######## design 1 ########
design_1/route_heat.png
10 x 12 tiles, from dark blue (low) to red (high), scaled to the fullest tile. Values are wire area over tile area, all layers added.
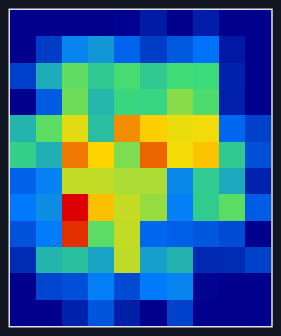

$ cat src/rtl/stopwatch_ctrl.sv
// Stopwatch sequencer: button presses -> count-enable/clear strobes for an external BCD counter.
// cnt_enable is combinational from state; cnt_clear is registered one cycle after a clear press; no backpressure.
module stopwatch_ctrl #(
  parameter int TICK_DIV    = 4,
  parameter bit STOP_AT_MAX = 1'b1
) (
  input  logic       clock,
  input  logic       reset,
  input  logic       btn_start_pause,
  input  logic       btn_lap,
  input  logic       btn_clear,
  input  logic [3:0] count_high,
  input  logic [3:0] count_low,
  output logic       cnt_enable,
  output logic       cnt_clear,
  output logic [3:0] disp_high,
  output logic [3:0] disp_low,
  output logic       lap_active,
  output logic [1:0] state
);

  localparam int PW = $clog2(TICK_DIV);
  localparam logic [PW-1:0] PMAX = PW'(TICK_DIV - 1);

  typedef enum logic [1:0] {
    IDLE  = 2'b00,
    RUN   = 2'b01,
    PAUSE = 2'b10,
    DONE  = 2'b11
  } state_e;

  state_e        state_q, state_d;
  logic [PW-1:0] presc_q, presc_d;
  logic          lap_active_q, lap_active_d;
  logic [3:0]    lap_high_q, lap_high_d;
  logic [3:0]    lap_low_q, lap_low_d;
  logic          cnt_clear_q, cnt_clear_d;
  logic          btn_sp_q, btn_lap_q, btn_clr_q;

  logic press_sp, press_lap, press_clr;
  logic at_max, period_end;

  assign press_sp   = btn_start_pause & ~btn_sp_q;
  assign press_lap  = btn_lap & ~btn_lap_q;
  assign press_clr  = btn_clear & ~btn_clr_q;
  // Out-of-range BCD digits can never look like 99.
  assign at_max     = (count_high == 4'd9) && (count_low == 4'd9);
  assign period_end = (presc_q == PMAX);

  always_comb begin
    state_d      = state_q;
    presc_d      = presc_q;
    lap_active_d = lap_active_q;
    lap_high_d   = lap_high_q;
    lap_low_d    = lap_low_q;
    cnt_clear_d  = 1'b0;

    // Prescaler advances in every RUN cycle, including the one that pauses,
    // so a resume continues from where the partial period left off.
    if (state_q == RUN) begin
      presc_d = period_end ? '0 : presc_q + PW'(1);
      if (STOP_AT_MAX && at_max && period_end) begin
        state_d = DONE;
      end
    end

    if (press_clr) begin
      state_d      = IDLE;
      presc_d      = '0;
      lap_active_d = 1'b0;
      cnt_clear_d  = 1'b1;
    end else if (press_lap) begin
      if (state_q == RUN || state_q == PAUSE) begin
        lap_active_d = ~lap_active_q;
        if (!lap_active_q) begin
          lap_high_d = count_high;
          lap_low_d  = count_low;
        end
      end
    end else if (press_sp) begin
      case (state_q)
        IDLE: begin
          state_d = RUN;
          presc_d = '0;
        end
        RUN:     state_d = PAUSE;
        PAUSE:   state_d = RUN;
        default: state_d = state_q;
      endcase
    end
  end

  always_ff @(posedge clock) begin
    if (!reset) begin
      state_q      <= IDLE;
      presc_q      <= '0;
      lap_active_q <= 1'b0;
      lap_high_q   <= 4'd0;
      lap_low_q    <= 4'd0;
      cnt_clear_q  <= 1'b0;
      btn_sp_q     <= 1'b0;
      btn_lap_q    <= 1'b0;
      btn_clr_q    <= 1'b0;
    end else begin
      state_q      <= state_d;
      presc_q      <= presc_d;
      lap_active_q <= lap_active_d;
      lap_high_q   <= lap_high_d;
      lap_low_q    <= lap_low_d;
      cnt_clear_q  <= cnt_clear_d;
      btn_sp_q     <= btn_start_pause;
      btn_lap_q    <= btn_lap;
      btn_clr_q    <= btn_clear;
    end
  end

  assign cnt_enable = (state_q == RUN) && period_end && !(STOP_AT_MAX && at_max);
  assign cnt_clear  = cnt_clear_q;
  assign lap_active = lap_active_q;
  assign disp_high  = lap_active_q ? lap_high_q : count_high;
  assign disp_low   = lap_active_q ? lap_low_q  : count_low;
  assign state      = state_q;

endmodule

$ cat config.mk
export PLATFORM = sky130hd
export DESIGN_NAME = stopwatch_ctrl
export DESIGN_NICKNAME = d
export VERILOG_FILES = /design/src/rtl/stopwatch_ctrl.sv
export SDC_FILE = /design/constraint.sdc
export NUM_CORES = 1
export LEC_CHECK = 0
export CORE_ASPECT_RATIO = 1.25
export CORE_MARGIN = 4
export CORE_UTILIZATION = 42
export DETAILED_ROUTE_END_ITERATION = 6
export PLACE_DENSITY = 0.71
export SLEW_MARGIN = 10
export SYNTH_ARGS = -nofsm -noshare
export SYNTH_HDL_FRONTEND = slang
export SYNTH_SLANG_ARGS = --single-unit
$ cat constraint.sdc
create_clock -name clock -period 1.5 [get_ports clock]
set_clock_uncertainty 0.05 [all_clocks]
set_input_delay 0.3 -clock clock [delete_from_list [all_inputs] [get_ports clock]]
set_output_delay 0.3 -clock clock [all_outputs]
set_load 0.03 [all_outputs]
######## design 2 ########
<file path="src/rtl/riscv_branch_resolve.sv">
// Branch resolution: decodes taken/not-taken, detects mispredicts, drives fetch redirect + flush, trains a 2-bit BHT.
// Latency 1 from EX transfer to redirect/BHT/counter effects; ex_ready drops while a redirect is pending or flushing.
module riscv_branch_resolve #(
  parameter int BHT_ENTRIES = 16,
  parameter int CNT_W       = 16
) (
  input  logic              clk,
  input  logic              rst,
  input  logic              ex_valid,
  output logic              ex_ready,
  input  logic              ex_is_branch,
  input  logic              ex_is_jump,
  input  logic [2:0]        ex_funct3,
  input  logic [31:0]       ex_pc,
  input  logic [31:0]       ex_target,
  input  logic              ex_pred_taken,
  output logic              br_un,
  input  logic              br_eq,
  input  logic              br_lt,
  output logic              redirect_valid,
  input  logic              redirect_ready,
  output logic [31:0]       redirect_pc,
  output logic              flush,
  input  logic [31:0]       if_pc,
  output logic              if_pred_taken,
  output logic              illegal_br,
  output logic [CNT_W-1:0]  branch_cnt,
  output logic [CNT_W-1:0]  mispred_cnt
);

  localparam int IDX_W = $clog2(BHT_ENTRIES);

  typedef enum logic [1:0] {
    IDLE,
    REDIR,
    FLUSH
  } state_t;

  state_t state;
  state_t state_nxt;

  logic             in_idle;
  logic             xfer;
  logic             is_cond;
  logic             bad_f3;
  logic             cond_taken;
  logic             taken;
  logic             mispred;
  logic [31:0]      fall_pc;

  logic             upd_vld;
  logic [IDX_W-1:0] upd_idx;
  logic             upd_taken;
  logic             res_vld;
  logic             res_mispred;

  logic [1:0]       bht [BHT_ENTRIES];

  logic             unused_pc_bits;

  // Comparator signedness comes straight from funct3 so the EX comparator settles in the same cycle.
  assign br_un = ex_funct3[1];

  assign in_idle = (state == IDLE);
  assign xfer    = ex_valid && in_idle && (ex_is_branch || ex_is_jump);
  assign is_cond = ex_is_branch && !ex_is_jump;
  assign bad_f3  = (ex_funct3[2:1] == 2'b01);

  always_comb begin
    cond_taken = 1'b0;
    case (ex_funct3)
      3'b000:         cond_taken = br_eq;
      3'b001:         cond_taken = !br_eq;
      3'b100, 3'b110: cond_taken = br_lt;
      3'b101, 3'b111: cond_taken = !br_lt;
      default:        cond_taken = 1'b0;
    endcase
  end

  assign taken   = ex_is_jump || (is_cond && cond_taken);
  assign mispred = (taken != ex_pred_taken);
  assign fall_pc = ex_pc + 32'd4;

  always_ff @(posedge clk) begin
    if (rst) begin
      state <= IDLE;
    end else begin
      state <= state_nxt;
    end
  end

  always_comb begin
    state_nxt      = state;
    ex_ready       = 1'b0;
    redirect_valid = 1'b0;
    flush          = 1'b0;
    case (state)
      IDLE: begin
        ex_ready = 1'b1;
        if (xfer && mispred) begin
          state_nxt = REDIR;
        end
      end
      REDIR: begin
        redirect_valid = 1'b1;
        if (redirect_ready) begin
          state_nxt = FLUSH;
        end
      end
      FLUSH: begin
        flush     = 1'b1;
        state_nxt = IDLE;
      end
      default: state_nxt = IDLE;
    endcase
  end

  // Only a mispredicted transfer loads redirect_pc, so it stays frozen for the whole REDIR wait.
  always_ff @(posedge clk) begin
    if (rst) begin
      redirect_pc <= 32'd0;
    end else if (xfer && mispred) begin
      redirect_pc <= taken ? ex_target : fall_pc;
    end
  end

  always_ff @(posedge clk) begin
    if (rst) begin
      upd_vld     <= 1'b0;
      upd_idx     <= '0;
      upd_taken   <= 1'b0;
      res_vld     <= 1'b0;
      res_mispred <= 1'b0;
      illegal_br  <= 1'b0;
    end else begin
      upd_vld     <= xfer && is_cond && !bad_f3;
      upd_idx     <= ex_pc[IDX_W+1:2];
      upd_taken   <= taken;
      res_vld     <= xfer;
      res_mispred <= xfer && mispred;
      illegal_br  <= xfer && is_cond && bad_f3;
    end
  end

  // Writes land at the clock edge, so a lookup in the update cycle still sees the old counter.
  always_ff @(posedge clk) begin
    if (rst) begin
      for (int i = 0; i < BHT_ENTRIES; i++) begin
        bht[i] <= 2'b01;
      end
    end else if (upd_vld) begin
      if (upd_taken) begin
        if (bht[upd_idx] != 2'b11) begin
          bht[upd_idx] <= bht[upd_idx] + 2'd1;
        end
      end else if (bht[upd_idx] != 2'b00) begin
        bht[upd_idx] <= bht[upd_idx] - 2'd1;
      end
    end
  end

  assign if_pred_taken  = bht[if_pc[IDX_W+1:2]][1];
  assign unused_pc_bits = ^{if_pc[31:IDX_W+2], if_pc[1:0]};

  always_ff @(posedge clk) begin
    if (rst) begin
      branch_cnt  <= '0;
      mispred_cnt <= '0;
    end else begin
      if (res_vld && !(&branch_cnt)) begin
        branch_cnt <= branch_cnt + CNT_W'(1);
      end
      if (res_mispred && !(&mispred_cnt)) begin
        mispred_cnt <= mispred_cnt + CNT_W'(1);
      end
    end
  end

endmodule

</file>
<file path="config.mk">
export PLATFORM = sky130hd
export DESIGN_NAME = riscv_branch_resolve
export DESIGN_NICKNAME = d
export VERILOG_FILES = /design/src/rtl/riscv_branch_resolve.sv
export SDC_FILE = /design/constraint.sdc
export NUM_CORES = 1
export LEC_CHECK = 0
export ABC_AREA = 1
export CORE_MARGIN = 4
export CORE_UTILIZATION = 51
export DETAILED_ROUTE_END_ITERATION = 6
export HOLD_SLACK_MARGIN = 0.06
export PLACE_DENSITY = 0.95
export RECOVER_POWER = 50
export SETUP_SLACK_MARGIN = 0.1
export SYNTH_ARGS = -nofsm -noshare
export SYNTH_HDL_FRONTEND = slang
export SYNTH_SLANG_ARGS = --single-unit
export TNS_END_PERCENT = 50
</file>
<file path="constraint.sdc">
create_clock -name clk -period 4.9 [get_ports clk]
set_input_delay 0.98 -clock clk [delete_from_list [all_inputs] [get_ports clk]]
set_output_delay 0.98 -clock clk [all_outputs]
set_load 0.1 [all_outputs]
</file>
design_2/class_map.png
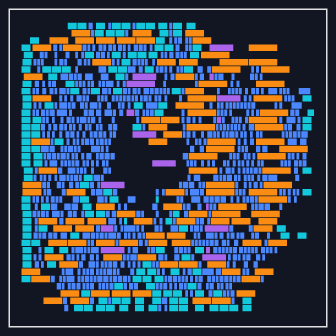
[orange] registers | cells: 107 | share of their area: 31%
[cyan] remaining buffers and delay cells | cells: 153 | share of their area: 19%
[purple] clock drivers and dummy loads | cells: 16 | share of their area: 3.8%
[blue] remaining logic cells | cells: 802 | share of their area: 46%
core area: 12,000 um^2
Finished Cell Area: 8060 um^2

==> impl_metrics.tcl, design 2 <==
# flow metrics
set metrics [dict create \
    status "finished, violations left" \
    violations "max-capacitance violations, max-slew violations" \
    synth-edff-count 32 \
    first_global_vias 6067 \
    antenna_found_initial 0 \
    die_area_um2 14100 \
    irDropWorstVdd_uv 177 \
    fillers 978 \
    ys_types 37 \
    maxCapViolCount 1 \
    ys_chip_area_um2 6280 \
    p_leak_uw 0.00336 \
    powerComb_uw 549 \
    cts_max_level 3 \
    routed_wl_mm 17.2 \
    synthMuxAreaShare_pct 0.977 \
    cts-root-buf "clkbuf_16" \
    cp.required_ps 4950 \
    top_area_share_pct 23.9 \
    power_frac_comb_pct 24.4 \
    internal-power_uw 1510 \
    xor_share_pct 3.33 \
    die_width_um 119 \
    use_met2_pct 42.9 \
    cts_resized 0 \
    area_leaders "dfxtp_1 (24%), nand2_1 (18%), edfxtp_1 (15%)" \
    cts_hold_buffers 0 \
    warning_count 54 \
    grt_setup_unrepaired "no" \
    yosys.stat.seqShare_pct 39.2 \
    r2r-start "upd_idx[0]$_SDFF_PP0_" \
    syn_area_um2 6280 \
    path_class "flip-flop to flip-flop" \
    cp-endpoint "bht[8][0]$_SDFFCE_PN1P_" \
    portBuffers 149 \
    rr_endpoint "bht[8][0]$_SDFFCE_PN1P_" \
    skew_ps 5.18 \
    fa_ha_area_share_pct 0.598 \
    finalMaxSlewViolations 42 \
    yosys-stat-cells 942 \
    fin_crit_sh_pct 78.8 \
    seq_area_um2 2460 \
    cts_setup_buffers 0 \
    setup_violations 0 \
    wire_per_inst_um 14.0 \
    cts_buffer_depth 2 \
]
==> design 2: final cells by class <==
class                           instances  share of cell area, %
Clock inverter                          4                  0.605
Inverter                               94                   4.38
Tap cell                              147                   2.28
Sequential cell                       107                   30.5
Timing Repair Buffer                  153                   18.7
Multi-Input combinational cell        708                   40.4
Clock buffer                           12                   3.07
==> design 2: metrics by stage <==
stage	cells	hold slack, ps
after floorplan	942	444
after global placement	1209	450
after detailed placement	1209	455
after CTS	1225	465
after global routing	1225	481
final	1225	464
==> design 2: critical path, delay by kind of cell, from the launching register on <==
kind,cells,cell delay (ps)
simple gates,12,2250
flops,1,780
buf+inv,2,530
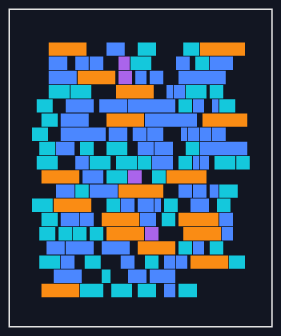
design_1/class_map.png
[cyan] remaining buffers and delay cells | cells: 49 | share of their area: 30%
[orange] registers | cells: 17 | share of their area: 24%
[blue] remaining logic cells | cells: 62 | share of their area: 43%
[purple] clock drivers and dummy loads | cells: 4 | share of their area: 2.0%
Finished Cell Area: 1490 um^2
FP Rows: 18

About design_1/route_heat.png:
mean over tiles: 0.13
densest ninth of the die: centre
nearly empty tiles: 20%
tiles over half the peak: 26%
emptiest ninth of the die: lower right
fullest tile: 0.42
Routed WL: 2.48 mm
All-Layer GR Usage: 16.3%
routed vias: 850
wire per inst: 15.3 um

==> impl_metrics.tcl, design 1 <==
# flow metrics
set metrics [dict create \
    status "finished, violations left" \
    violations "negative setup slack" \
    synthMostInstantiatedCell "dfxtp_1" \
    finalMaxSlewViolations 0 \
    wl_met1_mm 1.02 \
    slowest_delay_ps 380 \
    antenna_found_initial 0 \
    cts_buffers 3 \
    area_growth_pct 60.6 \
    cts-root-buf "clkbuf_4" \
    cp-startpoint "state[1]$_SDFFE_PP0P_" \
    end_kind "primary output" \
    area_leaders "dfxtp_1 (37%), mux2_4 (13%), o311a_1 (8.6%)" \
    path_cells "inv_4 -> ha_4 -> and2_4 -> a21boi_2 -> buf_6" \
    worst_slack_ps -146 \
    top_area_share_pct 36.7 \
    p_clk_share_pct 27.0 \
    setup_violations 17 \
    coreArea_um2 2050 \
    powerComb_uw 240 \
    power.group.top "registers" \
    worstSetupStartpointType "flip-flop" \
    worst_slew_pin_slew_ps 362 \
    ys_warn_count 0 \
    ys_top_cells_by_count "dfxtp_1 (17), mux2_4 (8), o21bai_1 (8), o311a_1 (8)" \
    grt_setup_unrepaired "yes" \
    rr_endpoint "lap_high_q[1]$_SDFFE_PN0P_" \
    vias_per_cell 5.25 \
    maxCapViolCount 0 \
    arrival_ps 1300 \
    grt_pass1_wl_mm 3.80 \
    hold_path.class "flip-flop to flip-flop" \
    yosys.stat.seqShare_pct 36.7 \
    r2r-start "state[1]$_SDFFE_PP0P_" \
    diodes 0 \
    ys_chip_area_um2 927 \
    synth-edff-count 0 \
    grt_overflow_total 0 \
    gp_congestion 0.862 \
    critPathTopFamily "flip-flops" \
    first_iter_violations 12 \
    cts_setup_buffers 8 \
    lay_top_count "buf_4" \
    synth-simple-area-share_pct 15.5 \
    hp-start "btn_clr_q$_SDFF_PN0_" \
    pg_clk_uw 263 \
    drive_gt1_share_pct 48.5 \
    whs_path_depth 1 \
    nNetsFinal 150 \
    ys_ff 17 \
    synthCells 84 \
    grt_max_degree 18 \
    ff_type "dfxtp_1" \
    cts_resized 56 \
    clk_latency_ps 300 \
    first_global_vias 830 \
    holdWs_ps 376 \
    powerSeq_uw 471 \
    fmax_ghz 0.607 \
    synthMuxAreaShare_pct 14.0 \
    irDropWorstVdd_uv 526 \
]
## design 1: state kept, by name, indices dropped and copies added (netlist names)
| name | count |
|---|---|
| btn_clr_q | 1 |
| btn_lap_q | 1 |
| btn_sp_q | 1 |
| cnt_clear | 1 |
| lap_active | 1 |
| lap_high_q | 4 |
| lap_low_q | 4 |
| presc_q | 2 |
| state | 2 |
## design 1: cell type report
type                    instances  share of cell area [%]
multi-input cells              59                    41.0
repair buffers                 49                    29.7
flip-flops and latches         17                    23.8
well taps                      30                    2.52
clock buffers                   3                    1.51
inverters                       3                    1.09
clock inverters                 1                   0.420

==> screenshots <==
Clock nets.
image #1
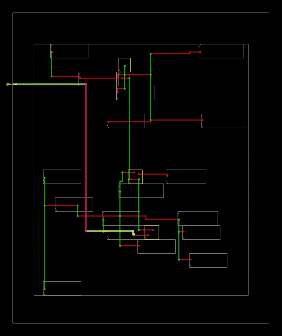
image #2
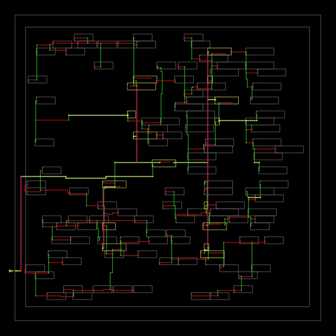
For design 1, see image #1.
For design 2, see image #2.
The one with the most clock buffers is image #2.


######## design 3 ########
design_3/class_map.png
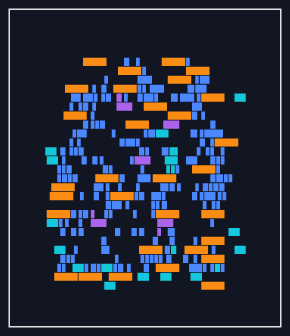

`config.mk`:
```
export PLATFORM = sky130hd
export DESIGN_NAME = uart_transmitter
export DESIGN_NICKNAME = d
export VERILOG_FILES = /design/src/rtl/uart_pkg.sv /design/src/rtl/uart_bit_timer.sv /design/src/rtl/uart_transmitter.sv
export SDC_FILE = /design/constraint.sdc
export NUM_CORES = 1
export LEC_CHECK = 0
export ABC_AREA = 1
export CAP_MARGIN = 40
export CELL_PAD_IN_SITES_DETAIL_PLACEMENT = 0
export CELL_PAD_IN_SITES_GLOBAL_PLACEMENT = 1
export CORE_AREA = 10 10 72 86
export DETAILED_ROUTE_END_ITERATION = 10
export DIE_AREA = 0 0 82 96
export GPL_TIMING_DRIVEN = 0
export PLACE_DENSITY_LB_ADDON = 0.1
export SKIP_CTS_REPAIR_TIMING = 1
export SLEW_MARGIN = 15
export SYNTH_ARGS = -nofsm -noshare
export SYNTH_HDL_FRONTEND = slang
export SYNTH_SLANG_ARGS = --single-unit
```
`constraint.sdc`:
```
create_clock -name clk -period 2.3 [get_ports clk]
set_clock_uncertainty 0.1 [all_clocks]
set_input_delay 0.345 -clock clk [delete_from_list [all_inputs] [get_ports clk]]
set_output_delay 0.345 -clock clk [all_outputs]
set_load 0.05 [all_outputs]
```
`src/rtl/uart_pkg.sv`:
```
// Shared UART definitions: state encoding, data width and default oversampling.
// Used by both the transmitter and the oversampling receiver.
package uart_pkg;

  typedef enum logic [2:0] {
    IDLE   = 3'd0,
    START  = 3'd1,
    DATA   = 3'd2,
    PARITY = 3'd3,
    STOP   = 3'd4
  } uart_state_e;

  localparam int unsigned UART_DATA_BITS          = 8;
  localparam int unsigned UART_OVERSAMPLE_DEFAULT = 16;

endpackage

```
`src/rtl/uart_bit_timer.sv`:
```
// Bit-period counter: counts 0..OVERSAMPLE-1 while enabled and flags the last
// cycle of each bit period with bit_end.
module uart_bit_timer
  import uart_pkg::*;
#(
  parameter int unsigned OVERSAMPLE = UART_OVERSAMPLE_DEFAULT
) (
  input  logic clk,
  input  logic rst,
  input  logic clear,
  input  logic enable,
  output logic bit_end
);

  localparam int unsigned CW = $clog2(OVERSAMPLE);

  logic [CW-1:0] cnt;
  logic          at_max;

  assign at_max  = (cnt == CW'(OVERSAMPLE - 1));
  assign bit_end = enable && at_max;

  always_ff @(posedge clk) begin
    if (rst || clear) begin
      cnt <= '0;
    end else if (enable) begin
      if (at_max) cnt <= '0;
      else        cnt <= cnt + CW'(1);
    end
  end

endmodule

```
`src/rtl/uart_transmitter.sv`:
```
// 8N1 UART transmitter with one-byte holding register; each bit lasts
// OVERSAMPLE clocks. Define UART_TX_PARITY_EN to insert an even-parity bit.
module uart_transmitter
  import uart_pkg::*;
#(
  parameter int unsigned OVERSAMPLE = UART_OVERSAMPLE_DEFAULT
) (
  input  logic       clk,
  input  logic       rst,
  input  logic [7:0] din,
  input  logic       start,
  output logic       ready,
  output logic       tx,
  output logic       busy,
  output logic       done
);

  localparam int unsigned BIDX_W = $clog2(UART_DATA_BITS);

  uart_state_e       state, state_next;
  logic [7:0]        shift;
  logic [7:0]        hold;
  logic              full;
  logic [BIDX_W-1:0] bit_idx;
  logic              bit_end;
  logic              frame_end;
  logic              tx_d;
  logic              busy_d;

  logic accept;
  logic stop_end;
  logic last_data;
  logic load_from_hold;
  logic load_from_din;
  logic hold_load;

`ifdef UART_TX_PARITY_EN
  logic par;
`endif

  uart_bit_timer #(
    .OVERSAMPLE(OVERSAMPLE)
  ) u_bit_timer (
    .clk    (clk),
    .rst    (rst),
    .clear  (state == IDLE),
    .enable (state != IDLE),
    .bit_end(bit_end)
  );

  assign ready = ~full;

  // A byte accepted on the very edge a stop bit ends (holding empty) goes
  // straight to the shifter so the next frame starts without parking in IDLE.
  always_comb begin
    accept         = start && !full;
    stop_end       = (state == STOP) && bit_end;
    last_data      = (state == DATA) && bit_end && (bit_idx == BIDX_W'(UART_DATA_BITS - 1));
    load_from_hold = full && ((state == IDLE) || stop_end);
    load_from_din  = accept && ((state == IDLE) || stop_end);
    hold_load      = accept && !load_from_din;
  end

  always_ff @(posedge clk) begin
    if (rst) begin
      state <= IDLE;
    end else begin
      state <= state_next;
    end
  end

  always_comb begin
    state_next = state;
    unique case (state)
      IDLE: begin
        if (full || accept) state_next = START;
      end
      START: begin
        if (bit_end) state_next = DATA;
      end
      DATA: begin
`ifdef UART_TX_PARITY_EN
        if (last_data) state_next = PARITY;
`else
        if (last_data) state_next = STOP;
`endif
      end
      PARITY: begin
        if (bit_end) state_next = STOP;
      end
      STOP: begin
        if (bit_end) state_next = (full || accept) ? START : IDLE;
      end
      default: state_next = IDLE;
    endcase
  end

  always_ff @(posedge clk) begin
    if (rst) begin
      shift   <= '0;
      hold    <= '0;
      full    <= 1'b0;
      bit_idx <= '0;
    end else begin
      if (load_from_hold) begin
        shift   <= hold;
        bit_idx <= '0;
      end else if (load_from_din) begin
        shift   <= din;
        bit_idx <= '0;
      end else if ((state == DATA) && bit_end) begin
        shift   <= shift >> 1;
        bit_idx <= bit_idx + BIDX_W'(1);
      end

      if (hold_load) begin
        hold <= din;
        full <= 1'b1;
      end else if (load_from_hold) begin
        full <= 1'b0;
      end
    end
  end

`ifdef UART_TX_PARITY_EN
  always_ff @(posedge clk) begin
    if (rst) begin
      par <= 1'b0;
    end else if (load_from_hold) begin
      par <= ^hold;
    end else if (load_from_din) begin
      par <= ^din;
    end
  end
`endif

  always_comb begin
    tx_d   = 1'b1;
    busy_d = (state != IDLE);
    unique case (state)
      IDLE:   tx_d = 1'b1;
      START:  tx_d = 1'b0;
      DATA:   tx_d = shift[0];
`ifdef UART_TX_PARITY_EN
      PARITY: tx_d = par;
`else
      PARITY: tx_d = 1'b1;
`endif
      STOP:   tx_d = 1'b1;
      default: tx_d = 1'b1;
    endcase
  end

  // Outputs lag the state by one edge; done needs a second stage so it lands
  // on the same edge that the line returns to idle or begins the next start bit.
  always_ff @(posedge clk) begin
    if (rst) begin
      tx        <= 1'b1;
      busy      <= 1'b0;
      frame_end <= 1'b0;
      done      <= 1'b0;
    end else begin
      tx        <= tx_d;
      busy      <= busy_d;
      frame_end <= stop_end;
      done      <= frame_end;
    end
  end

endmodule

```
######## design 4 ########
===== config.mk =====
export PLATFORM = sky130hd
export DESIGN_NAME = hue_sequencer
export DESIGN_NICKNAME = d
export VERILOG_FILES = /design/src/rtl/hue_seq_pkg.sv /design/src/rtl/hue_sequencer_step_timer.sv /design/src/rtl/hue_sequencer.sv
export SDC_FILE = /design/constraint.sdc
export NUM_CORES = 1
export LEC_CHECK = 0
export CAP_MARGIN = 10
export CORE_MARGIN = 1.5
export CORE_UTILIZATION = 58
export CTS_BUF_LIST = sky130_fd_sc_hd__clkbuf_4 sky130_fd_sc_hd__clkbuf_8 sky130_fd_sc_hd__clkbuf_16
export CTS_CLUSTER_SIZE = 24
export DETAILED_ROUTE_END_ITERATION = 7
export PLACE_DENSITY = 0.81
export REMOVE_ABC_BUFFERS = 1
export SLEW_MARGIN = 20
export SYNTH_ARGS = -nofsm -noshare
export SYNTH_HDL_FRONTEND = slang
export SYNTH_SLANG_ARGS = --single-unit

===== constraint.sdc =====
create_clock -name clk -period 5.3 [get_ports clk]
set_clock_uncertainty 0.2 [all_clocks]
set_input_delay 0.795 -clock clk [delete_from_list [all_inputs] [get_ports clk]]
set_output_delay 0.795 -clock clk [all_outputs]
set_load 0.01 [all_outputs]

===== src/rtl/hue_seq_pkg.sv =====
// Hue-wheel phase encoding and the (phase, step) -> RGB duty decode shared by the sequencer.
// Pure combinational helpers; no latency, no flow control.
package hue_seq_pkg;

    localparam int unsigned NUM_PHASES = 6;

    typedef enum logic [2:0] {
        PH_G_UP = 3'd0,
        PH_R_DN = 3'd1,
        PH_B_UP = 3'd2,
        PH_G_DN = 3'd3,
        PH_R_UP = 3'd4,
        PH_B_DN = 3'd5
    } hue_phase_t;

    typedef struct packed {
        logic [31:0] r;
        logic [31:0] g;
        logic [31:0] b;
    } duty_t;

    // One channel ramps per phase while the other two sit at a rail, so
    // neighbouring (p, s) points always differ in exactly one channel.
    function automatic duty_t hue_duty(
        input logic [2:0]  p,
        input logic [31:0] s,
        input logic [31:0] inc,
        input logic [31:0] pwm
    );
        logic [31:0] up;
        logic [31:0] dn;
        duty_t       d;
        up  = inc * s;
        dn  = pwm - up;
        d.r = pwm;
        d.g = 32'd0;
        d.b = 32'd0;
        case (hue_phase_t'(p))
            PH_G_UP: begin d.r = pwm;   d.g = up;    d.b = 32'd0; end
            PH_R_DN: begin d.r = dn;    d.g = pwm;   d.b = 32'd0; end
            PH_B_UP: begin d.r = 32'd0; d.g = pwm;   d.b = up;    end
            PH_G_DN: begin d.r = 32'd0; d.g = dn;    d.b = pwm;   end
            PH_R_UP: begin d.r = up;    d.g = 32'd0; d.b = pwm;   end
            PH_B_DN: begin d.r = pwm;   d.g = 32'd0; d.b = dn;    end
            default: ;
        endcase
        return d;
    endfunction

endpackage


===== src/rtl/hue_sequencer_step_timer.sv =====
// step_timer: counts run-gated clocks and strobes o_step on the last tick of each step.
// Strobe is combinational from the registered tick; run=0 freezes the count in place.
module step_timer #(
    parameter int STEP_CLKS = 10000
) (
    input  logic clk,
    input  logic rst_n,
    input  logic i_run,
    output logic o_step
);

    localparam int TW = (STEP_CLKS > 1) ? $clog2(STEP_CLKS) : 1;

    logic [TW-1:0] r_tick;
    logic          w_last;

    assign w_last = (r_tick == TW'(STEP_CLKS - 1));
    assign o_step = i_run && w_last;

    always_ff @(posedge clk or negedge rst_n) begin
        if (!rst_n) begin
            r_tick <= '0;
        end else if (i_run) begin
            if (w_last) begin
                r_tick <= '0;
            end else begin
                r_tick <= r_tick + 1'b1;
            end
        end
    end

endmodule


===== src/rtl/hue_sequencer.sv =====
// hue_sequencer: drives R/G/B pwm duty through a colour-wheel fade; duties are registered at each step event.
// run=0 freezes everything; define HUE_SEQUENCER_DIR_EN to add the dir input for reverse sequencing.
module hue_sequencer
    import hue_seq_pkg::*;
#(
    parameter int PWM_INTERVAL    = 1200,
    parameter int STEPS_PER_PHASE = 200,
    parameter int STEP_CLKS       = 10000
) (
    input  logic                              clk,
    input  logic                              rst_n,
    input  logic                              run,
`ifdef HUE_SEQUENCER_DIR_EN
    input  logic                              dir,
`endif
    output logic [$clog2(PWM_INTERVAL+1)-1:0] dc_r,
    output logic [$clog2(PWM_INTERVAL+1)-1:0] dc_g,
    output logic [$clog2(PWM_INTERVAL+1)-1:0] dc_b,
    output logic [2:0]                        phase,
    output logic                              cycle_done
);

    localparam int DW  = $clog2(PWM_INTERVAL + 1);
    localparam int SW  = (STEPS_PER_PHASE > 1) ? $clog2(STEPS_PER_PHASE) : 1;
    localparam int INC = (STEPS_PER_PHASE > 0) ? PWM_INTERVAL / STEPS_PER_PHASE : 0;

    if (STEPS_PER_PHASE < 1 || (PWM_INTERVAL % STEPS_PER_PHASE) != 0) begin : g_bad_steps
        $error("hue_sequencer: STEPS_PER_PHASE must divide PWM_INTERVAL exactly");
    end
    if (STEP_CLKS < 1) begin : g_bad_clks
        $error("hue_sequencer: STEP_CLKS must be at least 1");
    end

    logic          w_step;
    logic          w_dir;
    logic [SW-1:0] r_s;
    logic [2:0]    r_p;
    logic [SW-1:0] w_s_nxt;
    logic [2:0]    w_p_nxt;
    logic          w_wrap;
    duty_t         w_duty;
    logic [DW-1:0] r_dc_r;
    logic [DW-1:0] r_dc_g;
    logic [DW-1:0] r_dc_b;
    logic          r_cycle_done;
    logic          w_unused;

`ifdef HUE_SEQUENCER_DIR_EN
    assign w_dir = dir;
`else
    assign w_dir = 1'b0;
`endif

    step_timer #(
        .STEP_CLKS (STEP_CLKS)
    ) u_step_timer (
        .clk    (clk),
        .rst_n  (rst_n),
        .i_run  (run),
        .o_step (w_step)
    );

    always_comb begin
        w_s_nxt = r_s;
        w_p_nxt = r_p;
        w_wrap  = 1'b0;
        if (!w_dir) begin
            if (r_s == SW'(STEPS_PER_PHASE - 1)) begin
                w_s_nxt = '0;
                if (r_p == 3'(NUM_PHASES - 1)) begin
                    w_p_nxt = 3'd0;
                    w_wrap  = 1'b1;
                end else begin
                    w_p_nxt = r_p + 3'd1;
                end
            end else begin
                w_s_nxt = r_s + 1'b1;
            end
        end else begin
            if (r_s == '0) begin
                w_s_nxt = SW'(STEPS_PER_PHASE - 1);
                if (r_p == 3'd0) begin
                    w_p_nxt = 3'(NUM_PHASES - 1);
                    w_wrap  = 1'b1;
                end else begin
                    w_p_nxt = r_p - 3'd1;
                end
            end else begin
                w_s_nxt = r_s - 1'b1;
            end
        end
    end

    // Decode the post-step point so the registered duties always equal f(p, s).
    assign w_duty = hue_duty(w_p_nxt, 32'(w_s_nxt), 32'(INC), 32'(PWM_INTERVAL));

    assign w_unused = ^{w_duty.r[31:DW], w_duty.g[31:DW], w_duty.b[31:DW]};

    always_ff @(posedge clk or negedge rst_n) begin
        if (!rst_n) begin
            r_s          <= '0;
            r_p          <= 3'd0;
            r_dc_r       <= DW'(PWM_INTERVAL);
            r_dc_g       <= '0;
            r_dc_b       <= '0;
            r_cycle_done <= 1'b0;
        end else begin
            r_cycle_done <= 1'b0;
            if (w_step) begin
                r_s          <= w_s_nxt;
                r_p          <= w_p_nxt;
                r_dc_r       <= w_duty.r[DW-1:0];
                r_dc_g       <= w_duty.g[DW-1:0];
                r_dc_b       <= w_duty.b[DW-1:0];
                r_cycle_done <= w_wrap;
            end
        end
    end

    assign dc_r       = r_dc_r;
    assign dc_g       = r_dc_g;
    assign dc_b       = r_dc_b;
    assign phase      = r_p;
    assign cycle_done = r_cycle_done;

endmodule

design_3/clock_wires.png
Bar = 20 um.
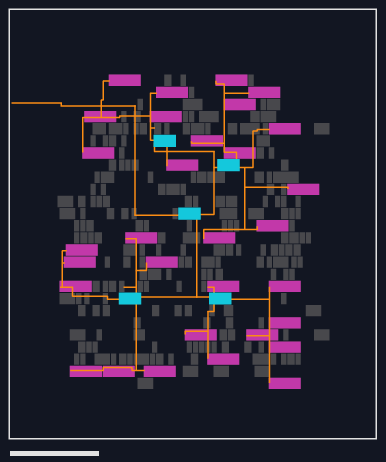
[magenta] flip-flops | count: 31
[orange] clock wires | length: 434 um
[cyan] clock-net drivers | count: 5
routed clock nets: 6
clock group total power: 401 uW
Clock Power Share: 17.3%
clk ins delay skew pair: 280 ps

Notes on design_3/class_map.png above:
[orange] registers | cells: 31 | share of their area: 35%
[purple] clock drivers and dummy loads | cells: 8 | share of their area: 4.6%
[cyan] remaining buffers and delay cells | cells: 20 | share of their area: 10%
[blue] remaining logic cells | cells: 177 | share of their area: 50%
FP Rows: 27
core area: 4530 um^2
Finished Cell Area: 1830 um^2

==> impl_metrics.tcl, design 3 <==
# flow metrics
set metrics [dict create \
    final_core_util_pct 40.4 \
    synth.avg_cell_area_um2 7.17 \
    power_frac_comb_pct 49.5 \
    wl_met3_um 114 \
    cp_max_fo 10 \
    power.group.top "combinational logic" \
    finalHoldViolCount 0 \
    gp_congestion 0.751 \
    layout.area.comb_um2 743 \
    path_class "flip-flop to primary output" \
    arrival_ps 1710 \
    relSlewSlack_pct 66.7 \
    met1_usage_pct 11.6 \
    critPathTopFamily "buffers and inverters" \
    area_leaders "dfxtp_1 (40%), nand3_1 (11%), nand2_1 (9.3%)" \
    cts_max_level 2 \
    wire_per_inst_um 12.5 \
    cts_buffer_depth 2 \
    ys_ff 31 \
    internal-power_uw 1300 \
    fin_crit_sh_pct 93.6 \
    powerComb_uw 1150 \
    drive_gt1_share_pct 13.6 \
    yosysTopAreaCell "dfxtp_1" \
    top_regs "hold: 8 flops, shift: 8 flops, u_bit_timer.cnt: 4 flops" \
    routed.top_layer "met4" \
    whs_endpoint "state[2]$_SDFFE_PP0P_" \
    finalMaxSlewViolations 0 \
    final_antenna_net_count 0 \
    hp-start "rst" \
    grt_pass1_wl_mm 6.38 \
    holdWs_ps 260 \
    die_area_um2 7870 \
    clk_pin_slew_ps 70 \
    placed_cell_area_um2 1740 \
    synth.logic.top_family "simple AND/OR/NAND/NOR gates" \
    switchingPower_uw 1020 \
    fp_nets 229 \
    placed_cells 286 \
    wl_met2_mm 1.97 \
    track_usage_pct 10.5 \
    syn_area_um2 1540 \
    hpwl_mm 2.78 \
    ys_warn_count 0 \
    die_width_um 82 \
    cts_buffers 5 \
    cts-root-buf "clkbuf_8" \
    period_needed_ps 2150 \
    cts.sinks 31 \
    ys_types 28 \
    end_kind "primary output" \
    synth-edff-count 0 \
    grt_overflow_total 0 \
    antenna_found_initial 0 \
    ys_async_sr_fraction_pct 0 \
    status "finished, final reports clean" \
    crit_buf_inv 3 \
    die_h_um 96 \
    dpl_worst_slack_ps 297 \
    p_per_area_nw_per_um2 1270 \
    powerSeq_uw 772 \
    cp-startpoint "full$_SDFFE_PP0P_" \
    met3_usage_pct 2.89 \
    stdcell_count 294 \
    area_growth_pct 18.5 \
    drc_errors 0 \
    synthCells 215 \
    lay_top_count "nand2_1" \
    fp-utilization_pct 34.1 \
    cp.required_ps 1860 \
]
## design 3: worst register-to-register path: cells and delay by family (launching register included)
kind | cells | cell delay (ps)
buf+inv | 1 | 170
flops | 1 | 360
compound gates | 2 | 260
fa+ha+maj | 1 | 210
simple gates | 3 | 500
## design 3: area by class of cell
| class | count | share of cell area [%] |
|---|---|---|
| Multi-Input combinational cell | 142 | 40.7 |
| Sequential cell | 31 | 34.0 |
| Inverter | 35 | 7.19 |
| Timing Repair Buffer | 13 | 7.12 |
| Clock buffer | 7 | 4.18 |
| Tap cell | 58 | 3.97 |
| Buffer | 7 | 2.60 |
| Clock inverter | 1 | 0.274 |
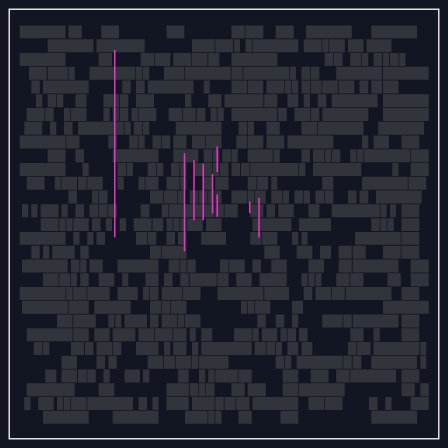
design_4/m4.png
Cells faint in the background.
wire length on this layer: 104 um
share of all routed wire: 1.0%
main direction: vertical
longest straight run: 36.7 um
nets with wire on the layer: 8
Routed WL: 10.1 mm
routed vias: 3,484

==> impl_metrics.tcl, design 4 <==
# flow metrics
set metrics [dict create \
    status "finished, final reports clean" \
    drive_gt1_share_pct 8.09 \
    cp-startpoint "r_s[0]$_DFFE_PN0P_" \
    p_leak_uw 0.00180 \
    path_cells "ha_1 -> nand4bb_1 -> nor2_1 -> buf_4 -> nor2_1 -> ha_1 -> a211oi_1 -> nor4b_1 -> or3_1 -> o21a_4 -> o31a_1 -> or3_1 -> a31oi_1" \
    fa_ha_area_share_pct 4.09 \
    die_width_um 84.6 \
    portBuffers 36 \
    hpwl_mm 7.22 \
    lay_top_count "dfrtp_1" \
    first_pass_iters 6 \
    wl_met3_um 932 \
    arrival_ps 4240 \
    cts_setup_buffers 0 \
    r2r_slack_ps 1110 \
    grt_setup_unrepaired "no" \
    ys_types 80 \
    slowest_delay_ps 520 \
    wl_met2_mm 4.72 \
    gp_congestion 0.969 \
    met3_usage_pct 5.51 \
    fp-utilization_pct 60.4 \
    internal-power_uw 592 \
    maxCapViolCount 0 \
    end_kind "flip-flop" \
    cts_resized 0 \
    yosysTopAreaCell "dfrtp_1" \
    synth.avg_cell_area_um2 8.61 \
    hold_path.class "flip-flop to flip-flop" \
    p_per_area_nw_per_um2 192 \
    ff_type "dfrtp_1" \
    vias_per_cell 6.37 \
    finalMaxSlewViolations 0 \
    wire_per_inst_um 18.5 \
    coreArea_um2 6390 \
    synth-edff-count 0 \
    synthMuxAreaShare_pct 1.13 \
    ys_chip_area_um2 3860 \
    grt_overflow_total 0 \
    r2r-start "r_s[0]$_DFFE_PN0P_" \
    largest_register "u_step_timer.r_tick" \
    cts_buffer_depth 2 \
    track_usage_pct 28.9 \
    ys_async_sr_fraction_pct 100 \
    path_class "flip-flop to flip-flop" \
    cp_max_fo 19 \
    seqPwrFrac_pct 59.2 \
]
-- design 4: cell type report --
class | instances | area share [%]
Multi-Input combinational cell | 350 | 52.6
Sequential cell | 56 | 32.5
Timing Repair Buffer | 41 | 9.09
Tap cell | 77 | 2.23
Clock buffer | 5 | 1.59
Inverter | 15 | 1.30
Clock inverter | 3 | 0.637
-- design 4: tightest hold or removal path, delay by kind of cell, from the launching register on --
kind             cells  cell delay (ps)
AND/OR/NAND/NOR      1               50
flip-flops           1              360
AND-OR/OR-AND        1               60

######## design 5 ########
design_5/m4.png
Cells faint in the background.
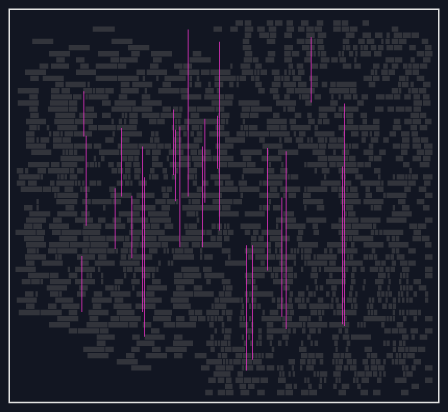

File: config.mk
export PLATFORM = sky130hd
export DESIGN_NAME = bht_predict_ctrl
export DESIGN_NICKNAME = d
export VERILOG_FILES = /design/src/rtl/bht_predict_ctrl.sv
export SDC_FILE = /design/constraint.sdc
export NUM_CORES = 1
export LEC_CHECK = 0
export ABC_AREA = 0
export CORE_AREA = 2 2 187 171
export DETAILED_ROUTE_END_ITERATION = 6
export DIE_AREA = 0 0 189 173
export GPL_ROUTABILITY_DRIVEN = 0
export GPL_TIMING_DRIVEN = 0
export PLACE_DENSITY_LB_ADDON = 0.08
export SYNTH_ARGS = -nofsm -noshare
export SYNTH_HDL_FRONTEND = slang
export SYNTH_SLANG_ARGS = --single-unit
File: constraint.sdc
create_clock -name clk -period 6.54 [get_ports clk]
set_input_delay 1.962 -clock clk [delete_from_list [all_inputs] [get_ports clk]]
set_output_delay 1.962 -clock clk [all_outputs]
set_load 0.02 [all_outputs]
File: src/rtl/bht_predict_ctrl.sv
// Fetch-side 2-bit saturating branch history table with F->D->E prediction tracking
// and E-stage mispredict/recovery. Optional statistics counters under `BHT_STATS_EN.
module bht_predict_ctrl #(
    parameter int unsigned IDX_W = 6
) (
    input  logic        clk,
    input  logic        rst_n,
    input  logic [31:0] PCF,
    input  logic        BtbHitF,
    input  logic [31:0] BtbTargetF,
    input  logic        StallD,
    input  logic        FlushD,
    input  logic        StallE,
    input  logic        FlushE,
    input  logic [31:0] PCE,
    input  logic        BrInstrE,
    input  logic        BranchE,
    input  logic [31:0] BrNPC,
    output logic        PredTakenF,
    output logic [31:0] NPCPredF,
    output logic        MispredictE,
    output logic [31:0] RecoverPCE
`ifdef BHT_STATS_EN
    ,
    output logic [31:0] BrCount,
    output logic [31:0] MissCount
`endif
);

    localparam int unsigned DEPTH = 1 << IDX_W;

    logic [1:0]       cnt_q [DEPTH];
    logic [1:0]       cnt_cur;
    logic [1:0]       cnt_d;
    logic [IDX_W-1:0] idx_f;
    logic [IDX_W-1:0] idx_e;
    logic             upd_e;

    logic             pred_taken_d_q;
    logic [31:0]      pred_target_d_q;
    logic             pred_taken_e_q;
    logic [31:0]      pred_target_e_q;
    logic [31:0]      pc_plus4_e;

    assign idx_f = PCF[IDX_W+1:2];
    assign idx_e = PCE[IDX_W+1:2];
    assign upd_e = BrInstrE & ~FlushE;

    // F-stage prediction reads the table without bypassing a same-cycle E update
    assign PredTakenF = BtbHitF & cnt_q[idx_f][1];
    assign NPCPredF   = PredTakenF ? BtbTargetF : PCF + 32'd4;

    always_comb begin
        cnt_cur = cnt_q[idx_e];
        cnt_d   = cnt_cur;
        if (BranchE) begin
            if (cnt_cur != 2'b11) cnt_d = cnt_cur + 2'd1;
        end else begin
            if (cnt_cur != 2'b00) cnt_d = cnt_cur - 2'd1;
        end
    end

    always_ff @(posedge clk or negedge rst_n) begin
        if (!rst_n) begin
            for (int unsigned i = 0; i < DEPTH; i++) cnt_q[i] <= 2'b01;
        end else if (upd_e) begin
            cnt_q[idx_e] <= cnt_d;
        end
    end

    // Prediction travels with the instruction; flush beats stall in each stage
    always_ff @(posedge clk or negedge rst_n) begin
        if (!rst_n) begin
            pred_taken_d_q  <= 1'b0;
            pred_target_d_q <= 32'd0;
            pred_taken_e_q  <= 1'b0;
            pred_target_e_q <= 32'd0;
        end else begin
            if (FlushD) begin
                pred_taken_d_q  <= 1'b0;
                pred_target_d_q <= 32'd0;
            end else if (!StallD) begin
                pred_taken_d_q  <= PredTakenF;
                pred_target_d_q <= NPCPredF;
            end
            if (FlushE) begin
                pred_taken_e_q  <= 1'b0;
                pred_target_e_q <= 32'd0;
            end else if (!StallE) begin
                pred_taken_e_q  <= pred_taken_d_q;
                pred_target_e_q <= pred_target_d_q;
            end
        end
    end

    assign pc_plus4_e = PCE + 32'd4;

    // A predicted-taken non-branch is a stale BTB alias and must also redirect
    always_comb begin
        MispredictE = 1'b0;
        RecoverPCE  = pc_plus4_e;
        if (BrInstrE && BranchE) begin
            if (!pred_taken_e_q || (pred_target_e_q != BrNPC)) begin
                MispredictE = 1'b1;
                RecoverPCE  = BrNPC;
            end
        end else if (pred_taken_e_q) begin
            MispredictE = 1'b1;
        end
    end

`ifdef BHT_STATS_EN
    logic [31:0] br_count_q;
    logic [31:0] miss_count_q;

    always_ff @(posedge clk or negedge rst_n) begin
        if (!rst_n) begin
            br_count_q   <= 32'd0;
            miss_count_q <= 32'd0;
        end else if (!FlushE) begin
            if (BrInstrE)    br_count_q   <= br_count_q + 32'd1;
            if (MispredictE) miss_count_q <= miss_count_q + 32'd1;
        end
    end

    assign BrCount   = br_count_q;
    assign MissCount = miss_count_q;
`endif

endmodule
######## design 6 ########
File: src/rtl/pc_fetch_unit_if.sv
// ----------------------------------------------------------------------------
// pc_fetch_unit_if
// Instruction-memory request/acknowledge bus between the fetch unit and the
// instruction memory.
//   imem_req   : fetch unit -> memory, a read is outstanding
//   imem_addr  : fetch unit -> memory, word address of the read (stable while
//                imem_req=1 until imem_ack)
//   imem_ack   : memory -> fetch unit, imem_rdata is valid; ends the request
//   imem_rdata : memory -> fetch unit, the instruction word read
// Modports: master (fetch unit side), slave (memory side).
// ----------------------------------------------------------------------------
interface pc_fetch_unit_if;
  logic        imem_req;
  logic [31:0] imem_addr;
  logic        imem_ack;
  logic [31:0] imem_rdata;

  modport master (
    output imem_req,
    output imem_addr,
    input  imem_ack,
    input  imem_rdata
  );

  modport slave (
    input  imem_req,
    input  imem_addr,
    output imem_ack,
    output imem_rdata
  );
endinterface

File: src/rtl/pc_fetch_unit.sv
// ----------------------------------------------------------------------------
// pc_fetch_unit
// Instruction fetch stage: keeps the program counter, issues one instruction
// memory read at a time, and presents the fetched word to the IF/ID register.
// Handles load-use stalls (by parking an early-arriving word in a one-entry
// buffer) and redirects from execute (by discarding in-flight data, draining an
// outstanding request first if necessary).
//
// Ports
//   clk, rst            : single clock, synchronous active-high reset
//   Jal, Jalr,
//   branch_result       : redirect requests (priority Jalr > Jal > branch)
//   jal_target,
//   jalr_target,
//   branch_target       : redirect addresses (bits [1:0] ignored)
//   load                : load-use stall, fetch outputs hold
//   imem                : instruction-memory bus (master side)
//   instruction_fetch   : fetched instruction
//   pc_pre_address      : address of instruction_fetch
//   fetch_valid         : instruction_fetch holds a real instruction
//
// States
//   FETCH : request at pc outstanding
//   HOLD  : word arrived during a stall, parked in buf_data/buf_pc, no request
//   DRAIN : redirect arrived with a request still outstanding; wait for the
//           ack at the old address, then jump to redir_pc
// ----------------------------------------------------------------------------
module pc_fetch_unit #(
  parameter logic [31:0] RESET_PC = 32'h0000_0000
) (
  input  logic                   clk,
  input  logic                   rst,
  input  logic                   Jal,
  input  logic                   Jalr,
  input  logic                   branch_result,
  input  logic [31:0]            jal_target,
  input  logic [31:0]            jalr_target,
  input  logic [31:0]            branch_target,
  input  logic                   load,
  pc_fetch_unit_if.master        imem,
  output logic [31:0]            instruction_fetch,
  output logic [31:0]            pc_pre_address,
  output logic                   fetch_valid
);

  typedef enum logic [1:0] {
    FETCH = 2'd0,
    HOLD  = 2'd1,
    DRAIN = 2'd2
  } state_t;

  state_t      state;
  logic [31:0] pc;
  logic [31:0] buf_data;
  logic [31:0] buf_pc;
  logic [31:0] redir_pc;

  logic        redirect;
  logic [31:0] redirect_target;
  logic [31:0] pc_plus4;
  logic        ack;

  // Word-align any address that is loaded into pc or redir_pc.
  function automatic logic [31:0] word_align(input logic [31:0] a);
    return {a[31:2], 2'b00};
  endfunction

  // Redirect selection: Jalr beats Jal beats a taken branch.
  always_comb begin
    redirect = Jalr | Jal | branch_result;
    if (Jalr) begin
      redirect_target = word_align(jalr_target);
    end else if (Jal) begin
      redirect_target = word_align(jal_target);
    end else begin
      redirect_target = word_align(branch_target);
    end
  end

  assign pc_plus4 = pc + 32'd4;
  assign ack      = imem.imem_ack;

  // The request address is always pc: in DRAIN pc still holds the old
  // address (the new target waits in redir_pc), in HOLD no request is out.
  // Reset masks the request combinationally so no read is seen while rst=1.
  assign imem.imem_req  = (state != HOLD) && !rst;
  assign imem.imem_addr = pc;

  // Fetch FSM, program counter, stall buffer and registered fetch outputs.
  always_ff @(posedge clk) begin
    if (rst) begin
      state             <= FETCH;
      pc                <= word_align(RESET_PC);
      buf_data          <= 32'd0;
      buf_pc            <= 32'd0;
      redir_pc          <= 32'd0;
      instruction_fetch <= 32'd0;
      pc_pre_address    <= 32'd0;
      fetch_valid       <= 1'b0;
    end else begin
      case (state)
        FETCH: begin
          if (redirect) begin
            // Whatever is in flight belongs to the wrong path.
            instruction_fetch <= 32'd0;
            pc_pre_address    <= 32'd0;
            fetch_valid       <= 1'b0;
            if (ack) begin
              pc <= redirect_target;
            end else begin
              // Request must complete at the old address before jumping.
              redir_pc <= redirect_target;
              state    <= DRAIN;
            end
          end else if (ack) begin
            pc <= pc_plus4;
            if (load) begin
              // Decode is stalled: park the word until the stall clears.
              buf_data <= imem.imem_rdata;
              buf_pc   <= pc;
              state    <= HOLD;
            end else begin
              instruction_fetch <= imem.imem_rdata;
              pc_pre_address    <= pc;
              fetch_valid       <= 1'b1;
            end
          end else if (!load) begin
            // No data this cycle: bubble.
            instruction_fetch <= 32'd0;
            pc_pre_address    <= 32'd0;
            fetch_valid       <= 1'b0;
          end else begin
            // Stalled and still waiting: outputs hold, request stays up.
            state <= FETCH;
          end
        end

        HOLD: begin
          if (redirect) begin
            pc                <= redirect_target;
            buf_data          <= 32'd0;
            buf_pc            <= 32'd0;
            instruction_fetch <= 32'd0;
            pc_pre_address    <= 32'd0;
            fetch_valid       <= 1'b0;
            state             <= FETCH;
          end else if (!load) begin
            instruction_fetch <= buf_data;
            pc_pre_address    <= buf_pc;
            fetch_valid       <= 1'b1;
            state             <= FETCH;
          end else begin
            state <= HOLD;
          end
        end

        DRAIN: begin
          instruction_fetch <= 32'd0;
          pc_pre_address    <= 32'd0;
          fetch_valid       <= 1'b0;
          if (ack) begin
            // A redirect arriving in the ack cycle is the latest and wins.
            if (redirect) begin
              pc       <= redirect_target;
              redir_pc <= redirect_target;
            end else begin
              pc <= redir_pc;
            end
            state <= FETCH;
          end else if (redirect) begin
            redir_pc <= redirect_target;
          end else begin
            state <= DRAIN;
          end
        end

        default: begin
          state             <= FETCH;
          instruction_fetch <= 32'd0;
          pc_pre_address    <= 32'd0;
          fetch_valid       <= 1'b0;
        end
      endcase
    end
  end

endmodule

File: src/flat_wrapper.sv
// flat-port wrapper written by rule: the top's interface ports become plain ports
module pc_fetch_unit_flat 
#(
  parameter logic [31:0] RESET_PC = 32'h0000_0000
)
  (clk, rst, Jal, Jalr, branch_result, jal_target, jalr_target, branch_target, load, instruction_fetch, pc_pre_address, fetch_valid, imem_imem_req, imem_imem_addr, imem_imem_ack, imem_imem_rdata);
  pc_fetch_unit_if imem_i ();
  input  logic clk;
  input  logic rst;
  input  logic Jal;
  input  logic Jalr;
  input  logic branch_result;
  input  logic [31:0] jal_target;
  input  logic [31:0] jalr_target;
  input  logic [31:0] branch_target;
  input  logic load;
  output logic [31:0] instruction_fetch;
  output logic [31:0] pc_pre_address;
  output logic fetch_valid;
  output wire logic [$bits(imem_i.imem_req)-1:0] imem_imem_req;
  output wire logic [$bits(imem_i.imem_addr)-1:0] imem_imem_addr;
  input wire logic [$bits(imem_i.imem_ack)-1:0] imem_imem_ack;
  input wire logic [$bits(imem_i.imem_rdata)-1:0] imem_imem_rdata;
  assign imem_imem_req = imem_i.imem_req;
  assign imem_imem_addr = imem_i.imem_addr;
  assign imem_i.imem_ack = imem_imem_ack;
  assign imem_i.imem_rdata = imem_imem_rdata;
  pc_fetch_unit #(.RESET_PC(RESET_PC)) u_core (.clk(clk), .rst(rst), .Jal(Jal), .Jalr(Jalr), .branch_result(branch_result), .jal_target(jal_target), .jalr_target(jalr_target), .branch_target(branch_target), .load(load), .imem(imem_i), .instruction_fetch(instruction_fetch), .pc_pre_address(pc_pre_address), .fetch_valid(fetch_valid));
endmodule
File: config.mk
export PLATFORM = sky130hd
export DESIGN_NAME = pc_fetch_unit_flat
export DESIGN_NICKNAME = d
export VERILOG_FILES = /design/src/rtl/pc_fetch_unit_if.sv /design/src/rtl/pc_fetch_unit.sv /design/src/flat_wrapper.sv
export SDC_FILE = /design/constraint.sdc
export NUM_CORES = 1
export LEC_CHECK = 0
export ABC_AREA = 0
export CORE_ASPECT_RATIO = 1.1
export CORE_MARGIN = 1
export CORE_UTILIZATION = 43
export DETAILED_ROUTE_END_ITERATION = 12
export DONT_BUFFER_PORTS = 1
export GPL_TIMING_DRIVEN = 0
export PLACE_DENSITY = 0.69
export SKIP_LAST_GASP = 1
export SLEW_MARGIN = 20
export SYNTH_ARGS = -nofsm -noshare
export SYNTH_HDL_FRONTEND = slang
export SYNTH_SLANG_ARGS = --single-unit
File: constraint.sdc
create_clock -name clk -period 2.5 [get_ports clk]
set_clock_uncertainty 0.05 [all_clocks]
set_input_delay 0.25 -clock clk [delete_from_list [all_inputs] [get_ports clk]]
set_output_delay 0.25 -clock clk [all_outputs]
set_load 0.005 [all_outputs]
######## design 7 ########
`src/rtl/putc_uart_tx.sv`:
```
// putc_uart_tx: FIFO-buffered 8N1 UART transmitter for the CPU putc path (optional even parity via PUTC_UART_PARITY_EN)
module putc_uart_tx #(
  parameter int CLKS_PER_BIT = 434,
  parameter int FIFO_DEPTH   = 16,
  parameter int ADDR_W       = 4
) (
  input  logic            clk,
  input  logic            rst,
  input  logic            putc_valid,
  input  logic [7:0]      putc_data,
  output logic            putc_ready,
  output logic            tx,
  output logic            busy,
  output logic [ADDR_W:0] level,
  output logic            overflow
);
  localparam int CW = $clog2(CLKS_PER_BIT);
  localparam logic [CW-1:0] CNT_MAX = CW'(CLKS_PER_BIT - 1);
  typedef enum logic [2:0] {IDLE, START, DATA, PARITY, STOP} state_t;
  state_t state, nxt;
  logic [7:0] mem [FIFO_DEPTH];
  logic [ADDR_W-1:0] wr_ptr, rd_ptr;
  logic [CW-1:0] cnt, cnt_nxt;
  logic [2:0] bidx, bidx_nxt;
  logic [7:0] char_q;
  logic full, push, pop, tick, tx_nxt;
  assign full = level == (ADDR_W+1)'(FIFO_DEPTH);
  assign putc_ready = !full;
  assign push = putc_valid && putc_ready;
  assign pop = (state == IDLE) && (level != '0);
  assign tick = cnt == CNT_MAX;
  assign busy = (state != IDLE) || (level != '0);
  // next state, bit index, baud counter and the registered value of tx for the coming cycle
  always_comb begin
    nxt = state;
    bidx_nxt = bidx;
    case (state)
      IDLE:   nxt = pop ? START : IDLE;
      START:  nxt = tick ? DATA : START;
      DATA: if (tick) begin
        bidx_nxt = bidx + 3'd1;
`ifdef PUTC_UART_PARITY_EN
        nxt = (bidx == 3'd7) ? PARITY : DATA;
`else
        nxt = (bidx == 3'd7) ? STOP : DATA;
`endif
      end
      PARITY: nxt = tick ? STOP : PARITY;
      STOP:   nxt = tick ? IDLE : STOP;
      default: nxt = IDLE;
    endcase
    cnt_nxt = (state == IDLE || nxt != state || tick) ? '0 : cnt + CW'(1);
    tx_nxt = (nxt == START) ? 1'b0 :
             (nxt == DATA) ? char_q[bidx_nxt] :
             (nxt == PARITY) ? ^char_q : 1'b1;
  end
  // FIFO storage; written only on an accepted push
  always_ff @(posedge clk)
    if (push) mem[wr_ptr] <= putc_data;
  // FIFO bookkeeping, overflow flag and transmitter state
  always_ff @(posedge clk) begin
    if (rst) begin
      state <= IDLE;
      wr_ptr <= '0;
      rd_ptr <= '0;
      level <= '0;
      cnt <= '0;
      bidx <= '0;
      char_q <= '0;
      tx <= 1'b1;
      overflow <= 1'b0;
    end else begin
      state <= nxt;
      cnt <= cnt_nxt;
      bidx <= bidx_nxt;
      tx <= tx_nxt;
      if (putc_valid && full) overflow <= 1'b1;
      if (push) wr_ptr <= wr_ptr + ADDR_W'(1);
      if (pop) begin
        rd_ptr <= rd_ptr + ADDR_W'(1);
        char_q <= mem[rd_ptr];
      end
      if (push && !pop) level <= level + (ADDR_W+1)'(1);
      else if (pop && !push) level <= level - (ADDR_W+1)'(1);
    end
  end
endmodule
```
`config.mk`:
```
export PLATFORM = sky130hd
export DESIGN_NAME = putc_uart_tx
export DESIGN_NICKNAME = d
export VERILOG_FILES = /design/src/rtl/putc_uart_tx.sv
export SDC_FILE = /design/constraint.sdc
export NUM_CORES = 1
export LEC_CHECK = 0
export CORE_MARGIN = 3
export CORE_UTILIZATION = 40
export CTS_CLUSTER_SIZE = 40
export DETAILED_ROUTE_END_ITERATION = 6
export GPL_TIMING_DRIVEN = 0
export MAX_ROUTING_LAYER = met4
export SETUP_SLACK_MARGIN = 0.3
export SLEW_MARGIN = 5
export SYNTH_ARGS = -nofsm -noshare
export SYNTH_HDL_FRONTEND = slang
export SYNTH_SLANG_ARGS = --single-unit
export TNS_END_PERCENT = 10
```
`constraint.sdc`:
```
create_clock -name clk -period 6.25 [get_ports clk]
set_input_delay 0.9375 -clock clk [delete_from_list [all_inputs] [get_ports clk]]
set_output_delay 0.9375 -clock clk [all_outputs]
set_load 0.01 [all_outputs]
```
design_6/m4.png
Cells faint in the background.
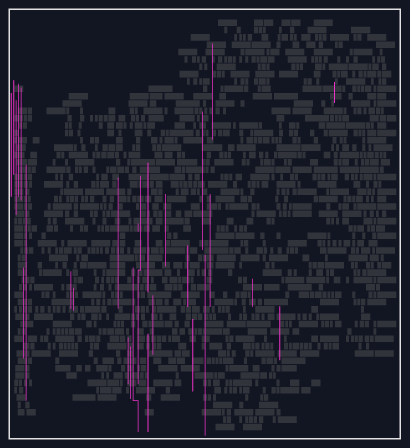
wire length on this layer: 980 um
share of all routed wire: 3.2%
longest straight run: 87.0 um
main direction: vertical
Routed WL: 30.7 mm
routed vias: 9,262

==> impl_metrics.tcl, design 6 <==
# flow metrics
set metrics [dict create \
    stdcell_count 1623 \
    worst_slack_ps 115 \
    layout.area.comb_um2 5080 \
    syn_area_um2 9560 \
    irDropWorstVdd_uv 459 \
    clk_pin_slew_ps 90 \
    dominant_cells "logic gates" \
    fin_crit_sh_pct 95.4 \
    finalHoldViolCount 0 \
    cts_tree "yes" \
    nNonClkBuffers 145 \
    die_area_um2 22800 \
    final_antenna_net_count 0 \
    io_pins 233 \
    lay_top_count "nor2_1" \
    yosysTopAreaCell "dfxtp_1" \
    grt_max_degree 24 \
    cp.depth 7 \
    placed_cell_area_um2 9920 \
    cp-startpoint "u_core.state[0]$_SDFFE_PP0P_" \
    status "finished, final reports clean" \
    end_kind "flip-flop" \
    ys_warn_count 0 \
    synth.avg_cell_area_um2 7.54 \
    fp-utilization_pct 44.3 \
    worstSetupStartpointType "flip-flop" \
    use_met2_pct 45.4 \
    critPathTopFamily "simple AND/OR/NAND/NOR gates" \
    num-clock-buffers 17 \
]
[design 6: where the power goes]
group          total (uW)  internal [uW]  switching (uW)  leakage [uW]
sequential           3530           3290             235       0.00159
clock                2900           1400            1490      0.000305
combinational        1370            482             885       0.00231
total                7790           5180            2610       0.00420
[design 6: sequential cells by signal (all words and copies together) (netlist names)]
signal	cells
u_core.imem.imem_addr	32
u_core.buf_pc	32
u_core.fetch_valid	1
u_core.buf_data	32
u_core.state	2
u_core.redir_pc	32
u_core.instruction_fetch	32
u_core.pc_pre_address	32
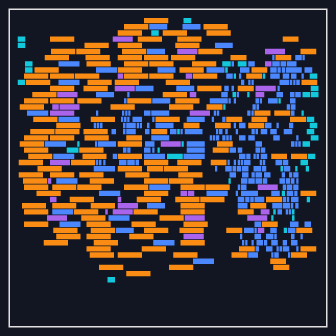
design_7/class_map.png
[cyan] remaining buffers and delay cells | cells: 46 | share of their area: 4.3%
[blue] remaining logic cells | cells: 257 | share of their area: 30%
[orange] registers | cells: 166 | share of their area: 58%
[purple] clock drivers and dummy loads | cells: 32 | share of their area: 7.2%
core area: 17,400 um^2
Seq area share: 56.4%
Final Util: 47.0%
Finished Cell Area: 8160 um^2
FP Rows: 48

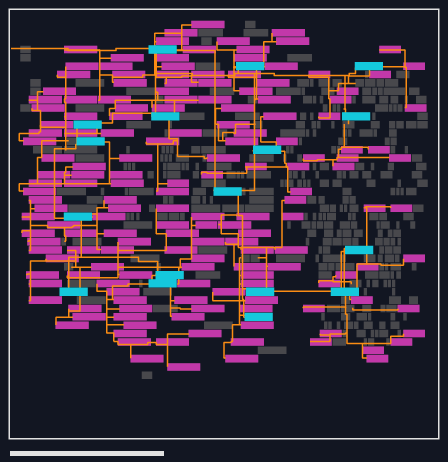
design_7/clock_wires.png
Bar = 50 um.
[cyan] clock-net drivers | count: 17
[orange] clock wires | length: 1,930 um
[magenta] flip-flops | count: 166
routed clock nets: 18
clock group total power: 1010 uW
clk ins delay skew pair: 430 ps

==> impl_metrics.tcl, design 7 <==
# flow metrics
set metrics [dict create \
    synthMuxAreaShare_pct 14.0 \
    drc_errors 0 \
    die_area_um2 19400 \
    portBuffers 19 \
    first_iter_violations 354 \
    cp-startpoint "putc_valid" \
    io_pins 20 \
    p_clk_share_pct 32.0 \
    area_leaders "edfxtp_1 (54%), dfxtp_1 (11%), mux4_1 (7.0%)" \
    ys_async_sr_fraction_pct 0 \
    first_pass_iters 4 \
    ys_chip_area_um2 7110 \
    grt_max_degree 17 \
    wire_per_inst_um 19.7 \
    switching_share_pct 29.3 \
    num-nonclk-inverters 8 \
    largest_register_ffs 128 \
    cts_buffer_depth 2 \
    ys_types 55 \
    tap_cells 225 \
    status "finished, final reports clean" \
    layout.area.comb_um2 2340 \
    cts-root-buf "clkbuf_16" \
    mostFrequentLayoutCells "edfxtp_1 (128), nor2_1 (42), dfxtp_1 (38)" \
    whs_endpoint "overflow$_SDFFE_PP0P_" \
    skew_ps 13.8 \
    finalHoldViolCount 0 \
    dpl_worst_slack_ps 2600 \
    fillers 1471 \
    reg2reg_depth 12 \
    lay_top_count "edfxtp_1" \
    holdWs_ps 484 \
    drive_gt1_share_pct 13.8 \
    diodes 0 \
    maxCapViolCount 0 \
    r2r-start "state[0]$_SDFF_PP0_" \
    cts_max_level 4 \
    p_leak_uw 0.00264 \
    path_class "input pin to flip-flop" \
    period_needed_ps 3230 \
    ff_count 166 \
    worst_slack_ps 3020 \
    fp_nets 475 \
    yosys-stat-cells 450 \
    cts_buffers 17 \
]
[design 7: worst max-delay path, cell delays in order]
cell	delay, ps
clkdlybuf4s50_1	490
a21boi_2	500
ha_1	280
inv_1	100
fa_1	410
a21o_1	170
a21oi_1	180
xnor2_1	90
or3_1	300
a21oi_1	130
[design 7: layer usage]
layer | up-vias | track usage [%] | part of all wire, % | routed length [um]
li1 | 1839 | - | - | -
met1 | 1993 | 21.2 | 47 | 6660
met3 | 12 | 3.61 | 2.9 | 412
met4 | 0 | 5.66 | 1.1 | 157
met2 | 74 | 24.6 | 49 | 7050
met5 | - | - | 0 | 0
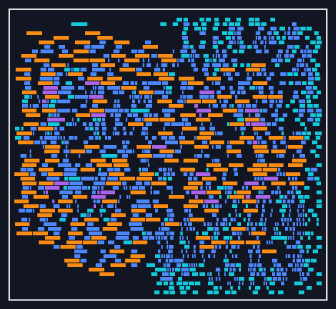
design_5/class_map.png
[orange] registers | cells: 194 | share of their area: 33%
[cyan] remaining buffers and delay cells | cells: 293 | share of their area: 17%
[purple] clock drivers and dummy loads | cells: 32 | share of their area: 4.0%
[blue] remaining logic cells | cells: 875 | share of their area: 46%
FP Rows: 61
Finished Cell Area: 15,600 um^2
Seq area share: 31.6%

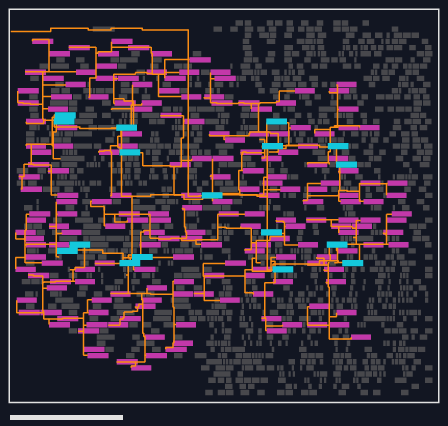
design_5/clock_wires.png
Bar = 50 um.
[magenta] flip-flops | count: 194
[orange] clock wires | length: 2,560 um
[cyan] clock-net drivers | count: 17
routed clock nets: 18
clk ins delay skew pair: 440 ps
Layout Skew: 14.2 ps

About design_5/m4.png:
wire length on this layer: 1,170 um
nets with wire on the layer: 19
main direction: vertical
longest straight run: 97.9 um
share of all routed wire: 2.9%
Routed WL: 40.2 mm
routed vias: 9,819

==> impl_metrics.tcl, design 5 <==
# flow metrics
set metrics [dict create \
    drc_errors 0 \
    vias_per_cell 5.45 \
    period_needed_ps 6460 \
    xor_share_pct 6.29 \
    ys_async_sr_fraction_pct 100 \
    area_leaders "dfrtp_1 (27%), mux2_2 (16%), dfstp_2 (14%)" \
    fp-utilization_pct 39.6 \
    coreArea_um2 30600 \
    powerComb_uw 638 \
    arrival_ps 4500 \
    first_iter_violations 682 \
    first_pass_iters 5 \
    status "finished, final reports clean" \
    die_h_um 173 \
    path_cells "dlygate4sd2_1 -> buf_6 -> mux4_2 -> nor3b_4 -> nor3_4 -> a32oi_2 -> and2_4 -> inv_6 -> buf_6 -> buf_6 -> nand2_1 -> nand2_1 -> clkdlybuf4s15_2" \
    grt_pass1_wl_mm 61.5 \
    finalHoldViolCount 0 \
    wl_met2_mm 19.8 \
    num-nonclk-inverters 13 \
    cpMostUsedCell "buf_6" \
    maxCapViolCount 0 \
    cts.sinks 194 \
    rr_endpoint "cnt_q[49]$_DFFE_PN0P_" \
    clk_pin_slew_ps 70 \
    ys_chip_area_um2 12100 \
    setup_violations 0 \
    holdWs_ps 528 \
    grt_overflow_total 0 \
    r2r_slack_ps 3740 \
    busiest_layer "met2" \
    ys_ff 194 \
]
## design 5: through the flow
stage / cells / setup WS (ps)
after CTS: 1796 / 3.24
after global placement: 1759 / -4920
after detailed placement: 1760 / -1490
after floorplan: 1153 / 388
after global routing: 1803 / -3.84
final: 1803 / 82.4
## design 5: sequential cells by signal (all words and copies together) (netlist names)
name and flops:
cnt_q 128, pred_target_d_q 32, pred_target_e_q 32, pred_taken_d_q 1, pred_taken_e_q 1
## design 5: repair_timing
item,CTS,global route
resized,232,33
setup endpoints to repair,66,66
buffers inserted,7,9
pin swaps,7,10
gates cloned,2,0

==> screenshots <==
Clock nets.
(a)
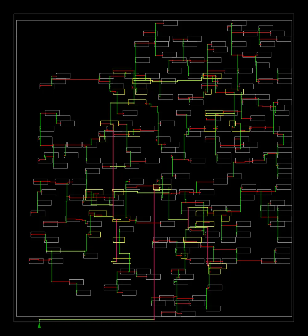
(b)
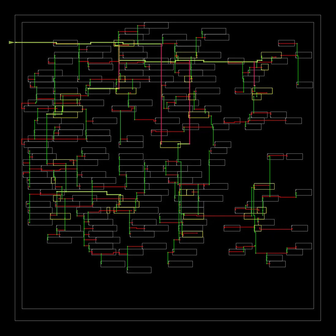
(c)
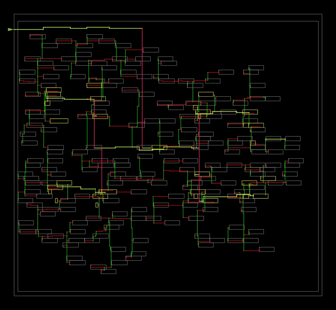
The one with the most clock buffers is (c).
The one with the fewest sequential cells is (b).
(a) is design 6.
(c) is design 5.
(b) is design 7.


######## design 8 ########
### src/rtl/scrambler_key_ctrl.sv
// Key-gated controller for the scrambler enable vector, driven by IJTAG TDR strobes.
// Enables are programmable only after the shifted-in key matches SECRET; repeated misses lock out until reset.
module scrambler_key_ctrl #(
    parameter int unsigned      KEY_W    = 8,
    parameter int unsigned      N_EN     = 4,
    parameter logic [KEY_W-1:0] SECRET   = 8'hA5,
    parameter int unsigned      MAX_FAIL = 3
) (
    input  logic            clk,
    input  logic            reset,
    input  logic            capture_en,
    input  logic            shift_en,
    input  logic            update_en,
    input  logic            scan_in,
    output logic            scan_out,
    output logic [N_EN-1:0] enables,
    output logic            unlocked,
    output logic            locked_out
);

    localparam int unsigned FAIL_W = $clog2(MAX_FAIL + 1);
    localparam int unsigned STAT_W = FAIL_W + 2;

    typedef enum logic [1:0] {
        ST_LOCKED   = 2'd0,
        ST_UNLOCKED = 2'd1,
        ST_LOCKOUT  = 2'd2
    } state_t;

    state_t              state_q;
    state_t              state_d;
    logic [KEY_W-1:0]    sr_q;
    logic [FAIL_W-1:0]   fail_q;
    logic [FAIL_W-1:0]   fail_d;
    logic [FAIL_W-1:0]   fail_inc;
    logic [N_EN-1:0]     enables_d;
    logic                unlocked_d;
    logic                locked_out_d;
    logic                upd;
    logic [STAT_W-1:0]   status;

    // update only takes effect when neither higher-priority strobe is active
    assign upd      = update_en && !capture_en && !shift_en;
    assign status   = {fail_q, locked_out, unlocked};
    assign fail_inc = (fail_q == FAIL_W'(MAX_FAIL)) ? fail_q : fail_q + FAIL_W'(1);
    assign scan_out = (state_q == ST_LOCKOUT) ? 1'b0 : sr_q[0];

    always_ff @(posedge clk or negedge reset) begin
        if (!reset) begin
            state_q <= ST_LOCKED;
        end else begin
            state_q <= state_d;
        end
    end

    always_comb begin
        state_d = state_q;
        fail_d  = fail_q;
        if (upd) begin
            case (state_q)
                ST_LOCKED: begin
                    if (sr_q == SECRET) begin
                        state_d = ST_UNLOCKED;
                        fail_d  = '0;
                    end else begin
                        fail_d = fail_inc;
                        if (fail_inc == FAIL_W'(MAX_FAIL)) begin
                            state_d = ST_LOCKOUT;
                        end
                    end
                end
                ST_UNLOCKED: begin
                    if (sr_q == ~SECRET) begin
                        state_d = ST_LOCKED;
                    end
                end
                ST_LOCKOUT: begin
                    state_d = ST_LOCKOUT;
                end
                default: begin
                    state_d = ST_LOCKED;
                end
            endcase
        end
    end

    // enables are forced to zero whenever the next state is not UNLOCKED
    always_comb begin
        unlocked_d   = (state_d == ST_UNLOCKED);
        locked_out_d = (state_d == ST_LOCKOUT);
        enables_d    = enables;
        if (state_d != ST_UNLOCKED) begin
            enables_d = '0;
        end else if (upd && (state_q == ST_UNLOCKED)) begin
            enables_d = sr_q[N_EN-1:0];
        end
    end

    always_ff @(posedge clk or negedge reset) begin
        if (!reset) begin
            sr_q       <= '0;
            fail_q     <= '0;
            enables    <= '0;
            unlocked   <= 1'b0;
            locked_out <= 1'b0;
        end else begin
            fail_q     <= fail_d;
            enables    <= enables_d;
            unlocked   <= unlocked_d;
            locked_out <= locked_out_d;
            if (capture_en) begin
                sr_q <= KEY_W'(status);
            end else if (shift_en) begin
                sr_q <= {scan_in, sr_q[KEY_W-1:1]};
            end
        end
    end

endmodule

### config.mk
export PLATFORM = sky130hd
export DESIGN_NAME = scrambler_key_ctrl
export DESIGN_NICKNAME = d
export VERILOG_FILES = /design/src/rtl/scrambler_key_ctrl.sv
export SDC_FILE = /design/constraint.sdc
export NUM_CORES = 1
export LEC_CHECK = 0
export CORE_UTILIZATION = 50
export CTS_BUF_LIST = sky130_fd_sc_hd__clkbuf_4
export DETAILED_ROUTE_END_ITERATION = 8
export PLACE_DENSITY = 0.81
export SLEW_MARGIN = 20
export SYNTH_ARGS = -nofsm -noshare
export SYNTH_HDL_FRONTEND = slang
export SYNTH_SLANG_ARGS = --single-unit
### constraint.sdc
create_clock -name clk -period 2 [get_ports clk]
set_input_delay 0.2 -clock clk [delete_from_list [all_inputs] [get_ports clk]]
set_output_delay 0.2 -clock clk [all_outputs]
set_load 0.05 [all_outputs]
######## design 9 ########
### src/rtl/uart_ram_loader_if.sv
// Byte-stream-in / RAM-write-out bundle of the UART RAM loader.
// The loader is the slave; the UART receiver and RAM are on the master side.
interface uart_ram_loader_if;
    logic [7:0] rx_data;
    logic       rx_valid;
    logic       wr_en;
    logic [7:0] wr_addr;
    logic [7:0] wr_data;
    logic       busy;
    logic       done;
    logic       error;

    modport master (
        output rx_data, rx_valid,
        input  wr_en, wr_addr, wr_data, busy, done, error
    );

    modport slave (
        input  rx_data, rx_valid,
        output wr_en, wr_addr, wr_data, busy, done, error
    );
endinterface

### src/rtl/uart_ram_loader.sv
// Parses SYNC/ADDR/LEN/DATA*N/CSUM frames into RAM writes; write, done and error are registered 1 cycle after the strobe.
// No backpressure: one byte per cycle is always accepted, bytes outside a frame other than SYNC are dropped.
module uart_ram_loader #(
    parameter logic [7:0] SYNC_BYTE      = 8'hA5,
    parameter int         TIMEOUT_CYCLES = 500000,
    parameter int         TO_W           = 20
) (
    input  logic               clk,
    input  logic               rst_n,
    uart_ram_loader_if.slave   bus
);

    localparam logic [2:0] IDLE     = 3'd0;
    localparam logic [2:0] GET_ADDR = 3'd1;
    localparam logic [2:0] GET_LEN  = 3'd2;
    localparam logic [2:0] GET_DATA = 3'd3;
    localparam logic [2:0] GET_CSUM = 3'd4;

    // Error is registered, so it is decided one count early to appear as the counter reaches TIMEOUT_CYCLES-1.
    localparam logic [TO_W-1:0] TO_LAST = TO_W'(TIMEOUT_CYCLES - 2);

    logic [2:0]      state;
    logic [7:0]      ptr;
    logic [7:0]      csum;
    logic [8:0]      remaining;
    logic [TO_W-1:0] to_cnt;
    logic            wr_en_q;
    logic [7:0]      wr_addr_q;
    logic [7:0]      wr_data_q;
    logic            done_q;
    logic            error_q;
    logic            timeout;

    assign timeout = (state != IDLE) && !bus.rx_valid && (to_cnt == TO_LAST);

    always_ff @(posedge clk or negedge rst_n) begin
        if (!rst_n) begin
            state     <= IDLE;
            ptr       <= 8'd0;
            csum      <= 8'd0;
            remaining <= 9'd0;
            to_cnt    <= '0;
            wr_en_q   <= 1'b0;
            wr_addr_q <= 8'd0;
            wr_data_q <= 8'd0;
            done_q    <= 1'b0;
            error_q   <= 1'b0;
        end else begin
            wr_en_q <= 1'b0;
            done_q  <= 1'b0;
            error_q <= 1'b0;

            if (state == IDLE || bus.rx_valid)
                to_cnt <= '0;
            else
                to_cnt <= to_cnt + 1'b1;

            if (timeout) begin
                error_q <= 1'b1;
                state   <= IDLE;
            end else if (bus.rx_valid) begin
                case (state)
                    IDLE: begin
                        if (bus.rx_data == SYNC_BYTE)
                            state <= GET_ADDR;
                    end
                    GET_ADDR: begin
                        ptr   <= bus.rx_data;
                        csum  <= bus.rx_data;
                        state <= GET_LEN;
                    end
                    GET_LEN: begin
                        remaining <= (bus.rx_data == 8'd0) ? 9'd256 : {1'b0, bus.rx_data};
                        csum      <= csum + bus.rx_data;
                        state     <= GET_DATA;
                    end
                    GET_DATA: begin
                        wr_en_q   <= 1'b1;
                        wr_addr_q <= ptr;
                        wr_data_q <= bus.rx_data;
                        ptr       <= ptr + 8'd1;
                        csum      <= csum + bus.rx_data;
                        remaining <= remaining - 9'd1;
                        if (remaining == 9'd1)
                            state <= GET_CSUM;
                    end
                    GET_CSUM: begin
                        if (bus.rx_data == csum)
                            done_q <= 1'b1;
                        else
                            error_q <= 1'b1;
                        state <= IDLE;
                    end
                    default: state <= IDLE;
                endcase
            end
        end
    end

    assign bus.wr_en   = wr_en_q;
    assign bus.wr_addr = wr_addr_q;
    assign bus.wr_data = wr_data_q;
    assign bus.done    = done_q;
    assign bus.error   = error_q;
    assign bus.busy    = (state != IDLE);

endmodule
### src/flat_wrapper.sv
// flat-port wrapper written by rule: the top's interface ports become plain ports
module uart_ram_loader_flat 
#(
    parameter logic [7:0] SYNC_BYTE      = 8'hA5,
    parameter int         TIMEOUT_CYCLES = 500000,
    parameter int         TO_W           = 20
)
  (clk, rst_n, bus_rx_data, bus_rx_valid, bus_wr_en, bus_wr_addr, bus_wr_data, bus_busy, bus_done, bus_error);
  uart_ram_loader_if bus_i ();
  input  logic clk;
  input  logic rst_n;
  input wire logic [$bits(bus_i.rx_data)-1:0] bus_rx_data;
  input wire logic [$bits(bus_i.rx_valid)-1:0] bus_rx_valid;
  output wire logic [$bits(bus_i.wr_en)-1:0] bus_wr_en;
  output wire logic [$bits(bus_i.wr_addr)-1:0] bus_wr_addr;
  output wire logic [$bits(bus_i.wr_data)-1:0] bus_wr_data;
  output wire logic [$bits(bus_i.busy)-1:0] bus_busy;
  output wire logic [$bits(bus_i.done)-1:0] bus_done;
  output wire logic [$bits(bus_i.error)-1:0] bus_error;
  assign bus_i.rx_data = bus_rx_data;
  assign bus_i.rx_valid = bus_rx_valid;
  assign bus_wr_en = bus_i.wr_en;
  assign bus_wr_addr = bus_i.wr_addr;
  assign bus_wr_data = bus_i.wr_data;
  assign bus_busy = bus_i.busy;
  assign bus_done = bus_i.done;
  assign bus_error = bus_i.error;
  uart_ram_loader #(.SYNC_BYTE(SYNC_BYTE), .TIMEOUT_CYCLES(TIMEOUT_CYCLES), .TO_W(TO_W)) u_core (.clk(clk), .rst_n(rst_n), .bus(bus_i));
endmodule
### config.mk
export PLATFORM = sky130hd
export DESIGN_NAME = uart_ram_loader_flat
export DESIGN_NICKNAME = d
export VERILOG_FILES = /design/src/rtl/uart_ram_loader_if.sv /design/src/rtl/uart_ram_loader.sv /design/src/flat_wrapper.sv
export SDC_FILE = /design/constraint.sdc
export NUM_CORES = 1
export LEC_CHECK = 0
export CORE_ASPECT_RATIO = 2
export CORE_MARGIN = 2
export CORE_UTILIZATION = 44
export DETAILED_ROUTE_END_ITERATION = 16
export SLEW_MARGIN = 0
export SYNTH_ARGS = -nofsm -noshare
export SYNTH_HDL_FRONTEND = slang
export SYNTH_SLANG_ARGS = --single-unit
### constraint.sdc
create_clock -name clk -period 2.02 [get_ports clk]
set_clock_uncertainty 0.2 [all_clocks]
set_input_delay 0.505 -clock clk [delete_from_list [all_inputs] [get_ports clk]]
set_output_delay 0.505 -clock clk [all_outputs]
set_load 0.01 [all_outputs]
######## design 10 ########
## config.mk

```make
export PLATFORM = sky130hd
export DESIGN_NAME = step_run_controller
export DESIGN_NICKNAME = d
export VERILOG_FILES = /design/src/rtl/step_run_controller.sv
export SDC_FILE = /design/constraint.sdc
export NUM_CORES = 1
export LEC_CHECK = 0
export CAP_MARGIN = 10
export CORE_UTILIZATION = 51
export CTS_BUF_LIST = sky130_fd_sc_hd__clkbuf_4 sky130_fd_sc_hd__clkbuf_8
export CTS_CLUSTER_SIZE = 24
export DETAILED_ROUTE_END_ITERATION = 12
export DONT_BUFFER_PORTS = 1
export HOLD_SLACK_MARGIN = 0.08
export PLACE_DENSITY = 0.63
export SLEW_MARGIN = 30
export SYNTH_ARGS = -nofsm -noshare
export SYNTH_HDL_FRONTEND = slang
export SYNTH_SLANG_ARGS = --single-unit
```

## constraint.sdc

```tcl
create_clock -name i_oszClk -period 4 [get_ports i_oszClk]
set_input_delay 0.6 -clock i_oszClk [delete_from_list [all_inputs] [get_ports i_oszClk]]
set_output_delay 0.6 -clock i_oszClk [all_outputs]
set_load 0.01 [all_outputs]
```

## src/rtl/step_run_controller.sv

```systemverilog
// Front-panel sequencer that gates the datapath clock: free run, single cycle, single instruction, breakpoint and HLT stops.
// Latency: switches and button pass 2-flop synchronisers, and the button also needs DEBOUNCE_CYCLES stable cycles; stop conditions drop o_clkEnable in the same cycle.
// Backpressure: none; o_clkEnable is the only throttle, and a press that arrives outside HALT/BREAK is ignored.
module step_run_controller #(
   parameter int DEBOUNCE_CYCLES = 50000,
   parameter int ADDR_WIDTH      = 16
) (
   input  logic                  i_oszClk,
   input  logic                  i_resetn,
   input  logic                  i_btnStep,
   input  logic                  i_swInstrNCycle,
   input  logic                  i_swStepNRun,
   input  logic                  i_swEnableBreakpoint,
   input  logic [ADDR_WIDTH-1:0] i_breakpointAddress,
   input  logic [ADDR_WIDTH-1:0] i_pc,
   input  logic                  i_instrStart,
   input  logic                  i_halt,
   output logic                  o_clkEnable,
   output logic [2:0]            o_state,
   output logic                  o_breakpointHit
);

   localparam logic [2:0] ST_HALT       = 3'd0;
   localparam logic [2:0] ST_RUN        = 3'd1;
   localparam logic [2:0] ST_STEP_CYCLE = 3'd2;
   localparam logic [2:0] ST_STEP_INSTR = 3'd3;
   localparam logic [2:0] ST_BREAK      = 3'd4;

   localparam int              CNT_W    = $clog2(DEBOUNCE_CYCLES + 1);
   localparam logic [CNT_W-1:0] DEB_LAST = CNT_W'(DEBOUNCE_CYCLES - 1);
   localparam logic [CNT_W-1:0] CNT_ONE  = CNT_W'(1);

   // Synchroniser stages; bit 1 is the synchronised value.
   // The mode switch is carried as "run mode" so that the cleared reset value
   // means step mode and the datapath never free-runs before the switch is seen.
   logic [1:0]       r_btnSync;
   logic [1:0]       r_instrSync;
   logic [1:0]       r_runSync;
   logic [1:0]       r_bpEnSync;

   logic [CNT_W-1:0] r_debCnt;
   logic             r_btnDeb;
   logic             r_btnDebD;

   logic [2:0]       r_state;
   logic             r_haltLatched;
   logic             r_guard;
   logic             r_started;

   logic             stepMode;
   logic             instrMode;
   logic             press;
   logic             bpMatch;
   logic             instrDone;
   logic             runStop;
   logic             clkEnable;

   // Two-flop synchronisers for the asynchronous front-panel inputs.
   always_ff @(posedge i_oszClk or negedge i_resetn) begin
      if (!i_resetn) begin
         r_btnSync   <= '0;
         r_instrSync <= '0;
         r_runSync   <= '0;
         r_bpEnSync  <= '0;
      end else begin
         r_btnSync   <= {r_btnSync[0],   i_btnStep};
         r_instrSync <= {r_instrSync[0], i_swInstrNCycle};
         r_runSync   <= {r_runSync[0],   ~i_swStepNRun};
         r_bpEnSync  <= {r_bpEnSync[0],  i_swEnableBreakpoint};
      end
   end

   // Button debounce: any return to the accepted level restarts the count.
   always_ff @(posedge i_oszClk or negedge i_resetn) begin
      if (!i_resetn) begin
         r_debCnt  <= '0;
         r_btnDeb  <= 1'b0;
         r_btnDebD <= 1'b0;
      end else begin
         r_btnDebD <= r_btnDeb;
         if (r_btnSync[1] == r_btnDeb) begin
            r_debCnt <= '0;
         end else if (r_debCnt == DEB_LAST) begin
            r_btnDeb <= r_btnSync[1];
            r_debCnt <= '0;
         end else begin
            r_debCnt <= r_debCnt + CNT_ONE;
         end
      end
   end

   assign stepMode  = ~r_runSync[1];
   assign instrMode = r_instrSync[1];
   assign press     = r_btnDeb & ~r_btnDebD;

   // Stop terms and clock enable; stops act in the same cycle so the stopping edge is never taken.
   always_comb begin
      bpMatch   = r_bpEnSync[1] & i_instrStart & (i_pc == i_breakpointAddress) & ~r_guard;
      instrDone = (i_instrStart & r_started) | i_halt;
      runStop   = i_halt | bpMatch | stepMode;
      clkEnable = 1'b0;
      case (r_state)
         ST_RUN:        clkEnable = ~runStop;
         ST_STEP_CYCLE: clkEnable = 1'b1;
         ST_STEP_INSTR: clkEnable = ~instrDone;
         default:       clkEnable = 1'b0;
      endcase
   end

   // Run/step state machine; i_halt outranks the breakpoint, which outranks the mode switch and the button.
   always_ff @(posedge i_oszClk or negedge i_resetn) begin
      if (!i_resetn) begin
         r_state       <= ST_HALT;
         r_haltLatched <= 1'b0;
         r_guard       <= 1'b0;
         r_started     <= 1'b0;
      end else begin
         case (r_state)
            ST_HALT: begin
               if (press) begin
                  if (stepMode) begin
                     r_state   <= instrMode ? ST_STEP_INSTR : ST_STEP_CYCLE;
                     r_started <= 1'b0;
                  end else begin
                     r_state       <= ST_RUN;
                     r_haltLatched <= 1'b0;
                  end
               end else if (!stepMode && !r_haltLatched) begin
                  r_state <= ST_RUN;
               end
            end
            ST_RUN: begin
               // The resume guard only has to cover the instruction we stopped on.
               if (clkEnable) r_guard <= 1'b0;
               if (i_halt) begin
                  r_state       <= ST_HALT;
                  r_haltLatched <= 1'b1;
               end else if (bpMatch) begin
                  r_state <= ST_BREAK;
               end else if (stepMode) begin
                  r_state <= ST_HALT;
               end
            end
            ST_STEP_CYCLE: begin
               r_state <= ST_HALT;
            end
            ST_STEP_INSTR: begin
               // The first cycle may itself be an instruction start; only later ones end the step.
               if (clkEnable) r_started <= 1'b1;
               if (instrDone) begin
                  r_state <= ST_HALT;
                  if (i_halt) r_haltLatched <= 1'b1;
               end
            end
            ST_BREAK: begin
               if (stepMode) begin
                  r_state <= ST_HALT;
               end else if (press) begin
                  r_state <= ST_RUN;
                  r_guard <= 1'b1;
               end
            end
            default: begin
               r_state <= ST_HALT;
            end
         endcase
      end
   end

   assign o_clkEnable     = clkEnable;
   assign o_state         = r_state;
   assign o_breakpointHit = (r_state == ST_BREAK);

endmodule
```

######## design 11 ########
===== config.mk =====
export PLATFORM = sky130hd
export DESIGN_NAME = prim_ram_ctrl
export DESIGN_NICKNAME = d
export VERILOG_FILES = /design/src/rtl/prim_ram_ctrl_pkg.sv /design/src/rtl/prim_ram_ctrl.sv
export SDC_FILE = /design/constraint.sdc
export NUM_CORES = 1
export LEC_CHECK = 0
export CAP_MARGIN = 5
export CORE_AREA = 2 2 102 104
export CTS_CLUSTER_DIAMETER = 60
export CTS_CLUSTER_SIZE = 10
export DETAILED_ROUTE_END_ITERATION = 8
export DIE_AREA = 0 0 104 106
export PLACE_DENSITY = 0.75
export SLEW_MARGIN = 5
export SYNTH_ARGS = -nofsm -noshare
export SYNTH_HDL_FRONTEND = slang
export SYNTH_SLANG_ARGS = --single-unit

===== constraint.sdc =====
create_clock -name clk_i -period 2.6 [get_ports clk_i]
set_input_delay 0.52 -clock clk_i [delete_from_list [all_inputs] [get_ports clk_i]]
set_output_delay 0.52 -clock clk_i [all_outputs]
set_load 0.02 [all_outputs]

===== src/rtl/prim_ram_ctrl_pkg.sv =====
`default_nettype none
// ============================================================================
// Module : prim_ram_ctrl_pkg
// Brief  : FSM state encoding and byte-merge helper for prim_ram_ctrl.
// Rev    : 1.0
// ============================================================================
package prim_ram_ctrl_pkg;

    typedef enum logic [1:0] {
        ST_IDLE  = 2'd0,
        ST_RD    = 2'd1,
        ST_MERGE = 2'd2
    } state_e;

    // Widest supported word; callers zero-extend narrower words into this.
    localparam int unsigned C_MERGE_MAX_DW = 256;

    function automatic logic [C_MERGE_MAX_DW-1:0] byte_merge(
        input logic [C_MERGE_MAX_DW-1:0]   data,
        input logic [C_MERGE_MAX_DW-1:0]   wdata,
        input logic [C_MERGE_MAX_DW/8-1:0] be
    );
        logic [C_MERGE_MAX_DW-1:0] res;
        res = data;
        for (int i = 0; i < C_MERGE_MAX_DW/8; i++) begin
            if (be[i]) begin
                res[i*8 +: 8] = wdata[i*8 +: 8];
            end
        end
        return res;
    endfunction

endpackage
`default_nettype wire


===== src/rtl/prim_ram_ctrl.sv =====
`default_nettype none
// ============================================================================
// Module : prim_ram_ctrl
// Brief  : Single-port RAM controller with byte-enable read-modify-write.
// Rev    : 1.0
// ============================================================================
module prim_ram_ctrl
    import prim_ram_ctrl_pkg::*;
#(
    parameter int ADDR_WIDTH = 16,
    parameter int DATA_WIDTH = 32
) (
    input  logic                    clk_i,
    input  logic                    rst_i,
    input  logic                    req_valid_i,
    output logic                    req_ready_o,
    input  logic                    req_we_i,
    input  logic [ADDR_WIDTH-1:0]   req_addr_i,
    input  logic [DATA_WIDTH-1:0]   req_wdata_i,
    input  logic [DATA_WIDTH/8-1:0] req_be_i,
    output logic                    rsp_valid_o,
    input  logic                    rsp_ready_i,
    output logic [DATA_WIDTH-1:0]   rsp_rdata_o,
    output logic                    ram_en_o,
    output logic                    ram_we_o,
    output logic [ADDR_WIDTH-1:0]   ram_addr_o,
    output logic [DATA_WIDTH-1:0]   ram_wdata_o,
    input  logic [DATA_WIDTH-1:0]   ram_rdata_i
);

    localparam int BE_WIDTH = DATA_WIDTH / 8;

    state_e                  state_q, state_d;
    logic                    rsp_valid_q, rsp_valid_d;
    logic [DATA_WIDTH-1:0]   rsp_rdata_q, rsp_rdata_d;
    logic [ADDR_WIDTH-1:0]   addr_q, addr_d;
    logic [DATA_WIDTH-1:0]   wdata_q, wdata_d;
    logic [BE_WIDTH-1:0]     be_q, be_d;

    logic                    w_accept;
    logic [DATA_WIDTH-1:0]   w_merged;
    logic [C_MERGE_MAX_DW-1:0]   w_mrg_data, w_mrg_wdata, w_mrg_out;
    logic [C_MERGE_MAX_DW/8-1:0] w_mrg_be;

    assign req_ready_o = !rst_i && (state_q == ST_IDLE) && (!rsp_valid_q || rsp_ready_i);
    assign w_accept    = req_valid_i && req_ready_o;
    assign rsp_valid_o = rsp_valid_q;
    assign rsp_rdata_o = rsp_rdata_q;

    always_comb begin
        w_mrg_data  = '0;
        w_mrg_wdata = '0;
        w_mrg_be    = '0;
        w_mrg_data[DATA_WIDTH-1:0]  = ram_rdata_i;
        w_mrg_wdata[DATA_WIDTH-1:0] = wdata_q;
        w_mrg_be[BE_WIDTH-1:0]      = be_q;
        w_mrg_out = byte_merge(w_mrg_data, w_mrg_wdata, w_mrg_be);
    end

    assign w_merged = w_mrg_out[DATA_WIDTH-1:0];

    generate
        if (DATA_WIDTH < C_MERGE_MAX_DW) begin : g_merge_pad
            logic w_pad_unused;
            assign w_pad_unused = ^w_mrg_out[C_MERGE_MAX_DW-1:DATA_WIDTH];
        end
    endgenerate

    always_ff @(posedge clk_i) begin
        if (rst_i) begin
            state_q     <= ST_IDLE;
            rsp_valid_q <= 1'b0;
            rsp_rdata_q <= '0;
            addr_q      <= '0;
            wdata_q     <= '0;
            be_q        <= '0;
        end else begin
            state_q     <= state_d;
            rsp_valid_q <= rsp_valid_d;
            rsp_rdata_q <= rsp_rdata_d;
            addr_q      <= addr_d;
            wdata_q     <= wdata_d;
            be_q        <= be_d;
        end
    end

    always_comb begin
        state_d     = state_q;
        rsp_valid_d = rsp_valid_q;
        rsp_rdata_d = rsp_rdata_q;
        addr_d      = addr_q;
        wdata_d     = wdata_q;
        be_d        = be_q;
        ram_en_o    = 1'b0;
        ram_we_o    = 1'b0;
        ram_addr_o  = '0;
        ram_wdata_o = '0;

        if (rsp_valid_q && rsp_ready_i) begin
            rsp_valid_d = 1'b0;
            rsp_rdata_d = '0;
        end

        case (state_q)
            ST_IDLE: begin
                if (w_accept) begin
                    if (!req_we_i) begin
                        ram_en_o   = 1'b1;
                        ram_addr_o = req_addr_i;
                        state_d    = ST_RD;
                    end else if (&req_be_i) begin
                        ram_en_o    = 1'b1;
                        ram_we_o    = 1'b1;
                        ram_addr_o  = req_addr_i;
                        ram_wdata_o = req_wdata_i;
                        rsp_valid_d = 1'b1;
                        rsp_rdata_d = '0;
                    end else if (|req_be_i) begin
                        // Partial write: fetch the old word, merge next cycle.
                        ram_en_o   = 1'b1;
                        ram_addr_o = req_addr_i;
                        addr_d     = req_addr_i;
                        wdata_d    = req_wdata_i;
                        be_d       = req_be_i;
                        state_d    = ST_MERGE;
                    end else begin
                        rsp_valid_d = 1'b1;
                        rsp_rdata_d = '0;
                    end
                end
            end
            ST_RD: begin
                rsp_valid_d = 1'b1;
                rsp_rdata_d = ram_rdata_i;
                state_d     = ST_IDLE;
            end
            ST_MERGE: begin
                ram_en_o    = 1'b1;
                ram_we_o    = 1'b1;
                ram_addr_o  = addr_q;
                ram_wdata_o = w_merged;
                rsp_valid_d = 1'b1;
                rsp_rdata_d = '0;
                state_d     = ST_IDLE;
            end
            default: begin
                state_d = ST_IDLE;
            end
        endcase

        // Reset must suppress any RAM strobe, including an in-flight merge.
        if (rst_i) begin
            ram_en_o    = 1'b0;
            ram_we_o    = 1'b0;
            ram_addr_o  = '0;
            ram_wdata_o = '0;
        end
    end

endmodule
`default_nettype wire


######## design 12 ########
<file path="src/rtl/fpu_mac_seq.sv">
// fpu_mac_seq: sequential bfloat16 multiply-accumulate that shares one external combinational FPU
//   clk_i, rst_ni            clock, asynchronous active-low reset
//   start_i, len_i           begin an accumulation of len_i pairs (sampled in IDLE)
//   pair_valid_i/ready_o     operand pair handshake carrying a_i, b_i
//   fpu_mode_o, fpu_in*_o    drive the FPU; fpu_out_i/fpu_overflow_i return its result
//   res_valid_o/ready_i      result handshake carrying res_o, res_overflow_o
//   busy_o                   high whenever not IDLE
module fpu_mac_seq #(
    parameter int DATA_WIDTH = 16,
    parameter int MODE_WIDTH = 1,
    parameter logic [MODE_WIDTH-1:0] MODE_ADD = MODE_WIDTH'(0),
    parameter logic [MODE_WIDTH-1:0] MODE_MUL = MODE_WIDTH'(1),
    parameter int LEN_WIDTH = 8
) (
    input  logic                  clk_i,
    input  logic                  rst_ni,
    input  logic                  start_i,
    input  logic [LEN_WIDTH-1:0]  len_i,
    input  logic                  pair_valid_i,
    output logic                  pair_ready_o,
    input  logic [DATA_WIDTH-1:0] a_i,
    input  logic [DATA_WIDTH-1:0] b_i,
    output logic [MODE_WIDTH-1:0] fpu_mode_o,
    output logic [DATA_WIDTH-1:0] fpu_in1_o,
    output logic [DATA_WIDTH-1:0] fpu_in2_o,
    input  logic [DATA_WIDTH-1:0] fpu_out_i,
    input  logic                  fpu_overflow_i,
    output logic                  res_valid_o,
    input  logic                  res_ready_i,
    output logic [DATA_WIDTH-1:0] res_o,
    output logic                  res_overflow_o,
    output logic                  busy_o
);
    typedef enum logic [2:0] {IDLE, FETCH, MUL, ADD, DONE} state_t;
    state_t                state;
    logic [LEN_WIDTH-1:0]  len_q, cnt_q;
    logic [DATA_WIDTH-1:0] a_q, b_q, prod_q, acc_q;
    logic                  ovf_q;
    always_ff @(posedge clk_i or negedge rst_ni) begin
        if (!rst_ni) begin
            state  <= IDLE;
            len_q  <= '0;
            cnt_q  <= '0;
            a_q    <= '0;
            b_q    <= '0;
            prod_q <= '0;
            acc_q  <= '0;
            ovf_q  <= 1'b0;
        end else begin
            case (state)
                IDLE: if (start_i) begin
                    len_q <= len_i;
                    cnt_q <= '0;
                    acc_q <= '0;
                    ovf_q <= 1'b0;
                    state <= (len_i != '0) ? FETCH : DONE;
                end
                FETCH: if (pair_valid_i) begin
                    a_q   <= a_i;
                    b_q   <= b_i;
                    state <= MUL;
                end
                MUL: begin
                    prod_q <= fpu_out_i;
                    ovf_q  <= ovf_q | fpu_overflow_i;
                    state  <= ADD;
                end
                ADD: begin
                    acc_q <= fpu_out_i;
                    ovf_q <= ovf_q | fpu_overflow_i;
                    cnt_q <= cnt_q + 1'b1;
                    state <= (cnt_q + 1'b1 == len_q) ? DONE : FETCH;
                end
                DONE: if (res_ready_i) state <= IDLE;
                default: state <= IDLE;
            endcase
        end
    end
    assign pair_ready_o   = state == FETCH;
    assign res_valid_o    = state == DONE;
    assign busy_o         = state != IDLE;
    assign res_o          = acc_q;
    assign res_overflow_o = ovf_q;
    assign fpu_mode_o     = (state == MUL) ? MODE_MUL : MODE_ADD;
    assign fpu_in1_o      = (state == MUL) ? a_q : (state == ADD) ? acc_q : '0;
    assign fpu_in2_o      = (state == MUL) ? b_q : (state == ADD) ? prod_q : '0;
endmodule

</file>
<file path="config.mk">
export PLATFORM = sky130hd
export DESIGN_NAME = fpu_mac_seq
export DESIGN_NICKNAME = d
export VERILOG_FILES = /design/src/rtl/fpu_mac_seq.sv
export SDC_FILE = /design/constraint.sdc
export NUM_CORES = 1
export LEC_CHECK = 0
export CAP_MARGIN = 10
export CORE_ASPECT_RATIO = 0.6
export CORE_MARGIN = 2
export CORE_UTILIZATION = 43
export CTS_CLUSTER_DIAMETER = 60
export DETAILED_ROUTE_END_ITERATION = 12
export PLACE_DENSITY = 0.78
export SLEW_MARGIN = 20
export SYNTH_ARGS = -nofsm -noshare
export SYNTH_HDL_FRONTEND = slang
export SYNTH_SLANG_ARGS = --single-unit
</file>
<file path="constraint.sdc">
create_clock -name clk_i -period 1.7 [get_ports clk_i]
set_input_delay 0.17 -clock clk_i [delete_from_list [all_inputs] [get_ports clk_i]]
set_output_delay 0.17 -clock clk_i [all_outputs]
set_load 0.1 [all_outputs]
</file>

==> screenshots <==
Sequential cells coloured by netlist name.
Other sequential cells in the stronger grey, the rest of the logic in the fainter grey.
shot_01.png
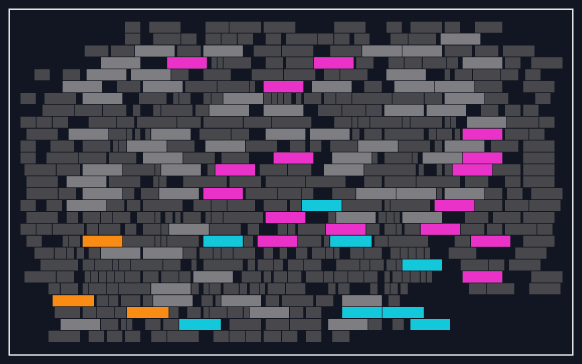
shot_02.png
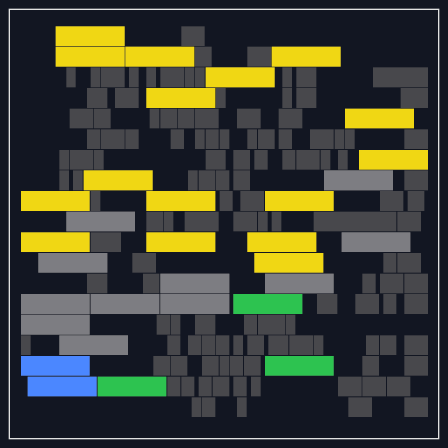
shot_03.png
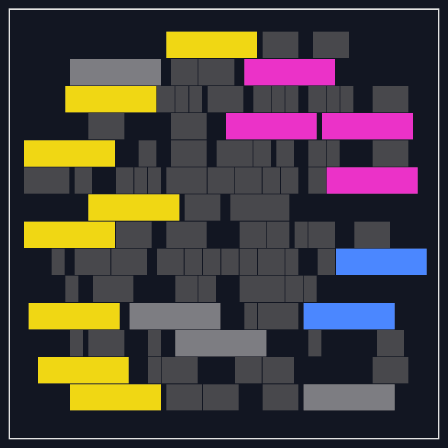
design 8 -> shot_03.png
design 10 -> shot_02.png
design 12 -> shot_01.png

Key to shot_02.png:
[yellow] r_debCnt | placed flops: 16
[green] o_state | placed flops: 3
[blue] r_runSync | placed flops: 2
not coloured: 11

design_10/route_heat.png
11 x 11 tiles, from dark blue (low) to red (high), scaled to the fullest tile. Values are wire area over tile area, all layers added.
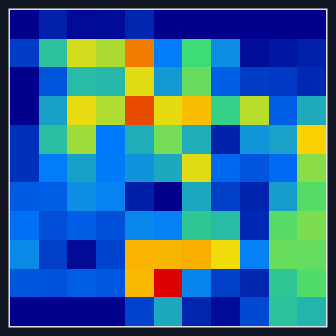
mean over tiles: 0.14
fullest tile: 0.44
tiles over half the peak: 24%
densest ninth of the die: bottom centre
nearly empty tiles: 12%
wire per inst: 13.7 um
All-Layer GR Usage: 18.6%

==> impl_metrics.tcl, design 10 <==
# flow metrics
set metrics [dict create \
    status "finished, final reports clean" \
    hold_path.class "input pin to flip-flop" \
    portBuffers 0 \
    first_global_vias 1019 \
    cts_buffer_depth 2 \
    cp.required_ps 3400 \
    ys_chip_area_um2 1510 \
    cts_setup_buffers 0 \
    worstSetupStartpointType "flip-flop" \
    relSlewSlack_pct 67.6 \
    sh_seq_area_pct 48.3 \
    area_leaders "dfrtp_1 (53%), xnor2_1 (13%), nor2_1 (5.2%)" \
    routed_wl_mm 2.60 \
    cts_tree "yes" \
    synth.avg_cell_area_um2 10.2 \
    first_pass_iters 4 \
    cp_max_fo 8 \
    met3_usage_pct 4.84 \
    finalMaxSlewViolations 0 \
    placed_cells 179 \
    final_core_util_pct 59.6 \
    ys_async_sr_fraction_pct 100 \
    vias 1069 \
    critPathTopFamily "flip-flops" \
    logic_gates 112 \
    area_growth_pct 9.50 \
    skew_ps 6.23 \
    fa_ha_area_share_pct 0.826 \
    cts.sinks 32 \
    finalHoldViolCount 0 \
    xor_share_pct 17.9 \
    synth.logic.top_family "simple AND/OR/NAND/NOR gates" \
    worst_slack_ps 1690 \
    cts_resized 0 \
    ff_count 32 \
    lay_top_count "dfrtp_1" \
    path_class "flip-flop to primary output" \
    io_pins 45 \
    ys_warn_count 0 \
    final_antenna_net_count 0 \
    sh_comb_area_pct 41.8 \
    coreArea_um2 2780 \
    die_h_um 56.5 \
    vias_per_cell 5.66 \
    dominant_cells "flip-flops and latches" \
    crit_buf_inv 1 \
    routed.top_layer "met4" \
    first_iter_violations 35 \
    grt_max_degree 33 \
    drc_errors 0 \
    ys_top_cells_by_count "dfrtp_1 (32), xnor2_1 (23), nor2_1 (21)" \
    grt_pass1_wl_mm 4.44 \
    clock_area_share_pct 4.83 \
    ys_types 25 \
    cts_max_level 2 \
    fmax_ghz 0.433 \
    wl_met1_mm 1.18 \
    worst_slew_pin_slew_ps 485 \
    die_area_um2 3190 \
]
design 10: registers in the layout, summed over array words and instances, names as in the netlist:
signal	cells
r_debCnt	16
r_runSync	2
r_guard	1
r_instrSync	2
r_haltLatched	1
r_btnDebD	1
r_btnDeb	1
o_state	3
r_bpEnSync	2
r_btnSync	2
r_started	1
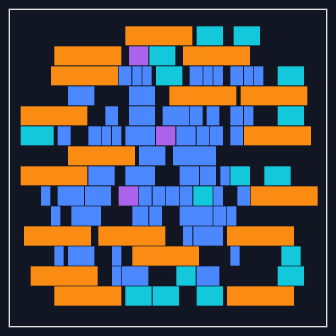
design_8/class_map.png
[purple] clock-net drivers | cells: 3 | share of their area: 2.2%
[cyan] remaining buffers and delay cells | cells: 16 | share of their area: 15%
[blue] remaining logic cells | cells: 59 | share of their area: 38%
[orange] registers | cells: 18 | share of their area: 45%
Finished Cell Area: 1020 um^2
Seq area share: 44.1%
FP Rows: 14
Final Util: 66.3%
core area: 1540 um^2

==> impl_metrics.tcl, design 8 <==
# flow metrics
set metrics [dict create \
    reg2reg_depth 4 \
    cp-startpoint "locked_out$_DFF_PN0_" \
    first_pass_iters 4 \
    yosys-stat-cells 79 \
    path_class "flip-flop to primary output" \
    critPathSlowestCell "clkdlybuf4s50_1" \
    fmax_ghz 0.599 \
    fa_ha_area_share_pct 0 \
    routed_wl_mm 1.60 \
    yosys.stat.seqShare_pct 53.7 \
    cp-endpoint "locked_out" \
    setup_tns_ps 0 \
    hold_path.class "input pin to async pin" \
    met1_usage_pct 28.3 \
    ys_async_sr_fraction_pct 100 \
    grt_overflow_total 0 \
    status "finished, final reports clean" \
    grt_max_degree 19 \
    largest_register "sr_q" \
    dpl_worst_slack_ps 204 \
    worstSetupStartpointType "flip-flop" \
    xor_share_pct 0 \
    path_cells "clkdlybuf4s50_1" \
    cts_tree "yes" \
    cp.required_ps 1800 \
    die_width_um 42.9 \
    lay_top_count "dfrtp_1" \
    placed_cell_area_um2 997 \
    busiest_layer "met2" \
    end_kind "primary output" \
    fp_nets 85 \
    cp.depth 1 \
    r2r-start "sr_q[1]$_DFFE_PN0P_" \
    cts.sinks 18 \
    wire_per_inst_um 14.3 \
    drc_errors 0 \
    first_global_vias 606 \
    fillers 122 \
    gp_congestion 0.804 \
    ff_type "dfrtp_1" \
    ys_chip_area_um2 838 \
    routed.top_layer "met4" \
    nNetsFinal 104 \
    synth.avg_cell_area_um2 10.6 \
    portBuffers 12 \
    mostFrequentLayoutCells "dfrtp_1 (18), nand2_1 (11), clkdlybuf4s50_1 (11)" \
    vias_per_cell 5.62 \
    maxCapViolCount 0 \
    period_needed_ps 1670 \
    ys_ff 18 \
    synth-edff-count 0 \
    area_leaders "dfrtp_1 (54%), mux2i_1 (9.6%), a21oi_1 (5.4%)" \
    top_regs "sr_q: 8 flops, enables: 4 flops" \
    drive_gt1_share_pct 12.5 \
]
## design 8: cells in the mapped netlist (2+ instances only)
cell type,n
a21oi_1,9
dfrtp_1,18
inv_1,3
mux2i_1,8
nand2_1,11
nand3_1,5
nor2_1,5
nor4bb_1,2
o21ai_0,4
or4bb_1,2
## design 8: cell type report
cell class                      instances  share of cell area (%)
Inverter                                3                    1.10
Tap cell                               16                    1.96
Multi-Input combinational cell         56                    35.7
Clock buffer                            3                    2.20
Sequential cell                        18                    44.1
Timing Repair Buffer                   16                    14.9
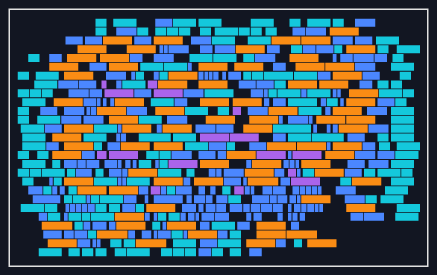
design_12/class_map.png
[cyan] remaining buffers and delay cells | cells: 162 | share of their area: 33%
[orange] registers | cells: 84 | share of their area: 31%
[purple] clock drivers and dummy loads | cells: 16 | share of their area: 4.1%
[blue] remaining logic cells | cells: 231 | share of their area: 32%
Final Util: 76.8%
core area: 9120 um^2

==> impl_metrics.tcl, design 12 <==
# flow metrics
set metrics [dict create \
    status "finished, violations left" \
    cts_tree "yes" \
    synth-edff-count 0 \
    lay_top_count "dfrtp_1" \
    worst_slack_ps -130 \
    placed_cells 569 \
    gp_congestion 0.824 \
    setup_violations 35 \
    fillers 511 \
    drc_errors 0 \
    ff_count 84 \
    track_usage_pct 24.4 \
    violations "negative setup slack" \
    first_pass_iters 4 \
    grt_overflow_total 0 \
    portBuffers 114 \
]
[design 12: worst max-delay path, stage by stage (launching register included)]
cell and delay [ps]:
dfrtp_1 410, buf_4 150, and3_4 200, buf_12 170, a22o_4 240, buf_12 160
[design 12: cells by family (layout without fill, tap and decap cells)]
logic type | count (synthesis) | in the layout | share of synthesized area (%)
flops | 84 | 84 | 52.5
simple gates | 80 | 80 | 10.7
compound gates | 79 | 79 | 13.8
mux | 57 | 57 | 16.0
buf+inv | 31 | 183 | 4.72
xor+xnor | 9 | 9 | 1.97
fa+ha+maj | 1 | 1 | 0.313
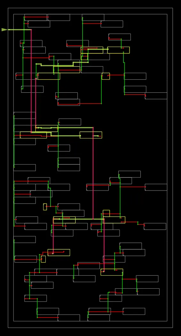
design_9/clock_nets.png
Clock Sink Count: 67
flip-flops: 67

==> impl_metrics.tcl, design 9 <==
# flow metrics
set metrics [dict create \
    status "finished, final reports clean" \
    cts_buffers 9 \
    die_h_um 133 \
    largest_register "u_core.to_cnt" \
    dominant_cells "logic gates" \
    fp_nets 416 \
    antenna_found_initial 0 \
    hpwl_mm 7.02 \
    gp_congestion 0.882 \
    grt_pass1_wl_mm 15.8 \
    xor_share_pct 4.54 \
    grt_overflow_total 0 \
    grt_max_degree 54 \
    sh_comb_area_pct 40.6 \
    whs_path_depth 2 \
    compound_area_share_pct 15.3 \
    synthMuxAreaShare_pct 5.12 \
    synthCells 392 \
    synth-simple-area-share_pct 21.4 \
    final_core_util_pct 60.5 \
]
==> design 9: what timing repair did <==
item | CTS | global route
hold buffers | 1 | 0
gates resized | 26 | 13
pin swaps | 4 | 8
hold endpoints to repair | 14 | 0
setup endpoints to repair | 10 | 17
==> design 9: tightest hold or removal path: stages (launching register included) <==
cell and delay (ps):
dfrtp_1 340, nand2_1 50, o21ai_0 60
==> design 9: metal layers <==
layer  wire [um]  share of wire [%]
met5           0                  0
met3         302                3.2
met4         319                3.4
met1        3620                 38
met2        5250                 55
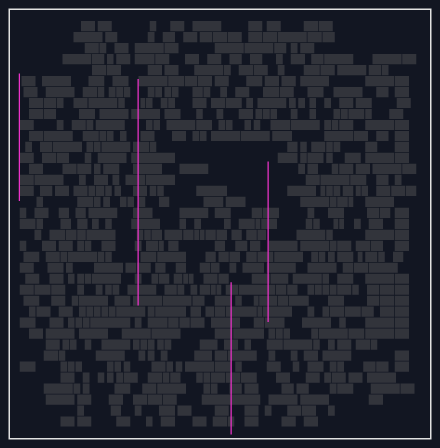
design_11/m4.png
Cells faint in the background.
longest straight run: 55.8 um
nets with wire on the layer: 3
share of all routed wire: 1.2%
routed vias: 4,426
Routed WL: 13.7 mm

==> impl_metrics.tcl, design 11 <==
# flow metrics
set metrics [dict create \
    reg2reg_depth 6 \
    r2r_slack_ps 600 \
    die_area_um2 11000 \
    wl_met1_mm 5.90 \
    cts_buffers 9 \
    gp_congestion 0.887 \
    ys_async_sr_fraction_pct 0 \
    dominant_cells "logic gates" \
    rr_endpoint "rsp_rdata_o[31]$_SDFF_PP0_" \
    track_usage_pct 24.4 \
    die_width_um 104 \
    critPathSlowestCell "or4_4" \
    ys_types 32 \
    whs_endpoint "rsp_rdata_o[16]$_SDFF_PP0_" \
    layout.area.comb_um2 2240 \
    met1_usage_pct 32.2 \
    antenna_found_initial 1 \
    placed_cell_area_um2 6180 \
    fillers 897 \
    finalHoldViolCount 0 \
    relSlewSlack_pct 58.0 \
    area_growth_pct 51.6 \
    yosys.stat.seqShare_pct 41.9 \
    first_iter_violations 279 \
    ys_chip_area_um2 4160 \
    diodes 1 \
    row_count 37 \
    seq_area_um2 1740 \
    holdWs_ps 479 \
    synth-edff-count 0 \
    hp-start "rsp_rdata_o[16]$_SDFF_PP0_" \
    critPathTopFamily "AND-OR/OR-AND gates" \
    yosys-stat-cells 452 \
    hold_path.class "flip-flop to flip-flop" \
    status "finished, final reports clean" \
    worst_slew_pin_slew_ps 627 \
]
[design 11: logic make-up (layout without fill, tap and decap cells)]
kind of cell               after synthesis  count (layout)  share of synthesized area, %
muxes                                   32              32                          8.67
AOI/OAI and AO/OA                      188             188                          32.1
and+or+nand+nor                         85              85                          10.4
other                                    0               1                             0
DFF                                     87              87                          41.9
buffers and inverters                   56             233                          5.81
adders and majority gates                4               4                          1.20
[design 11: metrics by stage]
stage               instances
finish                    766
CTS                       764
global route              766
detailed placement        744
floorplan                 452
global placement          744

######## design 13 ########
design_13/class_map.png
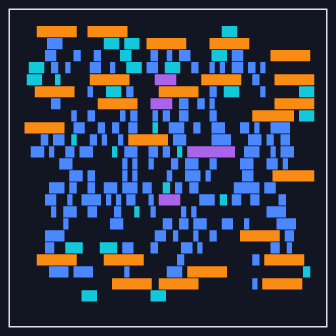
`src/rtl/usb_fs_tx_driver.sv`:
```
// USB full-speed transmit line driver: SYNC, NRZI-encoded bit-stuffed data, EOP.
// Outputs are registered; each clock edge selects the line bit for the following cycle.
module usb_fs_tx_driver (
  input  logic       i_clk,
  input  logic       i_rst_n,
  input  logic       i_tx_valid,
  input  logic [7:0] i_tx_data,
  output logic       o_tx_ready,
  output logic       o_dp,
  output logic       o_dn,
  output logic       o_oe,
  output logic       o_busy
);

  localparam logic [2:0] ST_IDLE = 3'd0;
  localparam logic [2:0] ST_SYNC = 3'd1;
  localparam logic [2:0] ST_DATA = 3'd2;
  localparam logic [2:0] ST_EOP1 = 3'd3;
  localparam logic [2:0] ST_EOP2 = 3'd4;
  localparam logic [2:0] ST_EOPJ = 3'd5;

  // r_level: 1 = J, 0 = K. r_cnt indexes the bit being (or next to be) sent.
  logic [2:0] r_state;
  logic [2:0] r_cnt;
  logic [7:0] r_sr;
  logic [2:0] r_ones;
  logic       r_level;
  logic       r_stuff;
  logic       r_eop_pend;
  logic       r_ready;
  logic       r_dp;
  logic       r_dn;
  logic       r_oe;
  logic       r_busy;

  logic [2:0] w_state;
  logic [2:0] w_cnt;
  logic [7:0] w_sr;
  logic [2:0] w_ones;
  logic       w_level;
  logic       w_stuff;
  logic       w_eop_pend;
  logic       w_ready;
  logic       w_emit;
  logic       w_bit;
  logic       w_eop_req;
  logic       w_go_eop;
  logic       w_se0;

  // Next-bit selection: SYNC/data bit, stuffed toggle, or EOP sequencing.
  always_comb begin
    w_state    = r_state;
    w_cnt      = r_cnt;
    w_sr       = r_sr;
    w_ones     = r_ones;
    w_level    = r_level;
    w_stuff    = 1'b0;
    w_eop_pend = r_eop_pend;
    w_ready    = 1'b0;
    w_emit     = 1'b0;
    w_bit      = 1'b0;
    w_eop_req  = 1'b0;
    w_go_eop   = 1'b0;
    case (r_state)
      ST_IDLE: begin
        w_level    = 1'b1;
        w_ones     = 3'd0;
        w_eop_pend = 1'b0;
        if (i_tx_valid) begin
          w_state = ST_SYNC;
          w_cnt   = 3'd0;
          w_emit  = 1'b1;
          w_bit   = 1'b0;
        end else begin
          w_state = ST_IDLE;
        end
      end
      ST_SYNC, ST_DATA: begin
        if (r_stuff) begin
          // Data position was already advanced when the stuff was scheduled.
          if (r_eop_pend) begin
            w_go_eop = 1'b1;
          end else begin
            w_emit = 1'b1;
            w_bit  = (r_state == ST_SYNC) ? (r_cnt == 3'd7) : r_sr[0];
          end
        end else begin
          if (r_cnt == 3'd7) begin
            if (i_tx_valid) begin
              w_state = ST_DATA;
              w_cnt   = 3'd0;
              w_sr    = i_tx_data;
            end else begin
              w_eop_req = 1'b1;
            end
          end else begin
            w_cnt = r_cnt + 3'd1;
            if (r_state == ST_DATA) begin
              w_sr = {1'b0, r_sr[7:1]};
            end else begin
              w_sr = r_sr;
            end
          end
          if (r_ones == 3'd6) begin
            w_stuff    = 1'b1;
            w_level    = ~r_level;
            w_ones     = 3'd0;
            w_eop_pend = w_eop_req;
          end else if (w_eop_req) begin
            w_go_eop = 1'b1;
          end else begin
            w_emit = 1'b1;
            w_bit  = (w_state == ST_SYNC) ? (w_cnt == 3'd7) : w_sr[0];
          end
        end
      end
      ST_EOP1: w_state = ST_EOP2;
      ST_EOP2: w_state = ST_EOPJ;
      ST_EOPJ: w_state = ST_IDLE;
      default: w_state = ST_IDLE;
    endcase

    if (w_emit) begin
      w_level = w_bit ? r_level : ~r_level;
      w_ones  = w_bit ? (r_ones + 3'd1) : 3'd0;
      w_ready = (w_cnt == 3'd7);
    end else begin
      w_ready = 1'b0;
    end

    if (w_go_eop) begin
      w_state    = ST_EOP1;
      w_level    = 1'b1;
      w_ones     = 3'd0;
      w_eop_pend = 1'b0;
    end else begin
      w_eop_pend = w_eop_pend;
    end

    w_se0 = (w_state == ST_EOP1) || (w_state == ST_EOP2);
  end

  // State and registered line outputs.
  always_ff @(posedge i_clk or negedge i_rst_n) begin
    if (!i_rst_n) begin
      r_state    <= ST_IDLE;
      r_cnt      <= 3'd0;
      r_sr       <= 8'd0;
      r_ones     <= 3'd0;
      r_level    <= 1'b1;
      r_stuff    <= 1'b0;
      r_eop_pend <= 1'b0;
      r_ready    <= 1'b0;
      r_dp       <= 1'b1;
      r_dn       <= 1'b0;
      r_oe       <= 1'b0;
      r_busy     <= 1'b0;
    end else begin
      r_state    <= w_state;
      r_cnt      <= w_cnt;
      r_sr       <= w_sr;
      r_ones     <= w_ones;
      r_level    <= w_level;
      r_stuff    <= w_stuff;
      r_eop_pend <= w_eop_pend;
      r_ready    <= w_ready;
      r_dp       <= w_se0 ? 1'b0 : w_level;
      r_dn       <= w_se0 ? 1'b0 : ~w_level;
      r_oe       <= (w_state != ST_IDLE);
      r_busy     <= (w_state != ST_IDLE);
    end
  end

  assign o_tx_ready = r_ready;
  assign o_dp       = r_dp;
  assign o_dn       = r_dn;
  assign o_oe       = r_oe;
  assign o_busy     = r_busy;

endmodule

```
`config.mk`:
```
export PLATFORM = sky130hd
export DESIGN_NAME = usb_fs_tx_driver
export DESIGN_NICKNAME = d
export VERILOG_FILES = /design/src/rtl/usb_fs_tx_driver.sv
export SDC_FILE = /design/constraint.sdc
export NUM_CORES = 1
export LEC_CHECK = 0
export CELL_PAD_IN_SITES_DETAIL_PLACEMENT = 1
export CELL_PAD_IN_SITES_GLOBAL_PLACEMENT = 2
export CORE_MARGIN = 2
export CORE_UTILIZATION = 34
export DETAILED_ROUTE_END_ITERATION = 8
export GPL_ROUTABILITY_DRIVEN = 1
export GPL_TIMING_DRIVEN = 0
export PLACE_DENSITY = 0.82
export SLEW_MARGIN = 20
export SYNTH_ARGS = -nofsm -noshare
export SYNTH_HDL_FRONTEND = slang
export SYNTH_SLANG_ARGS = --single-unit
export TNS_END_PERCENT = 20
```
`constraint.sdc`:
```
create_clock -name i_clk -period 2.8 [get_ports i_clk]
set_input_delay 0.42 -clock i_clk [delete_from_list [all_inputs] [get_ports i_clk]]
set_output_delay 0.42 -clock i_clk [all_outputs]
set_load 0.05 [all_outputs]
```
==> impl_metrics.tcl <==
# flow metrics
set metrics [dict create \
    status "finished, final reports clean" \
    period_needed_ps 2620 \
    top_area_share_pct 35.5 \
    busiest_layer "met2" \
    synth-edff-count 0 \
    sh_comb_area_pct 47.1 \
    irDropWorstVdd_uv 626 \
    fillers 533 \
    worst_slack_ps 178 \
    r2r_slack_ps 180 \
    cp_max_fo 10 \
    wl_met3_um 138 \
    ff_count 24 \
    clock_area_share_pct 3.89 \
    maxCapViolCount 0 \
    final_antenna_net_count 0 \
    cts_tree "yes" \
    yosys-stat-cells 176 \
    synth.avg_cell_area_um2 8.82 \
    finalMaxSlewViolations 0 \
    powerComb_uw 1390 \
    placed_cell_area_um2 1760 \
    synthMostInstantiatedCell "dfrtp_1" \
    drive_gt1_share_pct 8.72 \
    worst_slew_pin_slew_ps 836 \
    vias 1431 \
    nNonClkBuffers 26 \
    arrival_ps 2820 \
    die_h_um 71.6 \
    rr_endpoint "o_dn$_DFF_PN0_" \
    placed_cells 243 \
    syn_area_um2 1550 \
    num-nonclk-inverters 6 \
    met1_usage_pct 26.3 \
    first_iter_violations 50 \
    warning_count 28 \
    seq_area_um2 603 \
    setup_tns_ps 0 \
    cts.sinks 24 \
    largest_register_ffs 8 \
    cts_hold_buffers 0 \
    fp-utilization_pct 35.4 \
    portBuffers 15 \
]
About design_13/class_map.png:
[blue] remaining logic cells | cells: 141 | share of their area: 50%
[purple] clock drivers and dummy loads | cells: 4 | share of their area: 4.0%
[cyan] remaining buffers and delay cells | cells: 26 | share of their area: 12%
[orange] registers | cells: 24 | share of their area: 34%
Seq area share: 32.9%
Finished Cell Area: 1830 um^2
core area: 4380 um^2

==> cell families (layout without fill, tap and decap cells) <==
family          after synthesis  after routing  share of synthesized area [%]
xor+xnor                      3              3                           1.69
fa+ha+maj                     8              8                           5.97
compound gates               65             65                           29.4
buf+inv                      17             36                           5.48
simple gates                 59             59                           18.6
flops                        24             24                           38.9
==> worst max-delay path, stage by stage, from the launching register on <==
cell	delay, ps
dfrtp_1	490
ha_1	270
ha_1	190
buf_6	140
or4b_1	500
o22a_1	250
a31oi_2	210
a21oi_4	120
xnor2_1	160
a211oi_2	210


==> screenshots <==
Clock nets.
picture 1
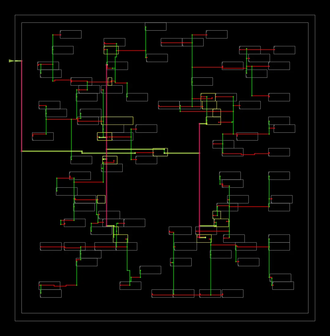
picture 2
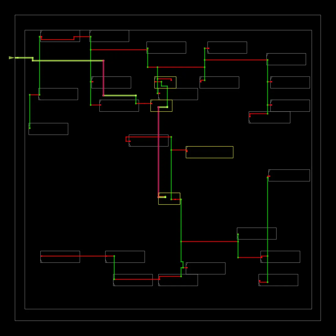
picture 3
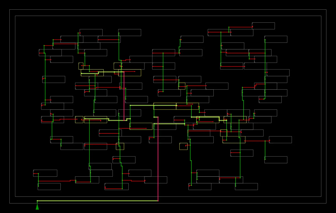
picture 4
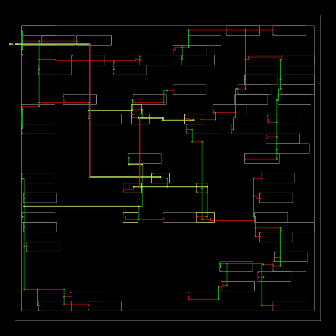
picture 5
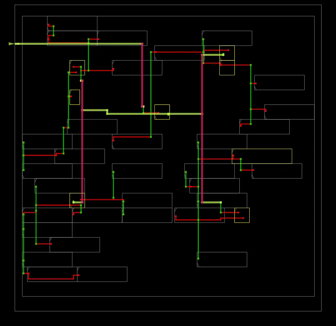
picture 6
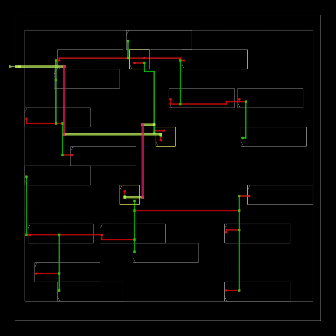
Picture 2 is design 13.
Picture 3 is design 12.
Picture 4 is design 4.
Picture 6 is design 8.
Picture 5 is design 10.
Picture 1 is design 11.


==> layout pictures side by side <==
Sequential cells coloured by netlist name.
Other sequential cells in the stronger grey, the rest of the logic in the fainter grey.
panel A
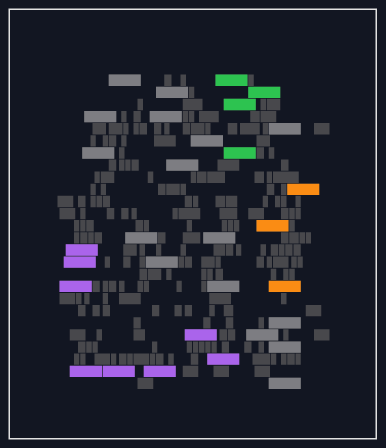
panel B
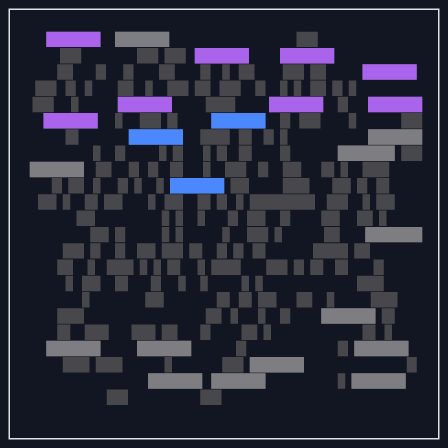
panel C
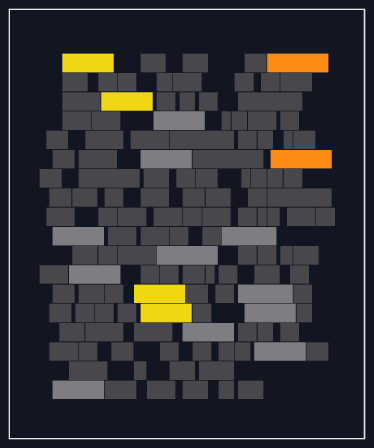
panel D
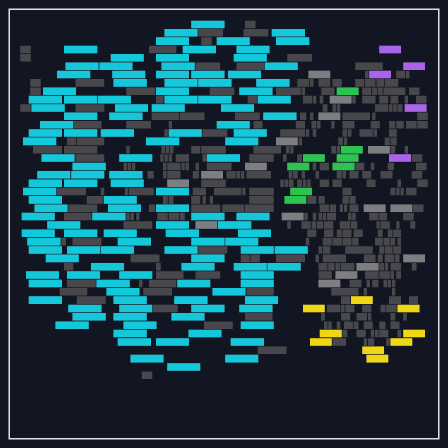
The one with the fewest sequential cells is panel C.
The one with the most cells is panel D.
panel B -> design 13
panel D -> design 7
panel A -> design 3
panel C -> design 1

Key to panel B:
[blue] r_state | placed flops: 3
[purple] r_sr | placed flops: 8

Power figures rest on the tool's default switching activity, not on a simulated workload.
